# block 1

block_1/final_placement.png
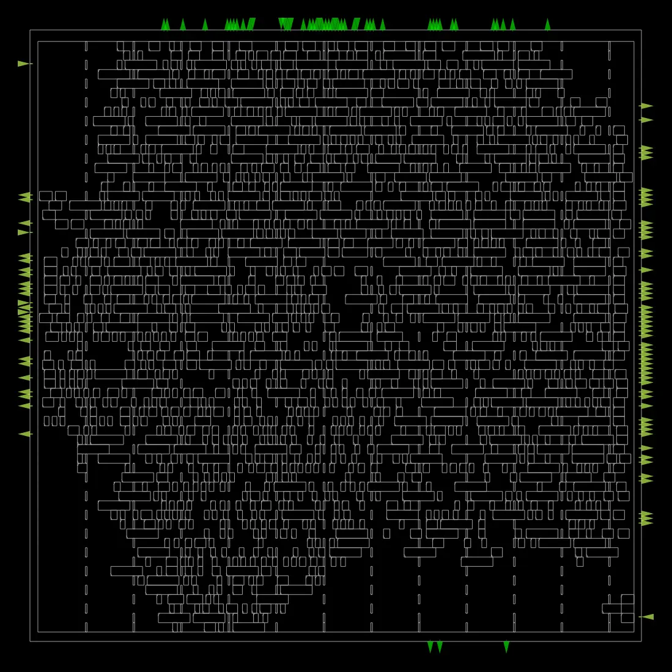

$ cat config.mk
export PLATFORM = sky130hd
export DESIGN_NAME = byte_input_handler
export DESIGN_NICKNAME = d
export VERILOG_FILES = /design/src/rtl/byte_input_handler.sv
export SDC_FILE = /design/constraint.sdc
export NUM_CORES = 1
export LEC_CHECK = 0
export ABC_AREA = 1
export CAP_MARGIN = 20
export CELL_PAD_IN_SITES_DETAIL_PLACEMENT = 1
export CELL_PAD_IN_SITES_GLOBAL_PLACEMENT = 1
export CORE_MARGIN = 2
export CORE_UTILIZATION = 35
export CTS_BUF_LIST = sky130_fd_sc_hd__clkbuf_2
export DETAILED_ROUTE_END_ITERATION = 16
export PLACE_DENSITY_LB_ADDON = 0.25
export RECOVER_POWER = 25
export SYNTH_ARGS = -nofsm -noshare
export SYNTH_HDL_FRONTEND = slang
export SYNTH_SLANG_ARGS = --single-unit
$ cat constraint.sdc
create_clock -name clk -period 2.2 [get_ports clk]
set_clock_uncertainty 0.2 [all_clocks]
set_input_delay 0.33 -clock clk [delete_from_list [all_inputs] [get_ports clk]]
set_output_delay 0.33 -clock clk [all_outputs]
set_load 0.005 [all_outputs]
$ cat src/rtl/byte_input_handler.sv
// rtl/byte_input_handler.sv - reassembles a host byte stream into 13-byte command frames
// Frame: SYNC_BYTE, then command, address, data words (MSB first), with an inter-byte timeout.
module byte_input_handler #(
   parameter logic [7:0]  SYNC_BYTE      = 8'hCD,
   parameter logic [31:0] TIMEOUT_CYCLES = 32'd1000000
) (
   input  logic        clk,
   input  logic        rst,
   input  logic        byte_valid,
   input  logic [7:0]  byte_data,
   output logic        byte_ready,
   input  logic        master_ready,
   output logic        in_ready,
   output logic [31:0] in_command,
   output logic [31:0] in_address,
   output logic [31:0] in_data,
   output logic        frame_error,
   output logic [15:0] error_count
);

   localparam logic [2:0] ST_IDLE    = 3'd0;
   localparam logic [2:0] ST_COMMAND = 3'd1;
   localparam logic [2:0] ST_ADDRESS = 3'd2;
   localparam logic [2:0] ST_DATA    = 3'd3;
   localparam logic [2:0] ST_PRESENT = 3'd4;

   // Firing one count early registers frame_error as the counter reaches TIMEOUT_CYCLES-1.
   localparam logic [31:0] TIMEOUT_LAST = TIMEOUT_CYCLES - 32'd2;

   logic [2:0]  state_q, state_d;
   logic [1:0]  cnt_q, cnt_d;
   logic [31:0] tmo_q, tmo_d;
   logic [31:0] cmd_q, cmd_d;
   logic [31:0] addr_q, addr_d;
   logic [31:0] data_q, data_d;
   logic [31:0] out_cmd_q, out_cmd_d;
   logic [31:0] out_addr_q, out_addr_d;
   logic [31:0] out_data_q, out_data_d;
   logic        byte_ready_q, byte_ready_d;
   logic        in_ready_q, in_ready_d;
   logic        frame_error_q, frame_error_d;
   logic [15:0] err_cnt_q, err_cnt_d;

   logic accept;
   logic in_frame;

   assign accept   = byte_valid && byte_ready_q;
   assign in_frame = (state_q == ST_COMMAND) || (state_q == ST_ADDRESS) || (state_q == ST_DATA);

   always_comb begin
      state_d       = state_q;
      cnt_d         = cnt_q;
      tmo_d         = tmo_q;
      cmd_d         = cmd_q;
      addr_d        = addr_q;
      data_d        = data_q;
      out_cmd_d     = out_cmd_q;
      out_addr_d    = out_addr_q;
      out_data_d    = out_data_q;
      in_ready_d    = 1'b0;
      frame_error_d = 1'b0;
      err_cnt_d     = err_cnt_q;

      case (state_q)
         ST_IDLE: begin
            if (accept && (byte_data == SYNC_BYTE)) begin
               state_d = ST_COMMAND;
               cnt_d   = 2'd0;
            end
         end
         ST_COMMAND: begin
            if (accept) begin
               cmd_d = {cmd_q[23:0], byte_data};
               cnt_d = cnt_q + 2'd1;
               if (cnt_q == 2'd3) state_d = ST_ADDRESS;
            end
         end
         ST_ADDRESS: begin
            if (accept) begin
               addr_d = {addr_q[23:0], byte_data};
               cnt_d  = cnt_q + 2'd1;
               if (cnt_q == 2'd3) state_d = ST_DATA;
            end
         end
         ST_DATA: begin
            if (accept) begin
               data_d = {data_q[23:0], byte_data};
               cnt_d  = cnt_q + 2'd1;
               if (cnt_q == 2'd3) begin
                  out_cmd_d  = cmd_q;
                  out_addr_d = addr_q;
                  out_data_d = {data_q[23:0], byte_data};
                  state_d    = ST_PRESENT;
               end
            end
         end
         ST_PRESENT: begin
            if (master_ready) begin
               in_ready_d = 1'b1;
               state_d    = ST_IDLE;
            end
         end
         default: state_d = ST_IDLE;
      endcase

      // An accepted byte always beats the timeout in the same cycle.
      if (in_frame) begin
         if (accept) begin
            tmo_d = 32'd0;
         end else if (tmo_q == TIMEOUT_LAST) begin
            frame_error_d = 1'b1;
            state_d       = ST_IDLE;
            cnt_d         = 2'd0;
            tmo_d         = 32'd0;
            if (err_cnt_q != 16'hFFFF) err_cnt_d = err_cnt_q + 16'd1;
         end else begin
            tmo_d = tmo_q + 32'd1;
         end
      end else begin
         tmo_d = 32'd0;
      end

      byte_ready_d = (state_d != ST_PRESENT);
   end

   always_ff @(posedge clk or negedge rst) begin
      if (!rst) begin
         state_q       <= ST_IDLE;
         cnt_q         <= 2'd0;
         tmo_q         <= 32'd0;
         cmd_q         <= 32'd0;
         addr_q        <= 32'd0;
         data_q        <= 32'd0;
         out_cmd_q     <= 32'd0;
         out_addr_q    <= 32'd0;
         out_data_q    <= 32'd0;
         byte_ready_q  <= 1'b0;
         in_ready_q    <= 1'b0;
         frame_error_q <= 1'b0;
         err_cnt_q     <= 16'd0;
      end else begin
         state_q       <= state_d;
         cnt_q         <= cnt_d;
         tmo_q         <= tmo_d;
         cmd_q         <= cmd_d;
         addr_q        <= addr_d;
         data_q        <= data_d;
         out_cmd_q     <= out_cmd_d;
         out_addr_q    <= out_addr_d;
         out_data_q    <= out_data_d;
         byte_ready_q  <= byte_ready_d;
         in_ready_q    <= in_ready_d;
         frame_error_q <= frame_error_d;
         err_cnt_q     <= err_cnt_d;
      end
   end

   assign byte_ready  = byte_ready_q;
   assign in_ready    = in_ready_q;
   assign in_command  = out_cmd_q;
   assign in_address  = out_addr_q;
   assign in_data     = out_data_q;
   assign frame_error = frame_error_q;
   assign error_count = err_cnt_q;

endmodule

# block 2

**src/rtl/timebase_pkg.sv**
```systemverilog
// Shared encodings and constants for the timebase scheduler.
package timebase_pkg;

  typedef enum logic [1:0] {
    TB_US  = 2'b00,
    TB_MS  = 2'b01,
    TB_S   = 2'b10,
    TB_OFF = 2'b11
  } tb_base_e;

  typedef enum logic {
    ARB_IDLE    = 1'b0,
    ARB_PRESENT = 1'b1
  } arb_state_e;

  localparam int unsigned SUB_PER_UNIT     = 1000;
  localparam int unsigned SUB_W            = $clog2(SUB_PER_UNIT);
  localparam int unsigned DEF_CLK_FREQ_MHZ = 50;

endpackage

```
**src/rtl/timebase_prescaler.sv**
```systemverilog
// Cascaded us/ms/s prescaler producing coincident one-cycle tick pulses.
module timebase_prescaler
  import timebase_pkg::*;
#(
  parameter int unsigned CLK_FREQ_MHZ = DEF_CLK_FREQ_MHZ
) (
  input  logic sys_clk,
  input  logic sys_rst_n,
  output logic tick_us_o,
  output logic tick_ms_o,
  output logic tick_s_o
);

  localparam int unsigned     PRE_W   = $clog2(CLK_FREQ_MHZ);
  localparam logic [PRE_W-1:0] PRE_MAX = PRE_W'(CLK_FREQ_MHZ - 1);
  localparam logic [SUB_W-1:0] SUB_MAX = SUB_W'(SUB_PER_UNIT - 1);

  logic [PRE_W-1:0] pre_cnt_q, pre_cnt_d;
  logic [SUB_W-1:0] us_cnt_q, us_cnt_d;
  logic [SUB_W-1:0] ms_cnt_q, ms_cnt_d;
  logic             pre_wrap, us_wrap, ms_wrap;

  // Each stage advances on the wrap of the one below, so ticks line up at boundaries.
  always_comb begin
    pre_wrap  = (pre_cnt_q == PRE_MAX);
    us_wrap   = pre_wrap && (us_cnt_q == SUB_MAX);
    ms_wrap   = us_wrap && (ms_cnt_q == SUB_MAX);
    pre_cnt_d = pre_wrap ? '0 : pre_cnt_q + PRE_W'(1);
    us_cnt_d  = us_cnt_q;
    ms_cnt_d  = ms_cnt_q;
    if (pre_wrap) begin
      us_cnt_d = us_wrap ? '0 : us_cnt_q + SUB_W'(1);
    end
    if (us_wrap) begin
      ms_cnt_d = ms_wrap ? '0 : ms_cnt_q + SUB_W'(1);
    end
  end

  always_ff @(posedge sys_clk or negedge sys_rst_n) begin
    if (!sys_rst_n) begin
      pre_cnt_q <= '0;
      us_cnt_q  <= '0;
      ms_cnt_q  <= '0;
      tick_us_o <= 1'b0;
      tick_ms_o <= 1'b0;
      tick_s_o  <= 1'b0;
    end else begin
      pre_cnt_q <= pre_cnt_d;
      us_cnt_q  <= us_cnt_d;
      ms_cnt_q  <= ms_cnt_d;
      tick_us_o <= pre_wrap;
      tick_ms_o <= us_wrap;
      tick_s_o  <= ms_wrap;
    end
  end

endmodule

```
**src/rtl/timebase_sched.sv**
```systemverilog
// Periodic event scheduler: per-channel period counters on us/ms/s ticks, round-robin event port.
// TIMEBASE_SCHED_TICK_OUT_EN exposes the tick pulses as tick_us/tick_ms/tick_s ports.
module timebase_sched
  import timebase_pkg::*;
#(
  parameter int unsigned CLK_FREQ_MHZ = DEF_CLK_FREQ_MHZ,
  parameter int unsigned NUM_CH       = 4,
  parameter int unsigned CNT_W        = 16
) (
  input  logic                      sys_clk,
  input  logic                      sys_rst_n,
  input  logic                      cfg_we,
  input  logic [$clog2(NUM_CH)-1:0] cfg_ch,
  input  logic [1:0]                cfg_base,
  input  logic [CNT_W-1:0]          cfg_period,
  output logic                      evt_valid,
  output logic [$clog2(NUM_CH)-1:0] evt_ch,
  input  logic                      evt_ready,
  output logic [NUM_CH-1:0]         overrun
`ifdef TIMEBASE_SCHED_TICK_OUT_EN
  ,
  output logic                      tick_us,
  output logic                      tick_ms,
  output logic                      tick_s
`endif
);

  localparam int unsigned CH_W = $clog2(NUM_CH);

  logic tick_us_w, tick_ms_w, tick_s_w;

  timebase_prescaler #(
    .CLK_FREQ_MHZ(CLK_FREQ_MHZ)
  ) u_prescaler (
    .sys_clk  (sys_clk),
    .sys_rst_n(sys_rst_n),
    .tick_us_o(tick_us_w),
    .tick_ms_o(tick_ms_w),
    .tick_s_o (tick_s_w)
  );

`ifdef TIMEBASE_SCHED_TICK_OUT_EN
  assign tick_us = tick_us_w;
  assign tick_ms = tick_ms_w;
  assign tick_s  = tick_s_w;
`endif

  tb_base_e         base_q   [NUM_CH];
  tb_base_e         base_d   [NUM_CH];
  logic [CNT_W-1:0] period_q [NUM_CH];
  logic [CNT_W-1:0] period_d [NUM_CH];
  logic [CNT_W-1:0] cnt_q    [NUM_CH];
  logic [CNT_W-1:0] cnt_d    [NUM_CH];
  logic [NUM_CH-1:0] pending_q, pending_d;
  logic [NUM_CH-1:0] overrun_q, overrun_d;
  logic [NUM_CH-1:0] sel_tick, expire, hs_clr, avail;

  arb_state_e        state_q, state_d;
  logic              evt_valid_q, evt_valid_d;
  logic [CH_W-1:0]   evt_ch_q, evt_ch_d;
  logic [CH_W-1:0]   rr_ptr_q, rr_ptr_d;
  logic [CH_W-1:0]   grant;
  logic              hs_c;

  // First requester at or after start, wrapping; NUM_CH is a power of two.
  function automatic logic [CH_W-1:0] rr_pick(input logic [NUM_CH-1:0] req,
                                              input logic [CH_W-1:0]   start);
    logic [CH_W-1:0] idx;
    rr_pick = start;
    for (int i = NUM_CH - 1; i >= 0; i--) begin
      idx = start + CH_W'(i);
      if (req[idx]) rr_pick = idx;
    end
  endfunction

  assign hs_c = evt_valid_q && evt_ready;

  // Channel counters, pending/overrun tracking and config writes (write wins).
  always_comb begin
    sel_tick  = '0;
    expire    = '0;
    hs_clr    = '0;
    pending_d = pending_q;
    overrun_d = overrun_q;
    for (int ch = 0; ch < NUM_CH; ch++) begin
      base_d[ch]   = base_q[ch];
      period_d[ch] = period_q[ch];
      cnt_d[ch]    = cnt_q[ch];
      unique case (base_q[ch])
        TB_US:   sel_tick[ch] = tick_us_w;
        TB_MS:   sel_tick[ch] = tick_ms_w;
        TB_S:    sel_tick[ch] = tick_s_w;
        default: sel_tick[ch] = 1'b0;
      endcase
      hs_clr[ch] = hs_c && (evt_ch_q == CH_W'(ch));
      if (sel_tick[ch] && (period_q[ch] != '0)) begin
        if (cnt_q[ch] == period_q[ch] - CNT_W'(1)) begin
          cnt_d[ch]  = '0;
          expire[ch] = 1'b1;
        end else begin
          cnt_d[ch] = cnt_q[ch] + CNT_W'(1);
        end
      end
      pending_d[ch] = (pending_q[ch] & ~hs_clr[ch]) | expire[ch];
      overrun_d[ch] = overrun_q[ch] | (expire[ch] & pending_q[ch] & ~hs_clr[ch]);
      if (cfg_we && (cfg_ch == CH_W'(ch))) begin
        base_d[ch]    = tb_base_e'(cfg_base);
        period_d[ch]  = cfg_period;
        cnt_d[ch]     = '0;
        pending_d[ch] = 1'b0;
        overrun_d[ch] = 1'b0;
      end
    end
  end

  always_ff @(posedge sys_clk or negedge sys_rst_n) begin
    if (!sys_rst_n) begin
      for (int ch = 0; ch < NUM_CH; ch++) begin
        base_q[ch]   <= TB_OFF;
        period_q[ch] <= '0;
        cnt_q[ch]    <= '0;
      end
      pending_q <= '0;
      overrun_q <= '0;
    end else begin
      base_q    <= base_d;
      period_q  <= period_d;
      cnt_q     <= cnt_d;
      pending_q <= pending_d;
      overrun_q <= overrun_d;
    end
  end

  // Arbiter: the accepted channel is masked so a re-grant goes to another requester.
  always_comb begin
    state_d     = state_q;
    evt_valid_d = evt_valid_q;
    evt_ch_d    = evt_ch_q;
    rr_ptr_d    = rr_ptr_q;
    avail       = pending_q & ~hs_clr;
    grant       = rr_pick(avail, rr_ptr_q);
    unique case (state_q)
      ARB_IDLE: begin
        if (|avail) begin
          state_d     = ARB_PRESENT;
          evt_valid_d = 1'b1;
          evt_ch_d    = grant;
          rr_ptr_d    = grant + CH_W'(1);
        end
      end
      ARB_PRESENT: begin
        if (hs_c) begin
          if (|avail) begin
            evt_ch_d = grant;
            rr_ptr_d = grant + CH_W'(1);
          end else begin
            state_d     = ARB_IDLE;
            evt_valid_d = 1'b0;
          end
        end
      end
      default: begin
        state_d     = ARB_IDLE;
        evt_valid_d = 1'b0;
      end
    endcase
  end

  always_ff @(posedge sys_clk or negedge sys_rst_n) begin
    if (!sys_rst_n) begin
      state_q     <= ARB_IDLE;
      evt_valid_q <= 1'b0;
      evt_ch_q    <= '0;
      rr_ptr_q    <= '0;
    end else begin
      state_q     <= state_d;
      evt_valid_q <= evt_valid_d;
      evt_ch_q    <= evt_ch_d;
      rr_ptr_q    <= rr_ptr_d;
    end
  end

  assign evt_valid = evt_valid_q;
  assign evt_ch    = evt_ch_q;
  assign overrun   = overrun_q;

endmodule

```
**config.mk**
```make
export PLATFORM = sky130hd
export DESIGN_NAME = timebase_sched
export DESIGN_NICKNAME = d
export VERILOG_FILES = /design/src/rtl/timebase_pkg.sv /design/src/rtl/timebase_prescaler.sv /design/src/rtl/timebase_sched.sv
export SDC_FILE = /design/constraint.sdc
export NUM_CORES = 1
export LEC_CHECK = 0
export CAP_MARGIN = 20
export CORE_ASPECT_RATIO = 2
export CORE_MARGIN = 10
export CORE_UTILIZATION = 57
export DETAILED_ROUTE_END_ITERATION = 12
export PLACE_DENSITY = 0.8
export SLEW_MARGIN = 20
export SYNTH_ARGS = -nofsm -noshare
export SYNTH_HDL_FRONTEND = slang
export SYNTH_HIERARCHICAL = 1
export SYNTH_SLANG_ARGS = --single-unit
```
**constraint.sdc**
```tcl
create_clock -name sys_clk -period 3 [get_ports sys_clk]
set_clock_uncertainty 0.1 [all_clocks]
set_input_delay 0.9 -clock sys_clk [delete_from_list [all_inputs] [get_ports sys_clk]]
set_output_delay 0.9 -clock sys_clk [all_outputs]
set_load 0.005 [all_outputs]
```

==> notes/layouts.md <==
Pictures saved along the way, in no particular order.

Sequential cells grouped by signal name.
Other sequential cells in the stronger gray, the rest of the logic in the fainter gray.
panel A
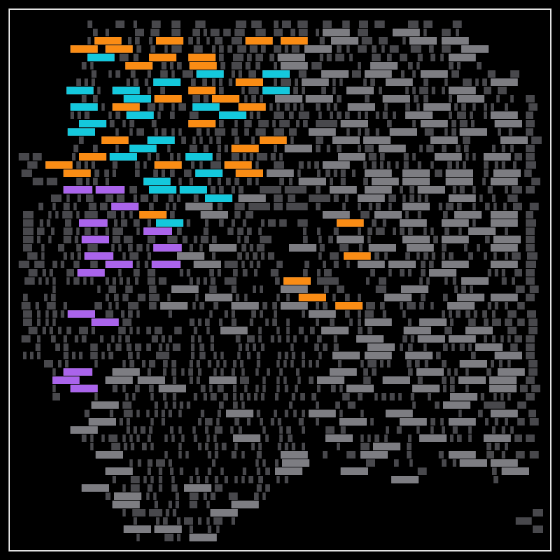
panel B
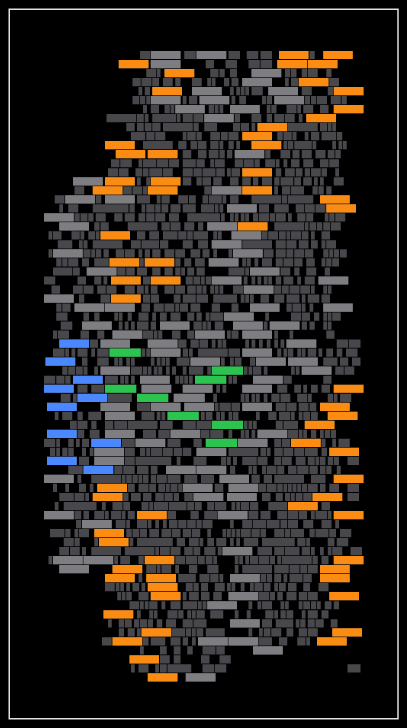
panel A: block 1
panel B: block 2
The one with the most cells is panel A.
The one with the most sequential cells is panel A.

Key to panel B:
| color | signal | sequential cells |
|---|---|---|
| green | base_q | 8 |
| orange | cnt_q | 64 |
| blue | u_prescaler/us_cnt_q | 10 |

block_2/met1.png
The bar under the picture is 20 µm long.
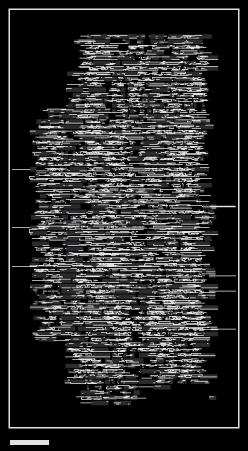
longest straight run: 37.3 µm
nets with wire on the layer: 1,220
wire length on this layer: 10,700 µm
main direction: horizontal
share of all routed wire: 36%
number of vias after detailed routing: 9,684
GRT met1 Usage: 26.37%
total wire length: 29,500 µm

==> run summary, block 2 <==
Results of the flow run.

The post-layout worst setup margin stands at -0.03822 ns. The last timing report of the flow puts the setup violation total at 6. Of the total power, combinational logic draws 21.7%. Warnings raised by the tools during the run amount to 28. Data on the critical path is required at its endpoint by 3.23 ns.

The count of instantiated cells in the yosys netlist stands at 1,187. The number of nets produced by synthesis stands at 1,223. The total power density per cell area stands at 549.8 nW/µm². The clock reaches the later pin of the worst-skew pair after 0.44 ns. STA lists the startpoint of the worst register-to-register path as period_q[50]. In this run the worst setup path terminates at cnt_q[51].

The flop and latch count out of synthesis stands at 179. The checks that failed: negative setup slack. nand2_1 is the most common cell in the netlist.

The mean number of vias per cell stands at 6.460. The combinational share of cell area stands at 47.93%. The most used flip-flop cell after synthesis is dfrtp_1. The total of clock buffers placed in the layout stands at 19. The number of global-route vias before repair stands at 9,839. The clock drives 179 sinks. The run finished, with violations left.

Of all cell types, the one taking the most synthesized area is dfrtp_1. Traced cell by cell, the critical path runs through buf_4 > nor4_2 > buf_4 > nand2_1 > a2111oi_2 > o311ai_2 > or4_4 > a31o_1 > a22o_1. The script parses the final routing iteration and logs DRC violations as 0.

Looking at the max-slew report, the worst-margin pin has a slew of 0.7188 ns. The clock tree cell share of total cell area stands at 4.935%. The static power due to leakage stands at 5.409 nW.
block 2: cells in the final DEF, fill, tap and decap left out, types with 8 or more instances in the layout:
master | synthesis | final
nand2_1 | 238 | 238
dfrtp_1 | 171 | 170
buf_4 | 1 | 75
xnor2_1 | 70 | 70
nor2_1 | 73 | 70
xor2_1 | 53 | 53
nand3_1 | 45 | 45
nor3_1 | 47 | 44
o21ai_0 | 37 | 37
nand4_1 | 34 | 34
clkdlybuf4s50_1 | 0 | 29
inv_1 | 27 | 25
mux2_2 | 22 | 22
nor4_1 | 23 | 19
clkbuf_16 | 0 | 17
a21oi_1 | 16 | 16
o31ai_1 | 13 | 13
o21a_1 | 13 | 13
and3_1 | 13 | 13
or3_1 | 14 | 11
or4_1 | 16 | 11
o211ai_1 | 10 | 10
a22o_1 | 10 | 10
a21o_1 | 10 | 10
ha_1 | 12 | 10
nand2b_1 | 9 | 9
a31oi_1 | 9 | 9
and2_1 | 8 | 8
a211oi_1 | 9 | 8
dfstp_2 | 8 | 8
block 2: critical path: cells and delay by family (launching register included):
kind,cells,cell delay (ns)
AND-OR/OR-AND,4,1.09
buffers and inverters,2,0.38
flip-flops,1,0.39
AND/OR/NAND/NOR,3,0.97
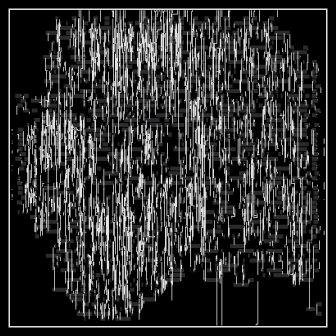
block_1/met2.png
main direction: vertical
share of all routed wire: 46%
wire length on this layer: 13,400 µm

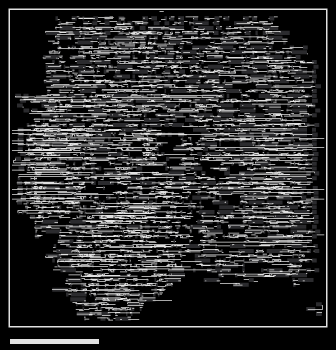
block_1/met1.png
The bar under the picture is 50 µm long.
nets with wire on the layer: 1,389
main direction: horizontal
longest straight run: 48.3 µm
number of vias after detailed routing: 9,083
GRT met1 Usage: 25.53%
total wire length: 29,280 µm

About block_1/final_placement.png:
sequential cell count: 240
flip-flop and latch share of the layout cell area: 44.91%

==> run summary, block 1 <==
Results of the flow run.

The run finished with clean final reports. The shortest clock period the worst path allows after layout stands at 2.086 ns. The critical path buffer and inverter count stands at 1. The critical path starts at error_count[1]. The count of cells in the finished layout, fillers not included, comes to 1,939. The wire length of the first global-routing pass stands at 47,430 µm. Per the finish-stage timing summary, setup violations number 0. The average size of a mapped cell stands at 8.434 µm². The adder-cell share of the synthesized area stands at 0.4755%. The OpenROAD warning count stands at 27. According to the hold report, the worst path is of the in -> reg type. The worst setup path is launched from a flop. Power attributed to combinational cells is 0.00277 W.

On the critical path the data arrives at 1.56 ns. The number of cells reported by Yosys stat comes to 1,248. Note, the detailed placer reported a final HPWL of 19,640 µm. The switching portion of total power comes to 33.87%.
==> block 1: registers in the layout, indices dropped and copies added (netlist names) <==
name         cells
frame_error      1
state_q          3
data_q          24
error_count     16
tmo_q           32
cnt_q            2
in_ready         1
byte_ready       1
in_address      32
addr_q          32
in_data         32
cmd_q           32
in_command      32
==> block 1: cell usage after synthesis (7+ instances only) <==
master	count	area [µm²]
o21ai_2	16	140.1
o21ai_0	95	475.5
buf_6	14	157.7
o21ai_1	64	320.3
buf_2	10	50.05
dfrtp_1	240	6006
inv_1	138	518.0
xor2_1	14	122.6
nand2_1	395	1483
nor2_1	131	491.7
clkbuf_1	20	75.07
nand3_1	52	260.3
nor3_1	7	35.03
nand4_1	16	100.1
==> block 1: final cells by class <==
class | count | area [µm²]
tap | 390 | 488.0
fill | 3678 | 16240
antenna | 1 | 2.502
sequential | 240 | 6016
clock inverter | 20 | 85.08
timing repair buffer | 238 | 2113
clock buffer | 88 | 440.4
multi-input combinational | 820 | 3712
inverter | 142 | 538.0

# block 3

$ cat src/rtl/keccak_pi_pkg.sv
// Shared definitions for the Keccak pi slice engine: geometry, controller
// state encoding and the (x,y) -> bit position helper.
package keccak_pi_pkg;

    localparam int DIM    = 5;
    localparam int LINE_W = DIM * DIM;
    localparam int IDX_W  = 6;

    // x/y sweep counters, mod-5 accumulator and bit-position widths
    localparam int CNT_W  = 3;
    localparam int ACC_W  = 5;
    localparam int POS_W  = 5;

    localparam logic [CNT_W-1:0] CNT_MAX = CNT_W'(DIM - 1);
    localparam logic [ACC_W-1:0] MOD_K   = ACC_W'(DIM);
    localparam logic [ACC_W-1:0] MOD_K2  = ACC_W'(2 * DIM);

    typedef enum logic [2:0] {
        ST_IDLE   = 3'd0,
        ST_LOAD   = 3'd1,
        ST_CALC   = 3'd2,
        ST_REDUCE = 3'd3,
        ST_WRITE  = 3'd4,
        ST_DONE   = 3'd5
    } pi_state_e;

    // Bit position of lane (x,y) inside a slice: 5*y + x
    function automatic logic [POS_W-1:0] idx(input logic [CNT_W-1:0] x,
                                             input logic [CNT_W-1:0] y);
        return POS_W'(y) * POS_W'(DIM) + POS_W'(x);
    endfunction

endpackage

$ cat src/rtl/pi_mod5_alu.sv
// Mod-5 ALU for the pi destination row: loads 2x+3y and then reduces it by
// repeated subtraction of 5, one subtraction per cycle.
//
// Flags are look-ahead so the controller never spends a cycle just to find
// out that the residue is already below 5:
//   sum_ge5 - the value about to be loaded (2x+3y) still needs reducing
//   rem_ge5 - after this cycle's subtraction the accumulator is still >= 5
module pi_mod5_alu
    import keccak_pi_pkg::*;
(
    input  logic             clk,
    input  logic             rst,
    input  logic             clr,
    input  logic             calc,
    input  logic             reduce,
    input  logic [CNT_W-1:0] x,
    input  logic [CNT_W-1:0] y,
    output logic [ACC_W-1:0] acc,
    output logic             sum_ge5,
    output logic             rem_ge5
);

    logic [ACC_W-1:0] sum;
    logic [ACC_W-1:0] acc_q;
    logic [ACC_W-1:0] acc_d;

    // Raw destination row 2x+3y (max 20, fits 5 bits unsigned) and flags
    always_comb begin
        sum     = (ACC_W'(x) << 1) + (ACC_W'(y) << 1) + ACC_W'(y);
        sum_ge5 = (sum >= MOD_K);
        rem_ge5 = (acc_q >= MOD_K2);
    end

    // Accumulator next value: clear, load 2x+3y, or subtract 5 while >= 5
    always_comb begin
        acc_d = acc_q;
        if (clr) begin
            acc_d = '0;
        end else if (calc) begin
            acc_d = sum;
        end else if (reduce && (acc_q >= MOD_K)) begin
            acc_d = acc_q - MOD_K;
        end
    end

    // Accumulator register
    always_ff @(posedge clk or negedge rst) begin
        if (!rst) begin
            acc_q <= '0;
        end else begin
            acc_q <= acc_d;
        end
    end

    assign acc = acc_q;

endmodule

$ cat src/rtl/keccak_pi_slice_engine.sv
// Keccak pi step on one 25-bit slice. The controller sweeps (x,y) over the
// 5x5 plane; for each lane the mod-5 ALU produces Y = (2x+3y) mod 5 and the
// source bit is written to destination (X,Y) = (y,Y) of a private buffer.
// The finished slice and its index tag are published together in one edge,
// so mem_out/out_idx never expose a partially permuted slice.
//
// Interface: start is a level sampled only in IDLE. While busy, start,
// line_in and line_idx are ignored; the copy captured in LOAD is used.
// done pulses for exactly one cycle, the cycle in which the new mem_out and
// out_idx are first visible; both then hold until the next done.
module keccak_pi_slice_engine
    import keccak_pi_pkg::*;
(
    input  logic              clk,
    input  logic              rst,
    input  logic              start,
    input  logic [LINE_W-1:0] line_in,
    input  logic [IDX_W-1:0]  line_idx,
    output logic [LINE_W-1:0] mem_out,
    output logic [IDX_W-1:0]  out_idx,
    output logic              busy,
    output logic              done,
    output logic [2:0]        dbg_state
);

    pi_state_e         state_q, state_d;
    logic [CNT_W-1:0]  x_q, x_d;
    logic [CNT_W-1:0]  y_q, y_d;
    logic [LINE_W-1:0] src_q, src_d;
    logic [LINE_W-1:0] dst_q, dst_d;
    logic [IDX_W-1:0]  idx_q, idx_d;
    logic [LINE_W-1:0] mem_out_q, mem_out_d;
    logic [IDX_W-1:0]  out_idx_q, out_idx_d;

    logic              alu_clr;
    logic              alu_calc;
    logic              alu_reduce;
    logic [ACC_W-1:0]  alu_acc;
    logic              alu_sum_ge5;
    logic              alu_rem_ge5;

    logic              last_cell;
    logic [POS_W-1:0]  wr_pos;

    pi_mod5_alu u_alu (
        .clk     (clk),
        .rst     (rst),
        .clr     (alu_clr),
        .calc    (alu_calc),
        .reduce  (alu_reduce),
        .x       (x_q),
        .y       (y_q),
        .acc     (alu_acc),
        .sum_ge5 (alu_sum_ge5),
        .rem_ge5 (alu_rem_ge5)
    );

    // Controller next-state and datapath next values
    always_comb begin
        state_d    = state_q;
        x_d        = x_q;
        y_d        = y_q;
        src_d      = src_q;
        dst_d      = dst_q;
        idx_d      = idx_q;
        mem_out_d  = mem_out_q;
        out_idx_d  = out_idx_q;
        alu_clr    = 1'b0;
        alu_calc   = 1'b0;
        alu_reduce = 1'b0;
        wr_pos     = '0;
        last_cell  = (x_q == CNT_MAX) && (y_q == CNT_MAX);

        case (state_q)
            ST_IDLE: begin
                if (start) begin
                    state_d = ST_LOAD;
                end
            end

            ST_LOAD: begin
                src_d   = line_in;
                idx_d   = line_idx;
                dst_d   = '0;
                x_d     = '0;
                y_d     = '0;
                alu_clr = 1'b1;
                state_d = ST_CALC;
            end

            // A row value already below 5 skips REDUCE entirely, so each
            // lane costs 2 cycles plus one per subtraction.
            ST_CALC: begin
                alu_calc = 1'b1;
                state_d  = alu_sum_ge5 ? ST_REDUCE : ST_WRITE;
            end

            ST_REDUCE: begin
                alu_reduce = 1'b1;
                state_d    = alu_rem_ge5 ? ST_REDUCE : ST_WRITE;
            end

            // Destination lane (X,Y) = (y, acc) lives at bit 5*acc + y
            ST_WRITE: begin
                wr_pos        = POS_W'(alu_acc) * POS_W'(DIM) + POS_W'(y_q);
                dst_d[wr_pos] = src_q[idx(x_q, y_q)];
                if (x_q == CNT_MAX) begin
                    x_d = '0;
                    y_d = (y_q == CNT_MAX) ? '0 : y_q + 1'b1;
                end else begin
                    x_d = x_q + 1'b1;
                end
                if (last_cell) begin
                    // Publish on the edge into DONE so done and the new
                    // result appear in the same cycle.
                    mem_out_d = dst_d;
                    out_idx_d = idx_q;
                    state_d   = ST_DONE;
                end else begin
                    state_d   = ST_CALC;
                end
            end

            ST_DONE: begin
                state_d = ST_IDLE;
            end

            default: begin
                state_d = ST_IDLE;
            end
        endcase
    end

    // State, counters, buffers and published result registers
    always_ff @(posedge clk or negedge rst) begin
        if (!rst) begin
            state_q   <= ST_IDLE;
            x_q       <= '0;
            y_q       <= '0;
            src_q     <= '0;
            dst_q     <= '0;
            idx_q     <= '0;
            mem_out_q <= '0;
            out_idx_q <= '0;
        end else begin
            state_q   <= state_d;
            x_q       <= x_d;
            y_q       <= y_d;
            src_q     <= src_d;
            dst_q     <= dst_d;
            idx_q     <= idx_d;
            mem_out_q <= mem_out_d;
            out_idx_q <= out_idx_d;
        end
    end

    assign mem_out   = mem_out_q;
    assign out_idx   = out_idx_q;
    assign busy      = (state_q == ST_LOAD)   || (state_q == ST_CALC) ||
                       (state_q == ST_REDUCE) || (state_q == ST_WRITE);
    assign done      = (state_q == ST_DONE);
    assign dbg_state = state_q;

endmodule

$ cat config.mk
export PLATFORM = sky130hd
export DESIGN_NAME = keccak_pi_slice_engine
export DESIGN_NICKNAME = d
export VERILOG_FILES = /design/src/rtl/keccak_pi_pkg.sv /design/src/rtl/pi_mod5_alu.sv /design/src/rtl/keccak_pi_slice_engine.sv
export SDC_FILE = /design/constraint.sdc
export NUM_CORES = 1
export LEC_CHECK = 0
export CAP_MARGIN = 20
export CORE_AREA = 2 2 115 95
export CTS_BUF_LIST = sky130_fd_sc_hd__clkbuf_8
export DETAILED_ROUTE_END_ITERATION = 12
export DIE_AREA = 0 0 117 97
export GPL_TIMING_DRIVEN = 0
export PLACE_DENSITY = 0.9
export SLEW_MARGIN = 10
export SYNTH_ARGS = -nofsm -noshare
export SYNTH_HDL_FRONTEND = slang
export SYNTH_HIERARCHICAL = 1
export SYNTH_SLANG_ARGS = --single-unit
$ cat constraint.sdc
create_clock -name clk -period 5 [get_ports clk]
set_input_delay 1 -clock clk [delete_from_list [all_inputs] [get_ports clk]]
set_output_delay 1 -clock clk [all_outputs]
set_load 0.02 [all_outputs]
# block 4

<file path="src/rtl/wr_nic_pkg.sv">
// Shared types and constants for the WR NIC upstream Wishbone master.
//   wbm_state_t     : master FSM state encoding (IDLE, BUS, RESP)
//   WBM_TIMEOUT_DEF : default bus-cycle timeout in clock cycles
//   RSP_ERR_DATA    : fill bit for rsp_dat on writes and errored commands
package wr_nic_pkg;

    typedef enum logic [1:0] {
        IDLE = 2'd0,
        BUS  = 2'd1,
        RESP = 2'd2
    } wbm_state_t;

    localparam int   WBM_TIMEOUT_DEF = 255;
    localparam logic RSP_ERR_DATA    = 1'b0;

endpackage

</file>
<file path="src/rtl/wr_nic_wb_timeout.sv">
// Bus-cycle watchdog for wr_nic_wb_master.
//   clk, rst    : clock, asynchronous active-high reset
//   clear       : zero the per-cycle counter (held while the master is idle)
//   enable      : count one cycle (asserted while a bus cycle is open)
//   cancel      : slave terminated the cycle this edge, so a terminal count is not a timeout
//   tc          : terminal count, high during the TIMEOUT-th cycle of an open bus cycle
//   timeout_cnt : saturating count of bus cycles aborted by timeout
module wr_nic_wb_timeout
    import wr_nic_pkg::*;
#(
    parameter int TIMEOUT = WBM_TIMEOUT_DEF
) (
    input  logic        clk,
    input  logic        rst,
    input  logic        clear,
    input  logic        enable,
    input  logic        cancel,
    output logic        tc,
    output logic [15:0] timeout_cnt
);

    logic [15:0] tmo;

    // tmo holds the number of BUS cycles already completed, so the cycle in which
    // it equals TIMEOUT-1 is the last one stb may stay high.
    assign tc = enable && (tmo == 16'(TIMEOUT - 1));

    always_ff @(posedge clk or posedge rst) begin
        if (rst) begin
            tmo         <= '0;
            timeout_cnt <= '0;
        end else begin
            if (clear) begin
                tmo <= '0;
            end else if (enable) begin
                tmo <= tmo + 16'd1;
            end
            if (tc && !cancel && (timeout_cnt != 16'hFFFF)) begin
                timeout_cnt <= timeout_cnt + 16'd1;
            end
        end
    end

endmodule

</file>
<file path="src/rtl/wr_nic_wb_master.sv">
// Upstream Wishbone master: turns valid/ready register commands into single
// classic Wishbone cycles and returns one response per command.
//   clk_125m, rst                     : clock, asynchronous active-high reset
//   cmd_valid/cmd_ready               : command handshake
//   cmd_we/adr/dat/sel                : command fields, latched on acceptance
//   rsp_valid/rsp_ready               : response handshake
//   rsp_dat/rsp_err                   : read data (0 on writes/errors), error flag
//   wb_cyc_o .. wb_sel_o              : registered Wishbone master outputs
//   wb_dat_i, wb_ack_i, wb_err_i      : Wishbone slave returns
//   timeout_cnt                       : saturating count of timed-out cycles
//   dbg_state                         : current FSM state for observation
// Handshake: a transfer happens on a rising edge where valid and ready are both
// high; the producer holds valid and its payload stable until that edge, and a
// held response is never changed while rsp_valid is high and rsp_ready is low.
module wr_nic_wb_master
    import wr_nic_pkg::*;
#(
    parameter int ADDR_W  = 32,
    parameter int DATA_W  = 32,
    parameter int TIMEOUT = WBM_TIMEOUT_DEF
) (
    input  logic                clk_125m,
    input  logic                rst,
    input  logic                cmd_valid,
    output logic                cmd_ready,
    input  logic                cmd_we,
    input  logic [ADDR_W-1:0]   cmd_adr,
    input  logic [DATA_W-1:0]   cmd_dat,
    input  logic [DATA_W/8-1:0] cmd_sel,
    output logic                rsp_valid,
    input  logic                rsp_ready,
    output logic [DATA_W-1:0]   rsp_dat,
    output logic                rsp_err,
    output logic                wb_cyc_o,
    output logic                wb_stb_o,
    output logic                wb_we_o,
    output logic [ADDR_W-1:0]   wb_adr_o,
    output logic [DATA_W-1:0]   wb_dat_o,
    output logic [DATA_W/8-1:0] wb_sel_o,
    input  logic [DATA_W-1:0]   wb_dat_i,
    input  logic                wb_ack_i,
    input  logic                wb_err_i,
    output logic [15:0]         timeout_cnt,
    output logic [1:0]          dbg_state
);

    wbm_state_t state;
    logic       tmo_tc;

    // Gated by rst so the port reads 0 while reset is held.
    assign cmd_ready = (state == IDLE) && !rst;
    assign dbg_state = state;

    wr_nic_wb_timeout #(
        .TIMEOUT (TIMEOUT)
    ) u_timeout (
        .clk         (clk_125m),
        .rst         (rst),
        .clear       (state == IDLE),
        .enable      (state == BUS),
        .cancel      (wb_ack_i || wb_err_i),
        .tc          (tmo_tc),
        .timeout_cnt (timeout_cnt)
    );

    always_ff @(posedge clk_125m or posedge rst) begin
        if (rst) begin
            state     <= IDLE;
            wb_cyc_o  <= 1'b0;
            wb_stb_o  <= 1'b0;
            wb_we_o   <= 1'b0;
            wb_adr_o  <= '0;
            wb_dat_o  <= '0;
            wb_sel_o  <= '0;
            rsp_valid <= 1'b0;
            rsp_dat   <= '0;
            rsp_err   <= 1'b0;
        end else begin
            case (state)
                IDLE: begin
                    if (cmd_valid) begin
                        wb_we_o  <= cmd_we;
                        wb_adr_o <= cmd_adr;
                        wb_dat_o <= cmd_dat;
                        wb_sel_o <= cmd_sel;
                        if (cmd_adr[1:0] != 2'b00) begin
                            // Misaligned: answer with an error, never touch the bus.
                            rsp_valid <= 1'b1;
                            rsp_err   <= 1'b1;
                            rsp_dat   <= {DATA_W{RSP_ERR_DATA}};
                            state     <= RESP;
                        end else begin
                            wb_cyc_o <= 1'b1;
                            wb_stb_o <= 1'b1;
                            state    <= BUS;
                        end
                    end
                end
                BUS: begin
                    // err has priority over a simultaneous ack.
                    if (wb_err_i || (!wb_ack_i && tmo_tc)) begin
                        wb_cyc_o  <= 1'b0;
                        wb_stb_o  <= 1'b0;
                        rsp_valid <= 1'b1;
                        rsp_err   <= 1'b1;
                        rsp_dat   <= {DATA_W{RSP_ERR_DATA}};
                        state     <= RESP;
                    end else if (wb_ack_i) begin
                        wb_cyc_o  <= 1'b0;
                        wb_stb_o  <= 1'b0;
                        rsp_valid <= 1'b1;
                        rsp_err   <= 1'b0;
                        rsp_dat   <= wb_we_o ? {DATA_W{RSP_ERR_DATA}} : wb_dat_i;
                        state     <= RESP;
                    end
                end
                RESP: begin
                    if (rsp_ready) begin
                        rsp_valid <= 1'b0;
                        state     <= IDLE;
                    end
                end
                default: begin
                    wb_cyc_o  <= 1'b0;
                    wb_stb_o  <= 1'b0;
                    rsp_valid <= 1'b0;
                    state     <= IDLE;
                end
            endcase
        end
    end

endmodule
</file>
<file path="config.mk">
export PLATFORM = sky130hd
export DESIGN_NAME = wr_nic_wb_master
export DESIGN_NICKNAME = d
export VERILOG_FILES = /design/src/rtl/wr_nic_pkg.sv /design/src/rtl/wr_nic_wb_timeout.sv /design/src/rtl/wr_nic_wb_master.sv
export SDC_FILE = /design/constraint.sdc
export NUM_CORES = 1
export LEC_CHECK = 0
export CORE_MARGIN = 2
export CORE_UTILIZATION = 62
export DETAILED_ROUTE_END_ITERATION = 8
export DONT_BUFFER_PORTS = 1
export PLACE_DENSITY = 0.84
export REMOVE_ABC_BUFFERS = 1
export SLEW_MARGIN = 20
export SYNTH_ARGS = -nofsm -noshare
export SYNTH_HDL_FRONTEND = slang
export SYNTH_SLANG_ARGS = --single-unit
</file>
<file path="constraint.sdc">
create_clock -name clk_125m -period 5.6 [get_ports clk_125m]
set_input_delay 1.12 -clock clk_125m [delete_from_list [all_inputs] [get_ports clk_125m]]
set_output_delay 1.12 -clock clk_125m [all_outputs]
set_load 0.02 [all_outputs]
</file>
# block 5

### config.mk
export PLATFORM = sky130hd
export DESIGN_NAME = bs_comp4
export DESIGN_NICKNAME = d
export VERILOG_FILES = /design/src/rtl/bs_comp_pkg.sv /design/src/rtl/bs_comp_bit.sv /design/src/rtl/bs_comp4.sv
export SDC_FILE = /design/constraint.sdc
export NUM_CORES = 1
export LEC_CHECK = 0
export CAP_MARGIN = 20
export CORE_AREA = 5 5 42 44
export DETAILED_ROUTE_END_ITERATION = 10
export DIE_AREA = 0 0 47 49
export PLACE_DENSITY = 0.5
export REMOVE_ABC_BUFFERS = 1
export SETUP_SLACK_MARGIN = 0.1
export SYNTH_ARGS = -nofsm -noshare
export SYNTH_HDL_FRONTEND = slang
export SYNTH_SLANG_ARGS = --single-unit
### constraint.sdc
create_clock -name clk -period 1.5 [get_ports clk]
set_input_delay 0.15 -clock clk [delete_from_list [all_inputs] [get_ports clk]]
set_output_delay 0.15 -clock clk [all_outputs]
set_load 0.02 [all_outputs]
### src/rtl/bs_comp_pkg.sv
// rtl/bs_comp_pkg.sv - shared types and helpers for the bs_comp magnitude comparator
//
// Contents:
//   BS_COMP_DEFAULT_WIDTH  default operand width (4)
//   cmp_res_t              encoded compare outcome {CMP_LT, CMP_EQ, CMP_GT}
//   cmp_to_flags()         cmp_res_t -> {lt, eq, gt} one-hot triple
package bs_comp_pkg;

  localparam int BS_COMP_DEFAULT_WIDTH = 4;

  typedef enum logic [1:0] {
    CMP_LT = 2'd0,
    CMP_EQ = 2'd1,
    CMP_GT = 2'd2
  } cmp_res_t;

  // Bit order of the returned vector is {lt, eq, gt}.
  function automatic logic [2:0] cmp_to_flags(input cmp_res_t res);
    logic [2:0] flags;
    flags = 3'b000;
    case (res)
      CMP_LT:  flags = 3'b100;
      CMP_EQ:  flags = 3'b010;
      CMP_GT:  flags = 3'b001;
      default: flags = 3'b000;
    endcase
    return flags;
  endfunction

endpackage

### src/rtl/bs_comp_bit.sv
// rtl/bs_comp_bit.sv - one-bit slice of the MSB-first magnitude compare chain
//
// Ports:
//   a_i, b_i      operand bits at this position
//   up_decided    a more significant bit already differed
//   up_gt         valid when up_decided: 1 = a > b, 0 = a < b
//   dn_decided    decision state passed to the next less significant slice
//   dn_gt         direction passed to the next less significant slice
//
// Once a higher slice has decided, this slice only forwards that decision;
// otherwise the first differing bit here decides, with a=1 meaning a > b.
module bs_comp_bit (
  input  logic a_i,
  input  logic b_i,
  input  logic up_decided,
  input  logic up_gt,
  output logic dn_decided,
  output logic dn_gt
);

  assign dn_decided = up_decided | (a_i ^ b_i);
  assign dn_gt      = up_decided ? up_gt : (a_i & ~b_i);

endmodule

### src/rtl/bs_comp4.sv
// rtl/bs_comp4.sv - registered WIDTH-bit magnitude comparator with one-hot LT/EQ/GT
//
// Ports:
//   clk        system clock, rising edge
//   rst_n      asynchronous active-low reset, clears all outputs
//   a, b       WIDTH-bit operands
//   in_valid   qualifies a/b for sampling on the next rising edge
//   LT/EQ/GT   registered one-hot compare result (all 0 until first sample)
//   out_valid  1 for the cycle after a sampled pair; flags otherwise hold
//
// Build option:
//   BS_COMP4_SIGNED_EN  treat a and b as two's-complement (default: unsigned)
module bs_comp4
  import bs_comp_pkg::*;
#(
  parameter int WIDTH = BS_COMP_DEFAULT_WIDTH
) (
  input  logic             clk,
  input  logic             rst_n,
  input  logic [WIDTH-1:0] a,
  input  logic [WIDTH-1:0] b,
  input  logic             in_valid,
  output logic             LT,
  output logic             EQ,
  output logic             GT,
  output logic             out_valid
);

  // Chain node k carries the decision after examining bits WIDTH-1 .. k.
  // Node WIDTH is the undecided seed at the top of the chain.
  logic [WIDTH:0] dec_chain;
  logic [WIDTH:0] gt_chain;

  assign dec_chain[WIDTH] = 1'b0;
  assign gt_chain[WIDTH]  = 1'b0;

  for (genvar i = 0; i < WIDTH; i++) begin : g_slice
    bs_comp_bit u_bit (
      .a_i        (a[i]),
      .b_i        (b[i]),
      .up_decided (dec_chain[i+1]),
      .up_gt      (gt_chain[i+1]),
      .dn_decided (dec_chain[i]),
      .dn_gt      (gt_chain[i])
    );
  end

  cmp_res_t chain_res;
  cmp_res_t cmp_res;

  always_comb begin
    chain_res = CMP_EQ;
    if (dec_chain[0]) begin
      chain_res = gt_chain[0] ? CMP_GT : CMP_LT;
    end
  end

`ifdef BS_COMP4_SIGNED_EN
  // When the sign bits differ the negative operand is smaller regardless of
  // the magnitude bits. When they match, the chain's MSB slice sees no
  // difference and the lower bits compare exactly as in unsigned mode.
  always_comb begin
    cmp_res = chain_res;
    if (a[WIDTH-1] != b[WIDTH-1]) begin
      cmp_res = a[WIDTH-1] ? CMP_LT : CMP_GT;
    end
  end
`else
  always_comb begin
    cmp_res = chain_res;
  end
`endif

  logic [2:0] next_flags;
  assign next_flags = cmp_to_flags(cmp_res);

  // Flags only change on a sampled pair; out_valid marks the cycle that
  // follows a sample, so flags persist with out_valid low when idle.
  always_ff @(posedge clk or negedge rst_n) begin
    if (!rst_n) begin
      LT        <= 1'b0;
      EQ        <= 1'b0;
      GT        <= 1'b0;
      out_valid <= 1'b0;
    end else if (in_valid) begin
      LT        <= next_flags[2];
      EQ        <= next_flags[1];
      GT        <= next_flags[0];
      out_valid <= 1'b1;
    end else begin
      out_valid <= 1'b0;
    end
  end

endmodule


==> notes/layouts.md <==
Pictures saved along the way, in no particular order.

Met3 routing.
Plate I
The bar under the picture is 10 µm long.
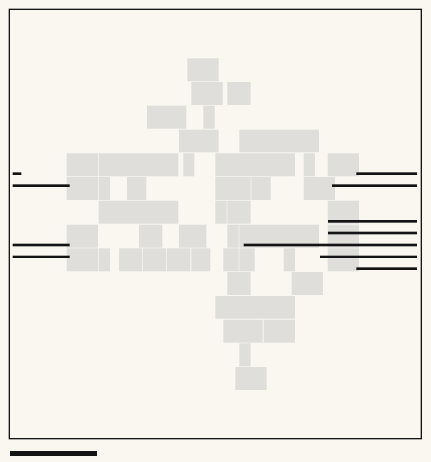
Plate II
The bar under the picture is 20 µm long.
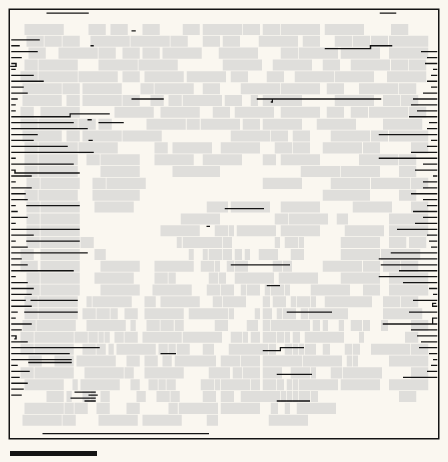
Plate III
The bar under the picture is 20 µm long.
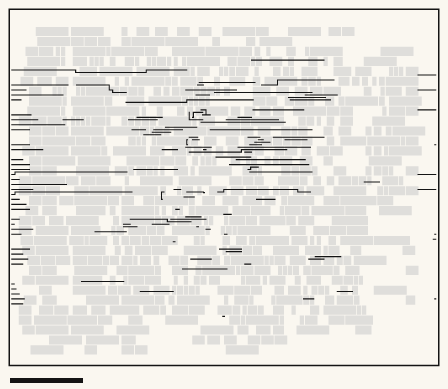
| from | picture |
|---|---|
| block 3 | Plate III |
| block 4 | Plate II |
| block 5 | Plate I |

block_3/registers.png
Other sequential cells in the stronger gray, the rest of the logic in the fainter gray.
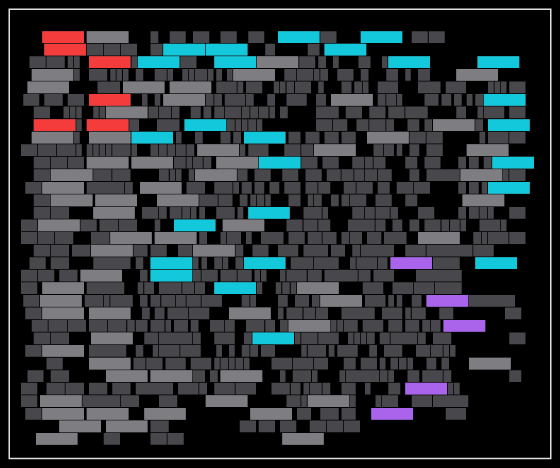
| color | signal | sequential cells |
|---|---|---|
| red | out_idx | 6 |
| cyan | mem_out | 25 |
| purple | u_alu/acc | 5 |
not colored: 65

==> run summary, block 3 <==
Results of the flow run.

Sorting the synthesized cells by area gives the leading types as dfrtp_1, mux2_2, ha_1. Sequential cells burn 33.5% of the power. The OpenROAD warning count stands at 30. The number of H-tree branching levels stands at 3. The power dissipated in the clock network stands at 0.000496 W. Detailed routing placed a total of 6980 µm of wire on met2. The average wire per standard cell stands at 18.29 µm. On the final layout, the worst hold slack is 0.4724 ns. Nets still carrying antenna violations after routing amount to 0. In the layout the commonest cells are dfrtp_1, clkdlybuf4s50_1, nand2_1. After synthesis, the chip area reported by Yosys is 6017 µm². The cell sitting at the root of the clock tree is a clkbuf_8.

The total half-perimeter wirelength after legalization and detailed placement stands at 10,460 µm. The type recorded for the worst min-delay path is reg -> reg. The share of power burned in the clock network stands at 14.4%. Of the synthesized area, sequential elements account for 42.00%. The maximum vdd drop stands at 0.3025 mV. The flow ran to the end, and the final reports show no timing, DRC or antenna violations. The critical path in this run is classified as reg -> reg.

The layout filler cell count stands at 777. The post-synth count of flops with an enable pin is 0. The floorplan-stage core utilization stands at 59.48%. Cell internal power was estimated by the tool at 0.001996 W. The post-detailed-routing wire length stands at 14,360 µm. The number of ports placed on the die boundary stands at 70. The post-layout worst setup margin stands at 1.583 ns.

During placement, the flow inserted port buffers numbering 69. The routed wirelength on the met1 layer is recorded as 6107 µm. In the detailed route, the total length drawn on met3 is 986 µm.

The critical-path maximum fanout stands at 9. For this design the static power due to leakage is 3.052 nW. At the pin with the least slew margin, the transition time is 0.9218 ns. The all-layer global routing usage stands at 26.19%.

In this run, placement finished with an instance count of 769. STA lists the startpoint of the worst hold path as idx_q[1]. The average size of a mapped cell stands at 10.76 µm².
## block 3: area by class of cell
type | instances | area, µm² | share of cell area, %
Multi-Input combinational cell | 387 | 3146 | 44.41
Buffer | 32 | 197.7 | 2.791
Inverter | 39 | 146.4 | 2.067
Clock buffer | 9 | 123.9 | 1.749
Timing Repair Buffer | 70 | 715.7 | 10.10
Sequential cell | 101 | 2527 | 35.68
Tap cell | 140 | 175.2 | 2.473
Clock inverter | 7 | 51.30 | 0.7243
## block 3: logic make-up (layout without fill, tap and decap cells)
logic type               after synthesis  in the layout  synth area share (%)
AND-OR/OR-AND                        142            142                 17.57
multiplexers                          67             67                 13.31
adder cells (fa/ha/maj)               31             31                 7.070
AND/OR/NAND/NOR                      135            135                 11.58
XOR/XNOR                              12             12                 2.745
flip-flops                           101            101                 42.00
buffers and inverters                 71            157                 5.718
## block 3: flip-flops by register name (all words and copies together) (netlist names)
signal,cells
out_idx,6
dbg_state,3
u_alu/acc,5
src_q,25
x_q,3
y_q,3
idx_q,6
mem_out,25
dst_q,25
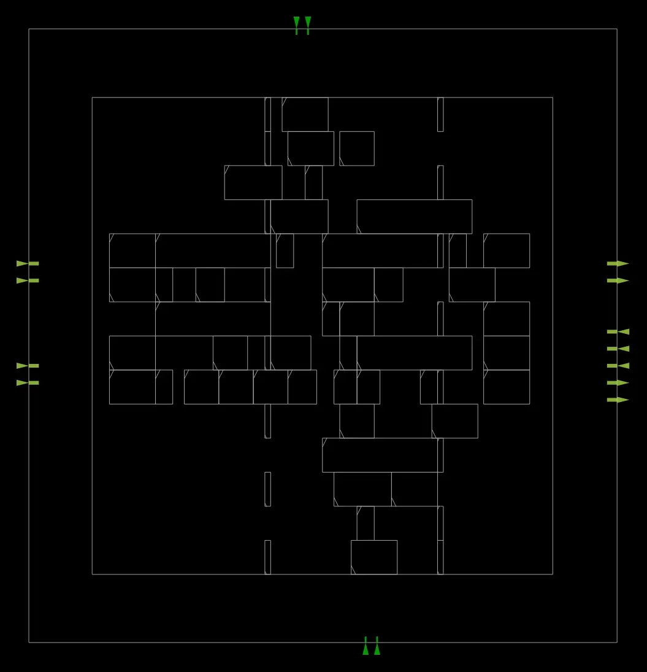
block_5/final_placement.png
count of placed standard cells in the final layout, fillers left out: 62
fill cell total of the finished layout: 166

==> run summary, block 5 <==
Results of the flow run.

The detail route stage leaves a number of antenna-violating nets equal to 0. Per the layout report, the design carries 16 non-clock buffers. The count of instantiated cells in the yosys netlist stands at 27. STA classifies the critical path startpoint as a flop. The count of final hold-check violations stands at 0. The fraction of power consumed by sequential logic stands at 32.5%. Of the total synthesized cell area, the portion taken by full adders, half adders and majority gates is 19.70%.

CTS placed an instance of clkbuf_4 at the clock tree root. The number of well taps stands at 16. The flop and latch count out of synthesis stands at 4. The multiplexer area fraction after synthesis stands at 0%. The number of optimization iterations in the first detailed-route pass stands at 1. The flow ran to the end, and the final reports show no timing, DRC or antenna violations. The OpenROAD warning count stands at 25.

The timing report attributes the biggest portion of critical-path delay to buffers and inverters. The clock slew at the register clock pins of the worst setup and hold paths stands at 0.04 ns. The placer congestion estimate stands at 0.6342.

Among the non-sequential cells, adder cells take the most area. Before placement the cells fill 18.13% of the core. The core outline area stands at 1401 µm².

In this run the worst hold path is classified as in -> async. The clock passes through at most 2 buffers. The post-detailed-routing wire length stands at 588 µm. The data required time at the worst endpoint stands at 1.35 ns.

The slew check shows that the tightest pin keeps a relative margin of 84.22%. Yosys mapped a number of flops with a built-in enable equal to 0.
-- block 5: how the worst max path moves through the flow --
stage / from / end / slack, ns / cells after the start
after floorplan: b[1] / GT / 0.43 / 5
after global placement: b[1] / GT / -0.08 / 6
after detailed placement: b[1] / GT / -0.08 / 6
after CTS: b[1] / GT / 0.15 / 6
after global routing: b[3] / EQ / 0.1 / 6
final: GT / GT / 0.18 / 1
-- block 5: stage by stage --
stage / cell area, µm² / worst slack [ns] / total power (W)
2_1_floorplan: 254.0 / 0.4264 / 0.0001811
3_3_place_gp: 429.2 / -0.07993 / 0.0002487
3_5_place_dp: 429.2 / -0.08418 / 0.0002496
4_1_cts: 451.7 / 0.1499 / 0.0003831
5_1_grt: 483.0 / 0.09837 / 0.0004105
6_report: 483.0 / 0.1795 / 0.0003854
-- block 5: sequential cells by signal, summed over array words and instances, names as in the netlist --
signal	flops
LT	1
out_valid	1
GT	1
EQ	1
-- block 5: metal layers --
layer	GRT usage [%]	up-vias	wire, µm
li1	-	134	-
met1	6.222	120	224
met2	7.466	11	271
met3	2.214	0	92
met4	4.147	0	0
met5	0	-	0
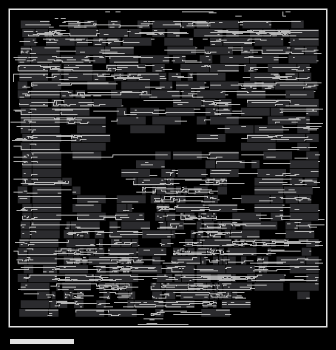
block_4/met1.png
The bar under the picture is 20 µm long.
wire length on this layer: 4,280 µm
longest straight run: 28.5 µm

==> run summary, block 4 <==
Results of the flow run.

The chip area stands at 9664 µm². The data required time at the worst endpoint stands at 4.48 ns. Global routing put the most usage on met2. The cell sitting at the root of the clock tree is a clkbuf_8. The initial antenna violation count stands at 0.

The total power density per cell area stands at 480.1 nW/µm². The chip area in the Yosys report stands at 5514 µm². For reference, the placement row count at floorplan is 34. The setup violation total in the final timing report stands at 0. Post-synth the commonest register cell is dfrtp_1. The share of the synthesized area in the top cell type stands at 62.63%. The number of ports placed on the die boundary stands at 231.

For this block, the via count after detailed routing is 3,254. The logs give a warning total of 26. The wire-length estimate of the detail-placed layout is 8001 µm. The detailed placer reported the number of placed instances as 489. The number of distinct standard cells referenced by the synthesized netlist stands at 39. The power consumed by sequential cells stands at 0.00156 W. Leaving out fill and tap cells, the most frequent cell in the layout is dfrtp_1. Clock-pin slew was measured on the worst setup and hold paths at 0.06 ns. The wire length of the first global-routing pass stands at 17,540 µm. Per the hold report, the tightest min-delay path originates at u_timeout.tmo[4]. The clock drives 138 sinks.

The run finished with clean final reports. The shortest clock period the worst path allows after layout stands at 2.905 ns. The maximum vdd drop stands at 0.2796 mV.

The met2 usage in global routing stands at 38.62%.
==> block 4: layer usage <==
layer	vias up	share of wire, %
li1	1424	-
met1	1651	38
met2	169	53
met3	10	7.6
met4	0	1.2
met5	-	0
==> block 4: cells by family (layout without fill, tap and decap cells) <==
kind of cell	after synthesis	count (layout)	synth area share, %
AOI/OAI and AO/OA	48	48	7.193
muxes	70	70	14.30
xor gates and xnor gates	26	26	4.130
DFF	138	138	62.63
adders and majority gates	3	3	0.6808
buffers and inverters	23	40	2.065
and+or+nand+nor	88	88	9.008
==> block 4: metrics by stage <==
stage	setup slack [ns]	hold slack [ns]	cell area, µm²	power, W	util [%]
after floorplan	0.7838	0.4683	5419	0.001771	-
after global placement	2.810	0.4959	5589	0.001843	64.40
after detailed placement	2.708	0.4985	5589	0.001872	64.40
after CTS	2.656	0.5065	6200	0.003011	71.44
after global routing	2.601	0.5389	6211	0.003100	71.57
final	2.695	0.5117	6211	0.002982	71.57
==> block 4: cell type report <==
type | count | area share, %
multi-input combinational | 235 | 31.47
timing repair buffer | 4 | 0.5439
clock buffer | 17 | 6.668
tap | 108 | 2.176
inverter | 5 | 0.3828
sequential | 138 | 55.60
clock inverter | 14 | 3.163

# block 6

block_6/registers.png
Other sequential cells in the stronger gray, the rest of the logic in the fainter gray.
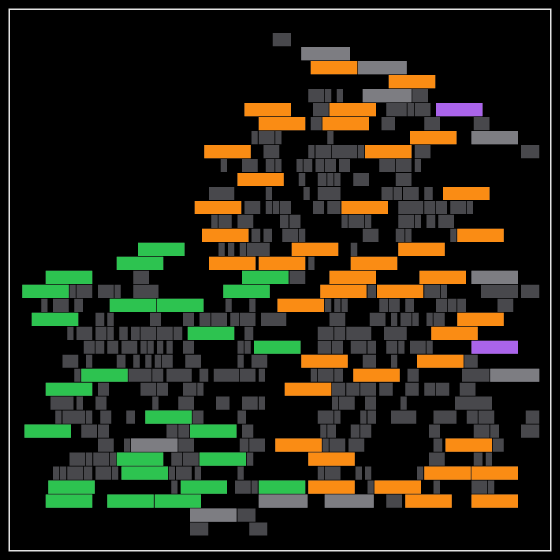

$ cat src/rtl/clk_btn_front_end.sv
// Clock divider and two-button debouncer that feed the 8-bit up/down LED counter stage.
// Optional feature macro RATE_SEL_EN adds a 2-bit Rate input that scales the divided clock x1/x2/x4/x8.
module clk_btn_front_end #(
    parameter int HALF_PERIOD = 16_666_667,
    parameter int DB_CYCLES   = 1_000_000,
    parameter int CNT_W       = 25,
    parameter int DB_W        = 20
) (
    input  logic       Clk50MHz,
    input  logic       RST_n,
    input  logic       BTN_SS_n,
    input  logic       BTN_UD_n,
`ifdef RATE_SEL_EN
    input  logic [1:0] Rate,
`endif
    output logic       Clk1_5Hz,
    output logic       Tick,
    output logic       SS,
    output logic       UD
);

    localparam logic [CNT_W-1:0] HALF_CNT = CNT_W'(HALF_PERIOD);
    localparam logic [DB_W-1:0]  DB_LAST  = DB_W'(DB_CYCLES - 1);

    // ---------------- clock divider ----------------
    logic [CNT_W-1:0] r_div_cnt;
    logic             r_clk_div;
    logic             r_tick;
    logic [CNT_W-1:0] w_term;
    logic             w_wrap;

`ifdef RATE_SEL_EN
    logic [CNT_W-1:0] w_half_sel;
    assign w_half_sel = HALF_CNT >> Rate;
    // Clamp so an over-divided half period cannot underflow into a huge terminal count.
    assign w_term = (w_half_sel == '0) ? '0 : w_half_sel - CNT_W'(1);
`else
    assign w_term = HALF_CNT - CNT_W'(1);
`endif

    // >= rather than == so a terminal count lowered below the current count wraps at once.
    assign w_wrap = (r_div_cnt >= w_term);

    // NOTE: state registers use non-blocking assignments so every flop samples pre-edge values.
    always_ff @(posedge Clk50MHz or negedge RST_n) begin
        if (!RST_n) begin
            r_div_cnt <= '0;
            r_clk_div <= 1'b0;
            r_tick    <= 1'b0;
        end else begin
            r_tick <= w_wrap & ~r_clk_div;
            if (w_wrap) begin
                r_div_cnt <= '0;
                r_clk_div <= ~r_clk_div;
            end else begin
                r_div_cnt <= r_div_cnt + CNT_W'(1);
            end
        end
    end

    // ---------------- button synchronise / debounce ----------------
    // Bit 0 is the run/hold button, bit 1 the up/down button.
    logic [1:0]            w_btn_raw;
    logic [1:0]            r_sync1;
    logic [1:0]            r_sync2;
    logic [1:0]            r_db_lvl;
    logic [1:0]            r_press;
    logic [1:0][DB_W-1:0]  r_db_cnt;
    logic [1:0]            w_differ;
    logic [1:0]            w_accept;

    assign w_btn_raw = {BTN_UD_n, BTN_SS_n};
    assign w_differ  = r_sync2 ^ r_db_lvl;

    // NOTE: the default assignment before the loop keeps this block free of inferred latches.
    always_comb begin
        w_accept = '0;
        for (int b = 0; b < 2; b++) begin
            w_accept[b] = w_differ[b] && (r_db_cnt[b] == DB_LAST);
        end
    end

    // NOTE: the small counter array is reset explicitly; it is control state, not a RAM.
    always_ff @(posedge Clk50MHz or negedge RST_n) begin
        if (!RST_n) begin
            r_sync1  <= '1;
            r_sync2  <= '1;
            r_db_lvl <= '1;
            r_db_cnt <= '0;
            r_press  <= '0;
        end else begin
            r_sync1  <= w_btn_raw;
            r_sync2  <= r_sync1;
            r_db_lvl <= (r_db_lvl & ~w_accept) | (r_sync2 & w_accept);
            // Only an accepted move to the pressed (low) level counts as a press.
            r_press  <= w_accept & ~r_sync2;
            for (int b = 0; b < 2; b++) begin
                if (!w_differ[b] || w_accept[b]) begin
                    r_db_cnt[b] <= '0;
                end else begin
                    r_db_cnt[b] <= r_db_cnt[b] + DB_W'(1);
                end
            end
        end
    end

    // ---------------- run/hold and direction levels ----------------
    logic r_ss;
    logic r_ud;

    always_ff @(posedge Clk50MHz or negedge RST_n) begin
        if (!RST_n) begin
            r_ss <= 1'b0;
            r_ud <= 1'b0;
        end else begin
            r_ss <= r_ss ^ r_press[0];
            r_ud <= r_ud ^ r_press[1];
        end
    end

    assign Clk1_5Hz = r_clk_div;
    assign Tick     = r_tick;
    assign SS       = r_ss;
    assign UD       = r_ud;

endmodule

$ cat config.mk
export PLATFORM = sky130hd
export DESIGN_NAME = clk_btn_front_end
export DESIGN_NICKNAME = d
export VERILOG_FILES = /design/src/rtl/clk_btn_front_end.sv
export SDC_FILE = /design/constraint.sdc
export NUM_CORES = 1
export LEC_CHECK = 0
export CORE_MARGIN = 2
export CORE_UTILIZATION = 35
export CTS_CLUSTER_SIZE = 14
export DETAILED_ROUTE_END_ITERATION = 12
export MAX_ROUTING_LAYER = met4
export PLACE_DENSITY = 0.58
export SLEW_MARGIN = 15
export SYNTH_ARGS = -nofsm -noshare
export SYNTH_HDL_FRONTEND = slang
export SYNTH_SLANG_ARGS = --single-unit
export TNS_END_PERCENT = 30
$ cat constraint.sdc
create_clock -name Clk50MHz -period 2.1 [get_ports Clk50MHz]
set_clock_uncertainty 0.1 [all_clocks]
set_input_delay 0.42 -clock Clk50MHz [delete_from_list [all_inputs] [get_ports Clk50MHz]]
set_output_delay 0.42 -clock Clk50MHz [all_outputs]
set_load 0.01 [all_outputs]
# block 7

$ cat config.mk
export PLATFORM = sky130hd
export DESIGN_NAME = child_resp_collector_flat
export DESIGN_NICKNAME = d
export VERILOG_FILES = /design/src/rtl/child_resp_collector_if.sv /design/src/rtl/child_resp_collector.sv /design/src/flat_wrapper.sv
export SDC_FILE = /design/constraint.sdc
export NUM_CORES = 1
export LEC_CHECK = 0
export CAP_MARGIN = 25
export CORE_MARGIN = 5
export CORE_UTILIZATION = 45
export DETAILED_ROUTE_END_ITERATION = 16
export GPL_TIMING_DRIVEN = 0
export PLACE_DENSITY = 0.82
export SETUP_SLACK_MARGIN = 0.1
export SLEW_MARGIN = 10
export SYNTH_ARGS = -nofsm -noshare
export SYNTH_HDL_FRONTEND = slang
export SYNTH_SLANG_ARGS = --single-unit
$ cat constraint.sdc
create_clock -name clk -period 5.5 [get_ports clk]
set_input_delay 0.55 -clock clk [delete_from_list [all_inputs] [get_ports clk]]
set_output_delay 0.55 -clock clk [all_outputs]
set_load 0.03 [all_outputs]
$ cat src/rtl/child_resp_collector_if.sv
// Handshake bundle between the child instance array and the parent consumer.
// The collector uses the master view; the children/parent side uses the slave view.
interface child_resp_collector_if #(
  parameter int N_CHILD = 5,
  parameter int DATA_W  = 16,
  parameter int SRC_W   = 3
);
  logic [N_CHILD-1:0]        child_valid;
  logic [N_CHILD*DATA_W-1:0] child_data;
  logic [N_CHILD-1:0]        child_ready;
  logic                      out_valid;
  logic [DATA_W-1:0]         out_data;
  logic [SRC_W-1:0]          out_src;
  logic                      out_ready;

  modport master (
    input  child_valid, child_data, out_ready,
    output child_ready, out_valid, out_data, out_src
  );

  modport slave (
    output child_valid, child_data, out_ready,
    input  child_ready, out_valid, out_data, out_src
  );
endinterface

$ cat src/rtl/child_resp_collector.sv
// Round-robin collector that merges per-child response channels into one
// registered, source-tagged stream toward the parent.
module child_resp_collector #(
  parameter int N_CHILD = 5,
  parameter int DATA_W  = 16,
  parameter int SRC_W   = 3,
  parameter int CNT_W   = 16
) (
  input  logic                 clk,
  input  logic                 rst_n,
  child_resp_collector_if.master bus,
  output logic [CNT_W-1:0]     xfer_cnt
);

  typedef enum logic {EMPTY = 1'b0, FULL = 1'b1} state_t;

  state_t             state_p1;
  state_t             state_nxt;
  logic [SRC_W-1:0]   rr_ptr_p1;
  logic [DATA_W-1:0]  out_data_p1;
  logic [SRC_W-1:0]   out_src_p1;
  logic [CNT_W-1:0]   cnt_p1;

  logic               grant_vld_p0;
  logic [SRC_W-1:0]   grant_idx_p0;
  logic [DATA_W-1:0]  grant_data_p0;
  logic [DATA_W-1:0]  words_p0 [N_CHILD];
  logic               load_p0;
  logic               take_p0;

  function automatic logic [CNT_W-1:0] sat_inc(input logic [CNT_W-1:0] v);
    return (&v) ? v : v + 1'b1;
  endfunction

  function automatic logic [SRC_W-1:0] next_ptr(input logic [SRC_W-1:0] g);
    return (g == SRC_W'(N_CHILD - 1)) ? '0 : g + 1'b1;
  endfunction

  // ---- stage p0: combinational arbitration and handshake ----
  always_comb begin
    grant_vld_p0 = 1'b0;
    grant_idx_p0 = '0;
    for (int k = 0; k < N_CHILD; k++) begin
      int               idx;
      logic [SRC_W-1:0] idx_w;
      idx = int'(rr_ptr_p1) + k;
      if (idx >= N_CHILD) idx = idx - N_CHILD;
      idx_w = SRC_W'(idx);
      if (!grant_vld_p0 && bus.child_valid[idx_w]) begin
        grant_vld_p0 = 1'b1;
        grant_idx_p0 = idx_w;
      end
    end
  end

  always_comb begin
    for (int k = 0; k < N_CHILD; k++) begin
      words_p0[k] = bus.child_data[k*DATA_W +: DATA_W];
    end
    grant_data_p0 = words_p0[grant_idx_p0];
  end

  // The held word may be replaced in the same cycle it drains.
  assign load_p0 = (state_p1 == EMPTY) || bus.out_ready;
  // Gating with rst_n keeps every child handshake off while reset is held.
  assign take_p0 = load_p0 && grant_vld_p0 && rst_n;

  always_comb begin
    bus.child_ready = '0;
    if (take_p0) bus.child_ready[grant_idx_p0] = 1'b1;
  end

  always_comb begin
    state_nxt = state_p1;
    case (state_p1)
      EMPTY:   if (take_p0) state_nxt = FULL;
      FULL:    if (bus.out_ready && !grant_vld_p0) state_nxt = EMPTY;
      default: state_nxt = EMPTY;
    endcase
  end

  // ---- stage p1: registered output word ----
  always_ff @(posedge clk or negedge rst_n) begin
    if (!rst_n) begin
      state_p1    <= EMPTY;
      rr_ptr_p1   <= '0;
      out_data_p1 <= '0;
      out_src_p1  <= '0;
      cnt_p1      <= '0;
    end else begin
      state_p1 <= state_nxt;
      if (take_p0) begin
        out_data_p1 <= grant_data_p0;
        out_src_p1  <= grant_idx_p0;
        rr_ptr_p1   <= next_ptr(grant_idx_p0);
        cnt_p1      <= sat_inc(cnt_p1);
      end
    end
  end

  assign bus.out_valid = (state_p1 == FULL);
  assign bus.out_data  = out_data_p1;
  assign bus.out_src   = out_src_p1;
  assign xfer_cnt      = cnt_p1;

endmodule

$ cat src/flat_wrapper.sv
// flat-port wrapper written by rule: the top's interface ports become plain ports
module child_resp_collector_flat 
#(
  parameter int N_CHILD = 5,
  parameter int DATA_W  = 16,
  parameter int SRC_W   = 3,
  parameter int CNT_W   = 16
)
  (clk, rst_n, xfer_cnt, bus_child_valid, bus_child_data, bus_out_ready, bus_child_ready, bus_out_valid, bus_out_data, bus_out_src);
  child_resp_collector_if #(.N_CHILD(N_CHILD), .DATA_W(DATA_W), .SRC_W(SRC_W)) bus_i ();
  input  logic clk;
  input  logic rst_n;
  output logic [CNT_W-1:0] xfer_cnt;
  input wire logic [$bits(bus_i.child_valid)-1:0] bus_child_valid;
  input wire logic [$bits(bus_i.child_data)-1:0] bus_child_data;
  input wire logic [$bits(bus_i.out_ready)-1:0] bus_out_ready;
  output wire logic [$bits(bus_i.child_ready)-1:0] bus_child_ready;
  output wire logic [$bits(bus_i.out_valid)-1:0] bus_out_valid;
  output wire logic [$bits(bus_i.out_data)-1:0] bus_out_data;
  output wire logic [$bits(bus_i.out_src)-1:0] bus_out_src;
  assign bus_i.child_valid = bus_child_valid;
  assign bus_i.child_data = bus_child_data;
  assign bus_i.out_ready = bus_out_ready;
  assign bus_child_ready = bus_i.child_ready;
  assign bus_out_valid = bus_i.out_valid;
  assign bus_out_data = bus_i.out_data;
  assign bus_out_src = bus_i.out_src;
  child_resp_collector #(.N_CHILD(N_CHILD), .DATA_W(DATA_W), .SRC_W(SRC_W), .CNT_W(CNT_W)) u_core (.clk(clk), .rst_n(rst_n), .bus(bus_i), .xfer_cnt(xfer_cnt));
endmodule
# block 8

$ cat src/rtl/tx_pkg.sv
// Shared definitions for the redundant UDP video transmit scheduler.
package tx_pkg;

    localparam int SEG_NUM_MAX_DEF = 150;
    localparam int GAP_CYCLES_DEF  = 12;
    localparam int LEN_W_DEF       = 13;

    typedef enum logic [2:0] {
        ST_IDLE,
        ST_REQ,
        ST_PAYLOAD,
        ST_WAIT_DONE,
        ST_GAP,
        ST_DONE
    } tx_state_e;

    // A frame is refused when any count is zero or the segment count exceeds the buffer pool.
    function automatic logic cfg_bad(input logic [15:0] num_seg,
                                     input logic [7:0]  redundancy,
                                     input logic        len_zero,
                                     input logic [15:0] num_seg_max);
        return (num_seg == 16'd0) || (redundancy == 8'd0) || len_zero || (num_seg > num_seg_max);
    endfunction

endpackage

$ cat src/rtl/tx_seg_round_counter.sv
// Nested segment/round counter: segments 0..N-1 inside rounds 1..R, with last-packet flag.
module tx_seg_round_counter #(
    parameter int SEG_W   = 16,
    parameter int ROUND_W = 8
) (
    input  logic               clk_i,
    input  logic               rst_i,
    input  logic               clear_i,
    input  logic               advance_i,
    input  logic [SEG_W-1:0]   num_segments_i,
    input  logic [ROUND_W-1:0] redundancy_i,
    output logic [SEG_W-1:0]   seg_o,
    output logic [ROUND_W-1:0] round_o,
    output logic               last_o
);

    logic [SEG_W-1:0]   seg_q;
    logic [ROUND_W-1:0] round_q;
    logic               seg_wrap;
    logic [ROUND_W:0]   round_inc;

    // Round increment is one bit wider so a redundancy of all-ones never wraps to zero.
    assign seg_wrap  = (seg_q == num_segments_i - SEG_W'(1));
    assign round_inc = {1'b0, round_q} + (ROUND_W + 1)'(1);
    assign last_o    = seg_wrap && (round_inc > {1'b0, redundancy_i});
    assign seg_o     = seg_q;
    assign round_o   = round_q;

    // Segment steps every advance; round steps when the segment index wraps.
    always_ff @(posedge clk_i or posedge rst_i) begin
        if (rst_i) begin
            seg_q   <= '0;
            round_q <= ROUND_W'(1);
        end else if (clear_i) begin
            seg_q   <= '0;
            round_q <= ROUND_W'(1);
        end else if (advance_i) begin
            if (seg_wrap) begin
                seg_q   <= '0;
                round_q <= round_inc[ROUND_W-1:0];
            end else begin
                seg_q   <= seg_q + SEG_W'(1);
            end
        end
    end

endmodule

$ cat src/rtl/tx_segment_scheduler.sv
// Per-frame scheduler: R rounds of N segment packets, packet handshake with the Ethernet framer.
module tx_segment_scheduler
    import tx_pkg::*;
#(
    parameter int SEGMENT_NUMBER_MAX = SEG_NUM_MAX_DEF,
    parameter int GAP_CYCLES         = GAP_CYCLES_DEF,
    parameter int LEN_W              = LEN_W_DEF
) (
    input  logic             clk125MHz,
    input  logic             rst,
    input  logic             frame_start,
    input  logic [15:0]      cfg_num_segments,
    input  logic [7:0]       cfg_redundancy,
    input  logic [LEN_W-1:0] cfg_payload_len,
    output logic             pkt_req,
    input  logic             pkt_ack,
    input  logic             payload_rd,
    input  logic             pkt_done,
    output logic [7:0]       txid,
    output logic [15:0]      segment_num,
    output logic [LEN_W-1:0] count_for_bram,
    output logic             count_for_bram_en,
    output logic [LEN_W-1:0] count_for_bram_b,
    output logic             data_user,
    output logic             busy,
    output logic             frame_done,
    output logic             cfg_err,
    output logic             frame_overrun
);

    localparam int GAP_W = (GAP_CYCLES > 1) ? $clog2(GAP_CYCLES) : 1;
    localparam logic [GAP_W-1:0] GAP_LAST = GAP_W'(GAP_CYCLES - 1);

    tx_state_e        state_q;
    logic [LEN_W-1:0] cnt_q;
    logic [LEN_W-1:0] len_q;
    logic [GAP_W-1:0] gap_q;
    logic [15:0]      num_seg_q;
    logic [7:0]       red_q;
    logic             cfg_err_q;
    logic             overrun_q;

    logic             cfg_rejected;
    logic             start_ok;
    logic             gap_end;
    logic             last_pkt;
    logic             seg_clear;
    logic             seg_advance;
    logic [15:0]      seg_w;
    logic [7:0]       round_w;

    assign cfg_rejected = cfg_bad(cfg_num_segments, cfg_redundancy,
                                  (cfg_payload_len == '0), 16'(SEGMENT_NUMBER_MAX));
    assign start_ok     = (state_q == ST_IDLE) && frame_start && !cfg_rejected;
    assign gap_end      = (state_q == ST_GAP) && (gap_q == GAP_LAST);
    assign seg_clear    = start_ok || (gap_end && last_pkt);
    assign seg_advance  = gap_end && !last_pkt;

    tx_seg_round_counter #(
        .SEG_W   (16),
        .ROUND_W (8)
    ) u_seg_round (
        .clk_i          (clk125MHz),
        .rst_i          (rst),
        .clear_i        (seg_clear),
        .advance_i      (seg_advance),
        .num_segments_i (num_seg_q),
        .redundancy_i   (red_q),
        .seg_o          (seg_w),
        .round_o        (round_w),
        .last_o         (last_pkt)
    );

    // Packet sequencing FSM; byte counter, gap timer and status pulses live alongside it.
    always_ff @(posedge clk125MHz or posedge rst) begin
        if (rst) begin
            state_q   <= ST_IDLE;
            cnt_q     <= '0;
            len_q     <= '0;
            gap_q     <= '0;
            num_seg_q <= '0;
            red_q     <= '0;
            cfg_err_q <= 1'b0;
            overrun_q <= 1'b0;
        end else begin
            cfg_err_q <= 1'b0;
            overrun_q <= frame_start && (state_q != ST_IDLE);
            case (state_q)
                ST_IDLE: begin
                    if (frame_start) begin
                        if (cfg_rejected) begin
                            cfg_err_q <= 1'b1;
                        end else begin
                            num_seg_q <= cfg_num_segments;
                            red_q     <= cfg_redundancy;
                            len_q     <= cfg_payload_len;
                            state_q   <= ST_REQ;
                        end
                    end
                end
                ST_REQ: begin
                    if (pkt_ack) begin
                        cnt_q   <= '0;
                        state_q <= ST_PAYLOAD;
                    end
                end
                ST_PAYLOAD: begin
                    if (payload_rd) begin
                        if (cnt_q == len_q - LEN_W'(1)) begin
                            // A pkt_done arriving with the final byte skips the wait state.
                            cnt_q   <= '0;
                            gap_q   <= '0;
                            state_q <= pkt_done ? ST_GAP : ST_WAIT_DONE;
                        end else begin
                            cnt_q <= cnt_q + LEN_W'(1);
                        end
                    end
                end
                ST_WAIT_DONE: begin
                    if (pkt_done) begin
                        gap_q   <= '0;
                        state_q <= ST_GAP;
                    end
                end
                ST_GAP: begin
                    if (gap_q == GAP_LAST) begin
                        state_q <= last_pkt ? ST_DONE : ST_REQ;
                    end else begin
                        gap_q <= gap_q + GAP_W'(1);
                    end
                end
                ST_DONE: begin
                    state_q <= ST_IDLE;
                end
                default: begin
                    state_q <= ST_IDLE;
                end
            endcase
        end
    end

    // data_user is a pure state decode, so it falls exactly once per packet without glitches.
    assign pkt_req           = (state_q == ST_REQ);
    assign data_user         = (state_q == ST_PAYLOAD);
    assign busy              = (state_q != ST_IDLE);
    assign frame_done        = (state_q == ST_DONE);
    assign count_for_bram_en = data_user && payload_rd;
    assign count_for_bram    = cnt_q;
    assign count_for_bram_b  = cnt_q;
    assign txid              = round_w;
    assign segment_num       = seg_w;
    assign cfg_err           = cfg_err_q;
    assign frame_overrun     = overrun_q;

endmodule

$ cat config.mk
export PLATFORM = sky130hd
export DESIGN_NAME = tx_segment_scheduler
export DESIGN_NICKNAME = d
export VERILOG_FILES = /design/src/rtl/tx_pkg.sv /design/src/rtl/tx_seg_round_counter.sv /design/src/rtl/tx_segment_scheduler.sv
export SDC_FILE = /design/constraint.sdc
export NUM_CORES = 1
export LEC_CHECK = 0
export CAP_MARGIN = 20
export CORE_ASPECT_RATIO = 0.5
export CORE_MARGIN = 1
export CORE_UTILIZATION = 35
export DETAILED_ROUTE_END_ITERATION = 16
export GPL_ROUTABILITY_DRIVEN = 0
export PLACE_DENSITY = 0.66
export SETUP_SLACK_MARGIN = 0.5
export SYNTH_ARGS = -nofsm -noshare
export SYNTH_HDL_FRONTEND = slang
export SYNTH_SLANG_ARGS = --single-unit
$ cat constraint.sdc
create_clock -name clk125MHz -period 3.7 [get_ports clk125MHz]
set_input_delay 1.11 -clock clk125MHz [delete_from_list [all_inputs] [get_ports clk125MHz]]
set_output_delay 1.11 -clock clk125MHz [all_outputs]
set_load 0.02 [all_outputs]
# block 9

`src/rtl/hpu_pkg.sv`:
```
// Shared types for the host-processing-unit output path: result/beat widths,
// the FIFO beat record and the packer state encoding.
package hpu_pkg;

    localparam int RES_W  = 32;
    localparam int BEAT_W = 64;

    typedef struct packed {
        logic              last;
        logic [BEAT_W-1:0] data;
    } beat_t;

    typedef enum logic {
        PK_LOW  = 1'b0,
        PK_HIGH = 1'b1
    } pack_state_t;

    // The first result of a pair always lands in the low half of the beat.
    function automatic beat_t make_beat(input logic [RES_W-1:0] hi,
                                        input logic [RES_W-1:0] lo,
                                        input logic             last);
        beat_t b;
        b.last = last;
        b.data = {hi, lo};
        return b;
    endfunction

endpackage

```
`src/rtl/beat_fifo.sv`:
```
// Synchronous FIFO with a registered show-ahead head; occupancy counts the
// stored entries plus the head register.
module beat_fifo #(
    parameter  int WIDTH = 65,
    parameter  int DEPTH = 32,
    localparam int OCC_W = $clog2(DEPTH) + 1
) (
    input  logic             clk,
    input  logic             rst,
    input  logic             i_push,
    input  logic [WIDTH-1:0] i_push_data,
    input  logic             i_pop,
    output logic             o_head_valid,
    output logic [WIDTH-1:0] o_head_data,
    output logic [OCC_W-1:0] o_occupancy
);

    localparam int AW = $clog2(DEPTH);

    logic [WIDTH-1:0] r_mem [DEPTH];
    logic [AW-1:0]    r_wr_ptr;
    logic [AW-1:0]    r_rd_ptr;
    logic [OCC_W-1:0] r_mem_cnt;
    logic [OCC_W-1:0] r_occ;
    logic             r_head_valid;
    logic [WIDTH-1:0] r_head_data;

    logic w_pop;
    logic w_load;

    assign w_pop  = i_pop & r_head_valid;
    // A push only becomes visible at the head one edge later, never bypassed.
    assign w_load = (~r_head_valid | w_pop) & (r_mem_cnt != '0);

    always_ff @(posedge clk) begin
        if (i_push) begin
            r_mem[r_wr_ptr] <= i_push_data;
        end
    end

    always_ff @(posedge clk) begin
        if (rst) begin
            r_wr_ptr     <= '0;
            r_rd_ptr     <= '0;
            r_mem_cnt    <= '0;
            r_occ        <= '0;
            r_head_valid <= 1'b0;
            r_head_data  <= '0;
        end else begin
            if (i_push) begin
                r_wr_ptr <= r_wr_ptr + 1'b1;
            end
            if (w_load) begin
                r_rd_ptr     <= r_rd_ptr + 1'b1;
                r_head_data  <= r_mem[r_rd_ptr];
                r_head_valid <= 1'b1;
            end else if (w_pop) begin
                r_head_valid <= 1'b0;
            end
            case ({i_push, w_load})
                2'b10:   r_mem_cnt <= r_mem_cnt + 1'b1;
                2'b01:   r_mem_cnt <= r_mem_cnt - 1'b1;
                default: r_mem_cnt <= r_mem_cnt;
            endcase
            case ({i_push, w_pop})
                2'b10:   r_occ <= r_occ + 1'b1;
                2'b01:   r_occ <= r_occ - 1'b1;
                default: r_occ <= r_occ;
            endcase
        end
    end

    assign o_head_valid = r_head_valid;
    assign o_head_data  = r_head_data;
    assign o_occupancy  = r_occ;

endmodule

```
`src/rtl/result_packer.sv`:
```
// Packs 32-bit core results pairwise into 64-bit AXI-Stream beats, buffers them,
// and drives them out with valid/ready; tracks overflow and emitted beats.
module result_packer
    import hpu_pkg::*;
#(
    parameter int DEPTH = 32,
    parameter int CNT_W = 16
) (
    input  logic                     clk,
    input  logic                     rst,
    input  logic                     in_valid,
    input  logic [RES_W-1:0]         in_data,
    input  logic                     in_last,
    output logic                     in_ready,
    output logic                     out_valid,
    output logic [BEAT_W-1:0]        out_data,
    output logic                     out_last,
    input  logic                     out_ready,
    output logic                     overflow,
    output logic [CNT_W-1:0]         beat_count,
    output pack_state_t              o_dbg_state,
    output logic [$clog2(DEPTH):0]   o_dbg_occupancy
);

    localparam int OCC_W = $clog2(DEPTH) + 1;
    localparam logic [OCC_W-1:0] FULL_OCC = OCC_W'(DEPTH);

    pack_state_t      r_state;
    logic [RES_W-1:0] r_low_hold;
    logic             r_overflow;
    logic [CNT_W-1:0] r_beat_count;

    logic             w_in_ready;
    logic             w_accept;
    logic             w_push;
    logic             w_out_fire;
    beat_t            w_push_beat;
    beat_t            w_head;
    logic             w_head_valid;
    logic [OCC_W-1:0] w_occ;

    // Ready looks only at registered occupancy, so a pop at full does not
    // reopen the input until the following cycle.
    assign w_in_ready = (w_occ < FULL_OCC);
    assign w_accept   = in_valid & w_in_ready;
    assign w_push     = w_accept & ((r_state == PK_HIGH) | in_last);
    assign w_out_fire = w_head_valid & out_ready;

    always_comb begin
        w_push_beat = '0;
        if (r_state == PK_HIGH) begin
            w_push_beat = make_beat(in_data, r_low_hold, in_last);
        end else begin
            w_push_beat = make_beat('0, in_data, 1'b1);
        end
    end

    always_ff @(posedge clk) begin
        if (rst) begin
            r_state      <= PK_LOW;
            r_low_hold   <= '0;
            r_overflow   <= 1'b0;
            r_beat_count <= '0;
        end else begin
            if (in_valid & ~w_in_ready) begin
                r_overflow <= 1'b1;
            end
            if (w_out_fire) begin
                r_beat_count <= r_beat_count + 1'b1;
            end
            if (w_accept) begin
                case (r_state)
                    PK_LOW: begin
                        if (!in_last) begin
                            r_low_hold <= in_data;
                            r_state    <= PK_HIGH;
                        end
                    end
                    PK_HIGH: begin
                        r_state <= PK_LOW;
                    end
                    default: r_state <= PK_LOW;
                endcase
            end
        end
    end

    beat_fifo #(
        .WIDTH ($bits(beat_t)),
        .DEPTH (DEPTH)
    ) u_fifo (
        .clk          (clk),
        .rst          (rst),
        .i_push       (w_push),
        .i_push_data  (w_push_beat),
        .i_pop        (out_ready),
        .o_head_valid (w_head_valid),
        .o_head_data  (w_head),
        .o_occupancy  (w_occ)
    );

    assign in_ready        = w_in_ready;
    assign out_valid       = w_head_valid;
    assign out_data        = w_head.data;
    assign out_last        = w_head.last;
    assign overflow        = r_overflow;
    assign beat_count      = r_beat_count;
    assign o_dbg_state     = r_state;
    assign o_dbg_occupancy = w_occ;

endmodule

```
`config.mk`:
```
export PLATFORM = sky130hd
export DESIGN_NAME = result_packer
export DESIGN_NICKNAME = d
export VERILOG_FILES = /design/src/rtl/hpu_pkg.sv /design/src/rtl/beat_fifo.sv /design/src/rtl/result_packer.sv
export SDC_FILE = /design/constraint.sdc
export NUM_CORES = 2
export LEC_CHECK = 0
export CAP_MARGIN = 15
export CORE_MARGIN = 4
export CORE_UTILIZATION = 50
export CTS_BUF_LIST = sky130_fd_sc_hd__clkbuf_8
export CTS_CLUSTER_SIZE = 8
export DETAILED_ROUTE_END_ITERATION = 8
export PLACE_DENSITY = 0.67
export SYNTH_ARGS = -nofsm -noshare
export SYNTH_HDL_FRONTEND = slang
export SYNTH_SLANG_ARGS = --single-unit
```
`constraint.sdc`:
```
create_clock -name clk -period 12.6 [get_ports clk]
set_input_delay 1.26 -clock clk [delete_from_list [all_inputs] [get_ports clk]]
set_output_delay 1.26 -clock clk [all_outputs]
set_load 0.02 [all_outputs]
```

==> gallery <==
M2 wires.
picture 1
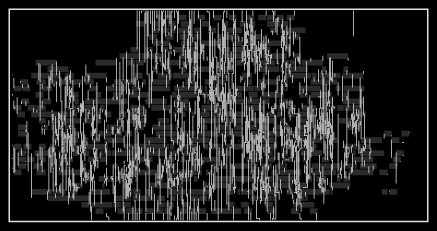
picture 2
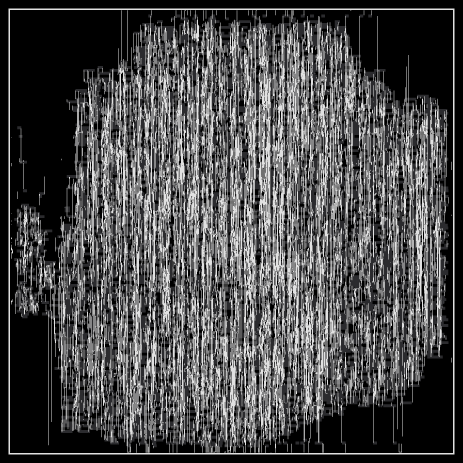
picture 3
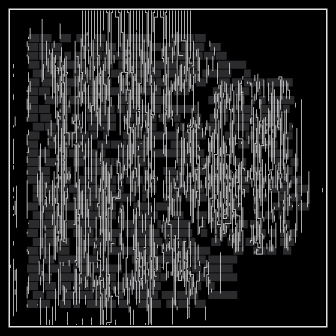
picture 4
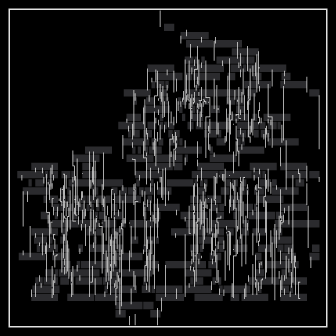
| picture | from |
|---|---|
| picture 4 | block 6 |
| picture 1 | block 8 |
| picture 2 | block 9 |
| picture 3 | block 7 |

Key to picture 1:
wire length on this layer: 6,360 µm
longest straight run: 32.6 µm
nets with wire on the layer: 609

block_8/met1.png
The bar under the picture is 50 µm long.
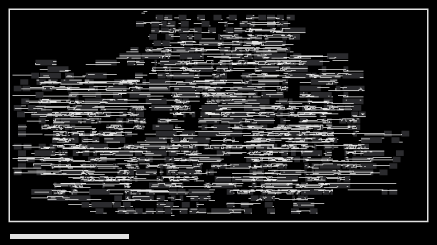
nets with wire on the layer: 656
main direction: horizontal
share of all routed wire: 49%
longest straight run: 54.3 µm
number of vias after detailed routing: 4,560
total wire length: 13,550 µm

==> run summary, block 8 <==
Results of the flow run.

The run finished with clean final reports. The transition time recorded at the tightest slew-check pin is 0.7121 ns. The number of design rule violations left after detail routing stands at 0.

Prior to clock tree synthesis, the placed netlist has a worst setup slack of 0.07827 ns. From left edge to right edge, the die measures 175.6 µm. Summing all placed instances gives a cell area of 6450 µm². The clock tree cell share of total cell area stands at 4.075%. In this run the worst hold path is classified as reg -> reg. The aggregate global routing overflow stands at 0. The count of final hold-check violations stands at 0. The layout filler cell count stands at 1,400. The combinational share of cell area stands at 43.11%. The cell sitting at the root of the clock tree is a clkbuf_16. Counting cells, the worst reg-to-reg path comes to 8. For this run, global-route usage on met1 was measured as 24.57%.

The number of distinct standard cells referenced by the synthesized netlist stands at 67. The floorplan has 31 rows. The finished layout holds 862 standard cells, fillers aside.

For this design, the CTS-stage hold fixing added 0 buffers. The number of non-clock buffers stands at 115. The number of nets produced by synthesis stands at 628.

The total of buffers placed on input and output ports stands at 99. Combinational cells account for 35.7% of the total power. The final sum of negative setup slack stands at 0 ns. The count of instantiated cells in the yosys netlist stands at 571. The arrival time of data at the worst endpoint is listed as 3.43 ns. The number of gates on the worst path with buffers counted stands at 8. Per the synth log, the flip-flop and latch total comes to 83. From bottom edge to top edge, the die measures 88.82 µm. The number of design-rule violations left by the first detailed-router iteration stands at 209.
## block 8: Yosys cell counts, drive strengths merged (9+ instances only)
library cell	n	area (µm²)
dfrtp	82	2052
nor2	40	150.1
nand2	37	138.9
o21ai	35	178.9
inv	28	105.1
xor2	28	245.2
xnor2	27	236.5
nand3	24	120.1
a21oi	22	110.1
mux2	21	236.5
buf	20	142.6
nor2b	20	125.1
clkbuf	18	68.81
ha	14	175.2
nand4	14	93.84
nor3	13	76.33
nor4	13	87.58
and3	9	56.30
or4	9	75.07
## block 8: stage by stage
stage | util (%) | total power, W | hold WS [ns]
after global routing | 46.95 | 0.003292 | 0.5310
final | 46.95 | 0.003117 | 0.5080
after CTS | 46.29 | 0.003135 | 0.5043
after detailed placement | 44.23 | 0.002282 | 0.4898
after floorplan | - | 0.001860 | 0.4623
after global placement | 44.23 | 0.002257 | 0.4837
## block 8: metal layers
layer	wire length [µm]	part of all wire (%)	up-vias
li1	-	-	2225
met1	6613	49	2261
met2	6360	47	72
met3	540	4.0	2
met4	35	0.26	0
met5	0	0	-
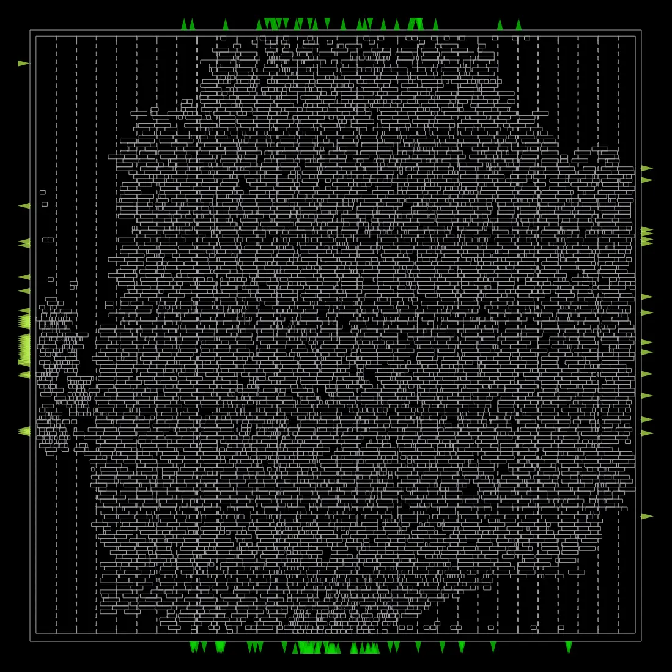
block_9/final_placement.png
fill cell total of the finished layout: 12,610
fraction of the core area covered by cells at the end of the flow: 56.61%
sequential cell count: 2,218
core footprint: 169,300 µm²
Rows: 151

==> run summary, block 9 <==
Results of the flow run.

The run finished with clean final reports. The number of buffers inserted to repair setup after CTS stands at 0. The count of synthesis-stage warnings from yosys stands at 0. The maximum frequency from static timing analysis stands at 202.7 MHz. The floorplan-stage core utilization stands at 50.25%.

The analysis reports a worst IR drop on VDD of 0.2223 mV. Among all stages on the critical path, the maximum delay recorded is 0.92 ns. The post-synthesis instance area stands at 85,060 µm². The data required time at the worst endpoint stands at 13.18 ns. Using the TritonRoute via totals, the vias-per-cell ratio works out to 6.136. Walking the critical path from launch to capture passes 7 cell instances. The hold-critical path depth stands at 2. The global-route met1 utilization stands at 34.51%. The total power density per cell area stands at 188.6 nW/µm². The post-layout worst setup margin stands at 7.666 ns. Per the placement report, the placed cell count is 6,464. Detailed placement finished with a half-perimeter wire length of 121,900 µm. For hold timing, the worst endpoint is r_low_hold[22]. The detailed router placed 43,710 vias in this run. Global routing consumed, on the met3 layer, 4.474% of the routing resources. By instance count after routing, the leading logic cell type is edfxtp_1.
==> block 9: report_power, final <==
| group | internal [W] | switching [W] |
|---|---|---|
| Clock | 0.00302 | 0.00273 |
| Combinational | 0.00165 | 0.00216 |
| Sequential | 0.00829 | 0.000235 |
==> block 9: cell usage after synthesis, types with 8 or more instances <==
master    number  area (µm²)
xor2_1        16       140.1
edfxtp_1    2080       62460
or3_1         10       62.56
clkbuf_1      93       349.1
o21ai_0       45       225.2
nor2_1        69       259.0
nand2b_1       8       50.05
mux2i_1      528        5285
o21ai_1       15       75.07
buf_2        103       515.5
o22ai_1       22       137.6
a21oi_1      158       790.8
ha_1          14       175.2
a211oi_1      65       488.0
a22o_1        65       569.3
and2_1        33       206.5
mux4_2       316        7117
buf_6         11       123.9
inv_1         14       52.55
buf_1         13       48.80
mux2_2        33       371.6
o221ai_1      35       306.5
xnor2_1       11       96.34
dfxtp_1      138        2763
nor3_1        27       135.1
nand2_1       97       364.1
nand3_1        8       40.04
a22oi_1      177        1329
buf_4         32       240.2
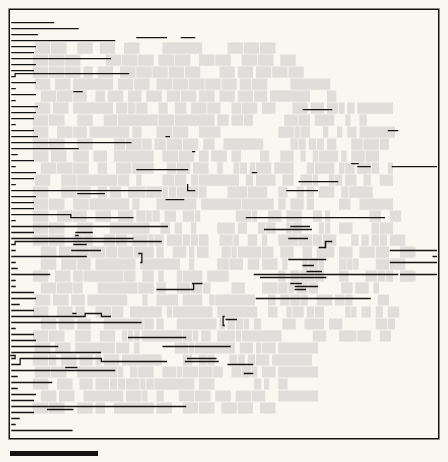
block_7/met3.png
The bar under the picture is 20 µm long.
wire length on this layer: 1,030 µm
share of all routed wire: 8.8%
nets with wire on the layer: 110
main direction: horizontal

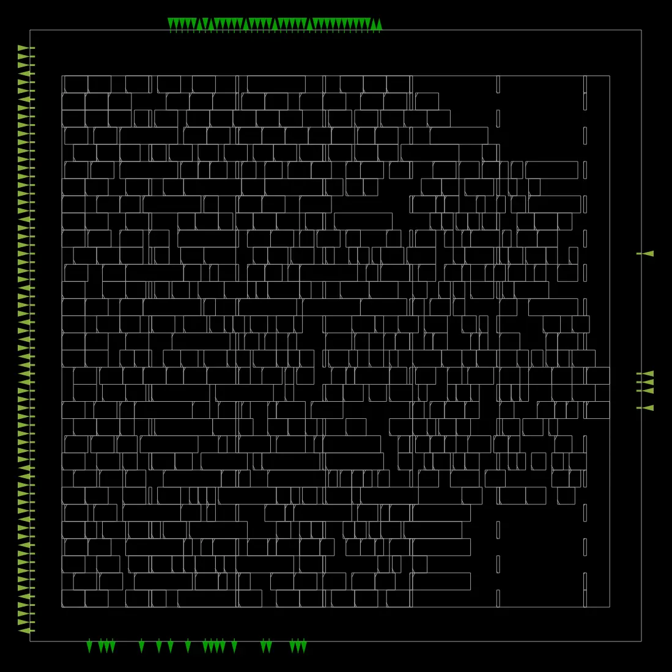
block_7/final_placement.png
Rows: 31
Tap Count: 99
fill cell total of the finished layout: 605
flip-flop and latch share of the layout cell area: 19.91%

==> run summary, block 7 <==
Results of the flow run.

The flow ran to the end, and the final reports show no timing, DRC or antenna violations. The count of pins over their slew limit stands at 0. The post-detailed-routing wire length stands at 11,700 µm. Among logic cells in the layout, the one with the most instances is clkdlybuf4s50_1. For this run, the register share of the synthesized area comes to 28.63%. The final-layout non-clock buffer area share stands at 28.70%. The number of cells on the worst reg-to-reg path stands at 15. In the routed design, unresolved DRC markers number 0. For the worst-skew pair, the clock arrives at the later sink with an insertion delay of 0.29 ns.

The H-tree was split into 2 levels. The number of global-route vias before repair came to 3,734. Counting along the longest clock path gives a buffer depth of 2. The post-cts hold buffer count stands at 0. Per the log, the first TritonRoute iteration ended with a DRC count of 164.

The power of the combinational group stands at 0.00304 W. In the power breakdown, the internal column shows 0.001757 W. During synthesis, Yosys emitted a total of 0 warnings. After Yosys synthesis, full adders, half adders and majority gates account for 3.891% of the synthesized area. The fraction of the cycle the final worst path needs stands at 94.01%.
[block 7: worst max-delay path, stage by stage, from the launching register on]
cell,delay (ns)
dfrtp_1,0.44
clkinv_2,0.19
ha_1,0.20
inv_1,0.05
fa_1,0.49
o21ba_2,0.26
or2_1,0.24
a211o_1,0.32
a31oi_2,0.25
and4_1,0.30
nand4b_2,0.20
a21oi_2,0.44
and2_1,0.23
clkdlybuf4s50_1,0.71
[block 7: through the flow]
step	util, %	hold WS (ns)	total power [W]	cell area [µm²]
CTS	66.84	0.08593	0.003699	4900
finish	66.85	0.08984	0.003712	4901
floorplan	-	0.2544	0.002678	3408
detailed placement	65.73	0.4000	0.003506	4818
global placement	65.52	0.4616	0.003445	4803
global route	66.85	0.08578	0.003981	4901
[block 7: sequential cells by signal, summed over array words and instances (netlist names)]
| register | count |
|---|---|
| u_core.bus.out_data | 16 |
| u_core.bus.out_src | 3 |
| u_core.bus.out_valid | 1 |
| u_core.rr_ptr_p1 | 3 |
| u_core.xfer_cnt | 16 |
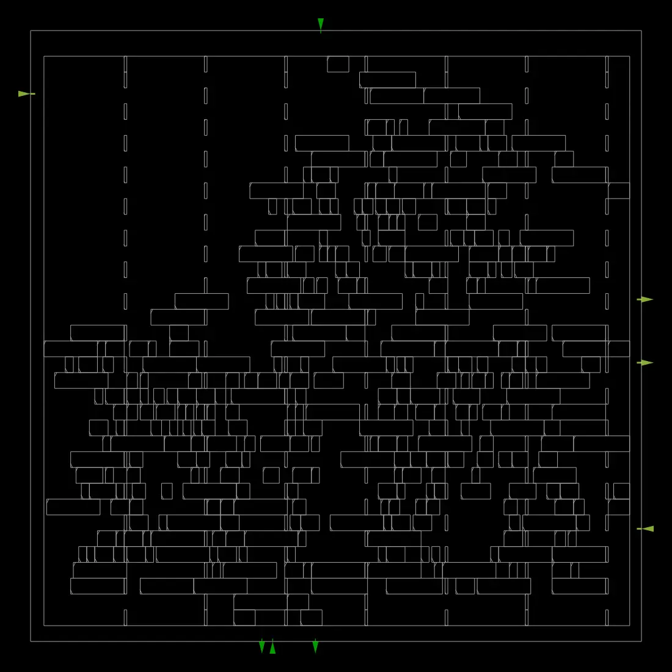
block_6/final_placement.png
core footprint: 9864 µm²
count of placed standard cells in the final layout, fillers left out: 500

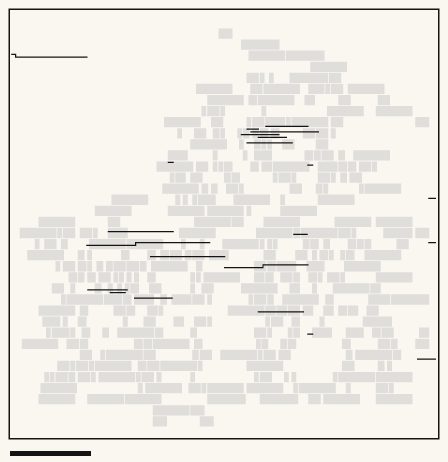
block_6/met3.png
The bar under the picture is 20 µm long.
share of all routed wire: 3.3%
nets with wire on the layer: 13
number of vias after detailed routing: 2,437
met3 track utilization from global routing: 2.994%
total wire length: 6336 µm

## Picture notes: block_6/registers.png
| color | signal | sequential cells |
|---|---|---|
| green | r_div_cnt | 25 |
| orange | r_db_cnt | 40 |
| purple | r_press | 2 |
not colored: 10
flip-flop and latch share of the layout cell area: 48.28%
area taken by flip-flops and latches: 1934 µm²
Seq power: 0.00160 W
fraction of the core area covered by cells at the end of the flow: 40.61%

==> run summary, block 6 <==
Results of the flow run.

For this design the ratio of total power to cell area is 693.9 nW/µm². The post-CTS resize count stands at 0. The average wire per standard cell stands at 12.67 µm.

The run finished with clean final reports. In this run, the synthesized area fraction spent on adder and majority cells is recorded as 1.400%. The OpenROAD report gives the critical path a required time of 2.29 ns. The async set-or-reset flop fraction in the synthesized netlist stands at 100.0%. The number of distinct standard cells referenced by the synthesized netlist stands at 38. Checking hold timing, the worst path is listed with class reg -> reg. Summing over the stages, the warning tally comes to 27. The post-synthesis cell count stands at 346. The all-layer global routing usage stands at 13.26%. The clock net in this run drives a total of 77 sinks. In this run, the synthesized area fraction spent on AND-OR/OR-AND gates is recorded as 1.750%. The wire length of the first global-routing pass stands at 11,520 µm.

The worst setup path is captured at a flop. Synthesis inferred 77 register bits. The maximum vdd drop stands at 0.3972 mV.

In this run the clock root is driven by a clkbuf_8. The chip height stands at 105.1 µm. TritonCTS built the clock tree. The initial antenna violation count stands at 0. The total half-perimeter wirelength after legalization and detailed placement stands at 4191 µm. The number of nets in the finished design stands at 370.

The count of synthesis-stage warnings from yosys stands at 0. In the Yosys report, the sequential cells make up 54.11% of the chip area. The number of cells after detailed placement stands at 483. The number of global-route vias before repair was 2,466.
block 6: registers in the layout, indices dropped and copies added (netlist names), named ones only:
name       count
r_sync2        2
SS             1
Tick           1
r_press        2
UD             1
r_sync1        2
Clk1_5Hz       1
r_db_cnt      40
r_div_cnt     25
block 6: critical path: cells and delay by family, from the launching register on:
family	cells	cell delay, ns
simple gates	3	1.04
flops	1	0.44
mux	1	0.32
block 6: final cells by class:
| type | count | share of cell area [%] |
|---|---|---|
| inverter | 3 | 0.2811 |
| multi-input combinational | 257 | 39.73 |
| clock inverter | 5 | 0.9057 |
| clock buffer | 11 | 3.279 |
| sequential | 77 | 48.28 |
| timing repair buffer | 14 | 3.373 |
| tap | 133 | 4.154 |
block 6: per-layer routing:
metal,GRT usage (%),vias to the layer above,share of wire [%]
li1,-,1203,-
met1,16.94,1189,48
met2,20.27,34,46
met3,2.994,11,3.3
met4,5.714,0,2.1
met5,-,-,0
block 6: where the power goes:
part           leakage, nW  total, W  switching (W)  internal, W
combinational        0.635  0.000185       0.000101    0.0000843
clock               0.0760  0.000993       0.000561     0.000432
sequential            1.04   0.00160      0.0000617      0.00154
total                 1.75   0.00278       0.000724      0.00206


==> gallery <==
Placed standard cells.
shot_01.png
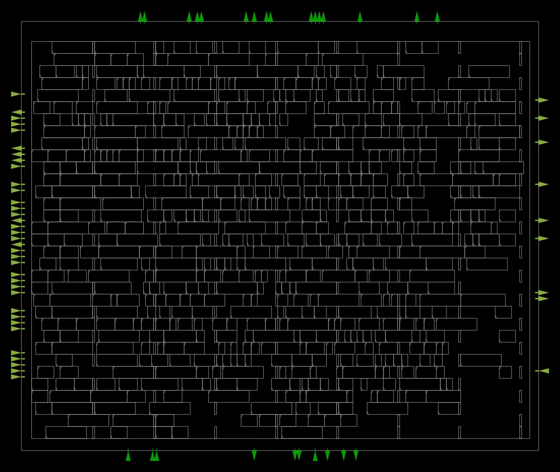
shot_02.png
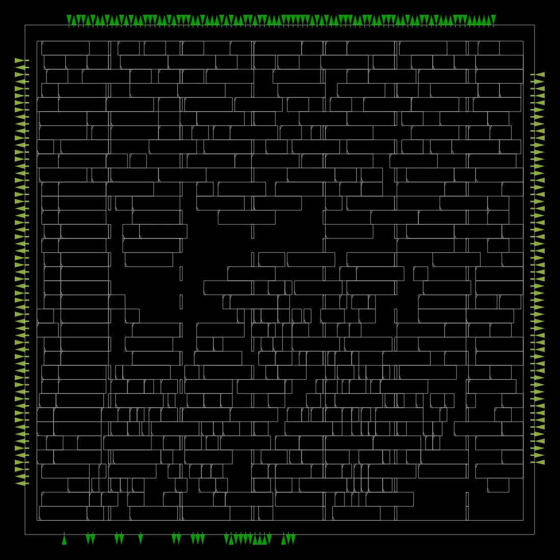
shot_03.png
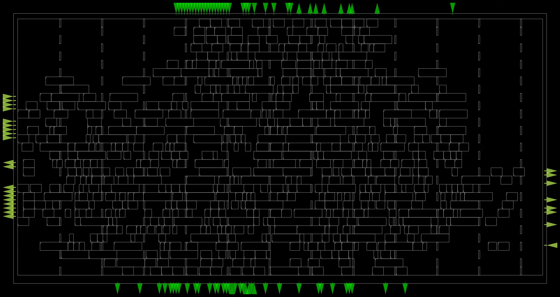
shot_04.png
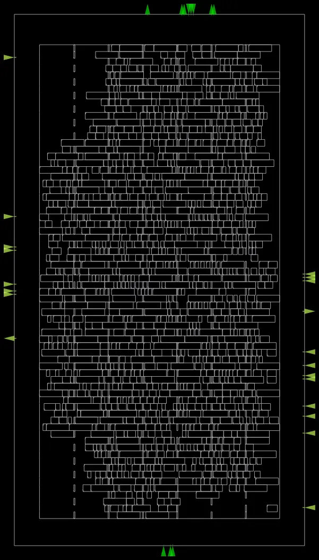
block 2: shot_04.png
block 4: shot_02.png
block 8: shot_03.png
block 3: shot_01.png


==> layout pictures side by side <==
M2 wires.
image #1
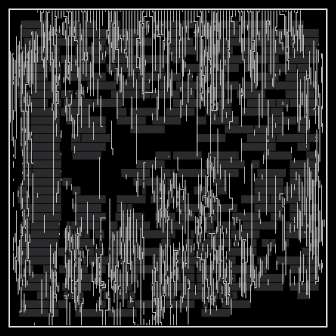
image #2
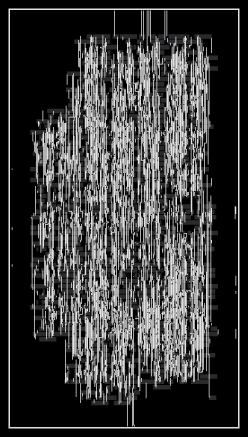
image #3
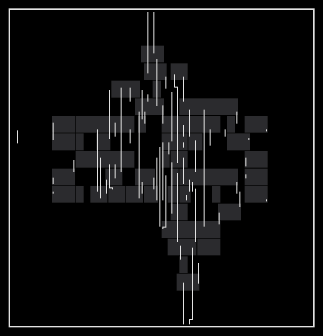
image #4
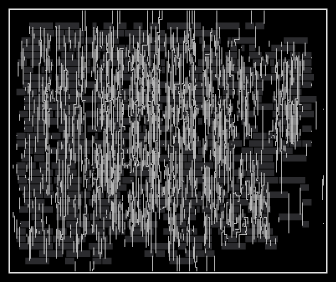
| from | picture |
|---|---|
| block 5 | image #3 |
| block 3 | image #4 |
| block 4 | image #1 |
| block 2 | image #2 |

Power is estimated from default activity; no workload was simulated.
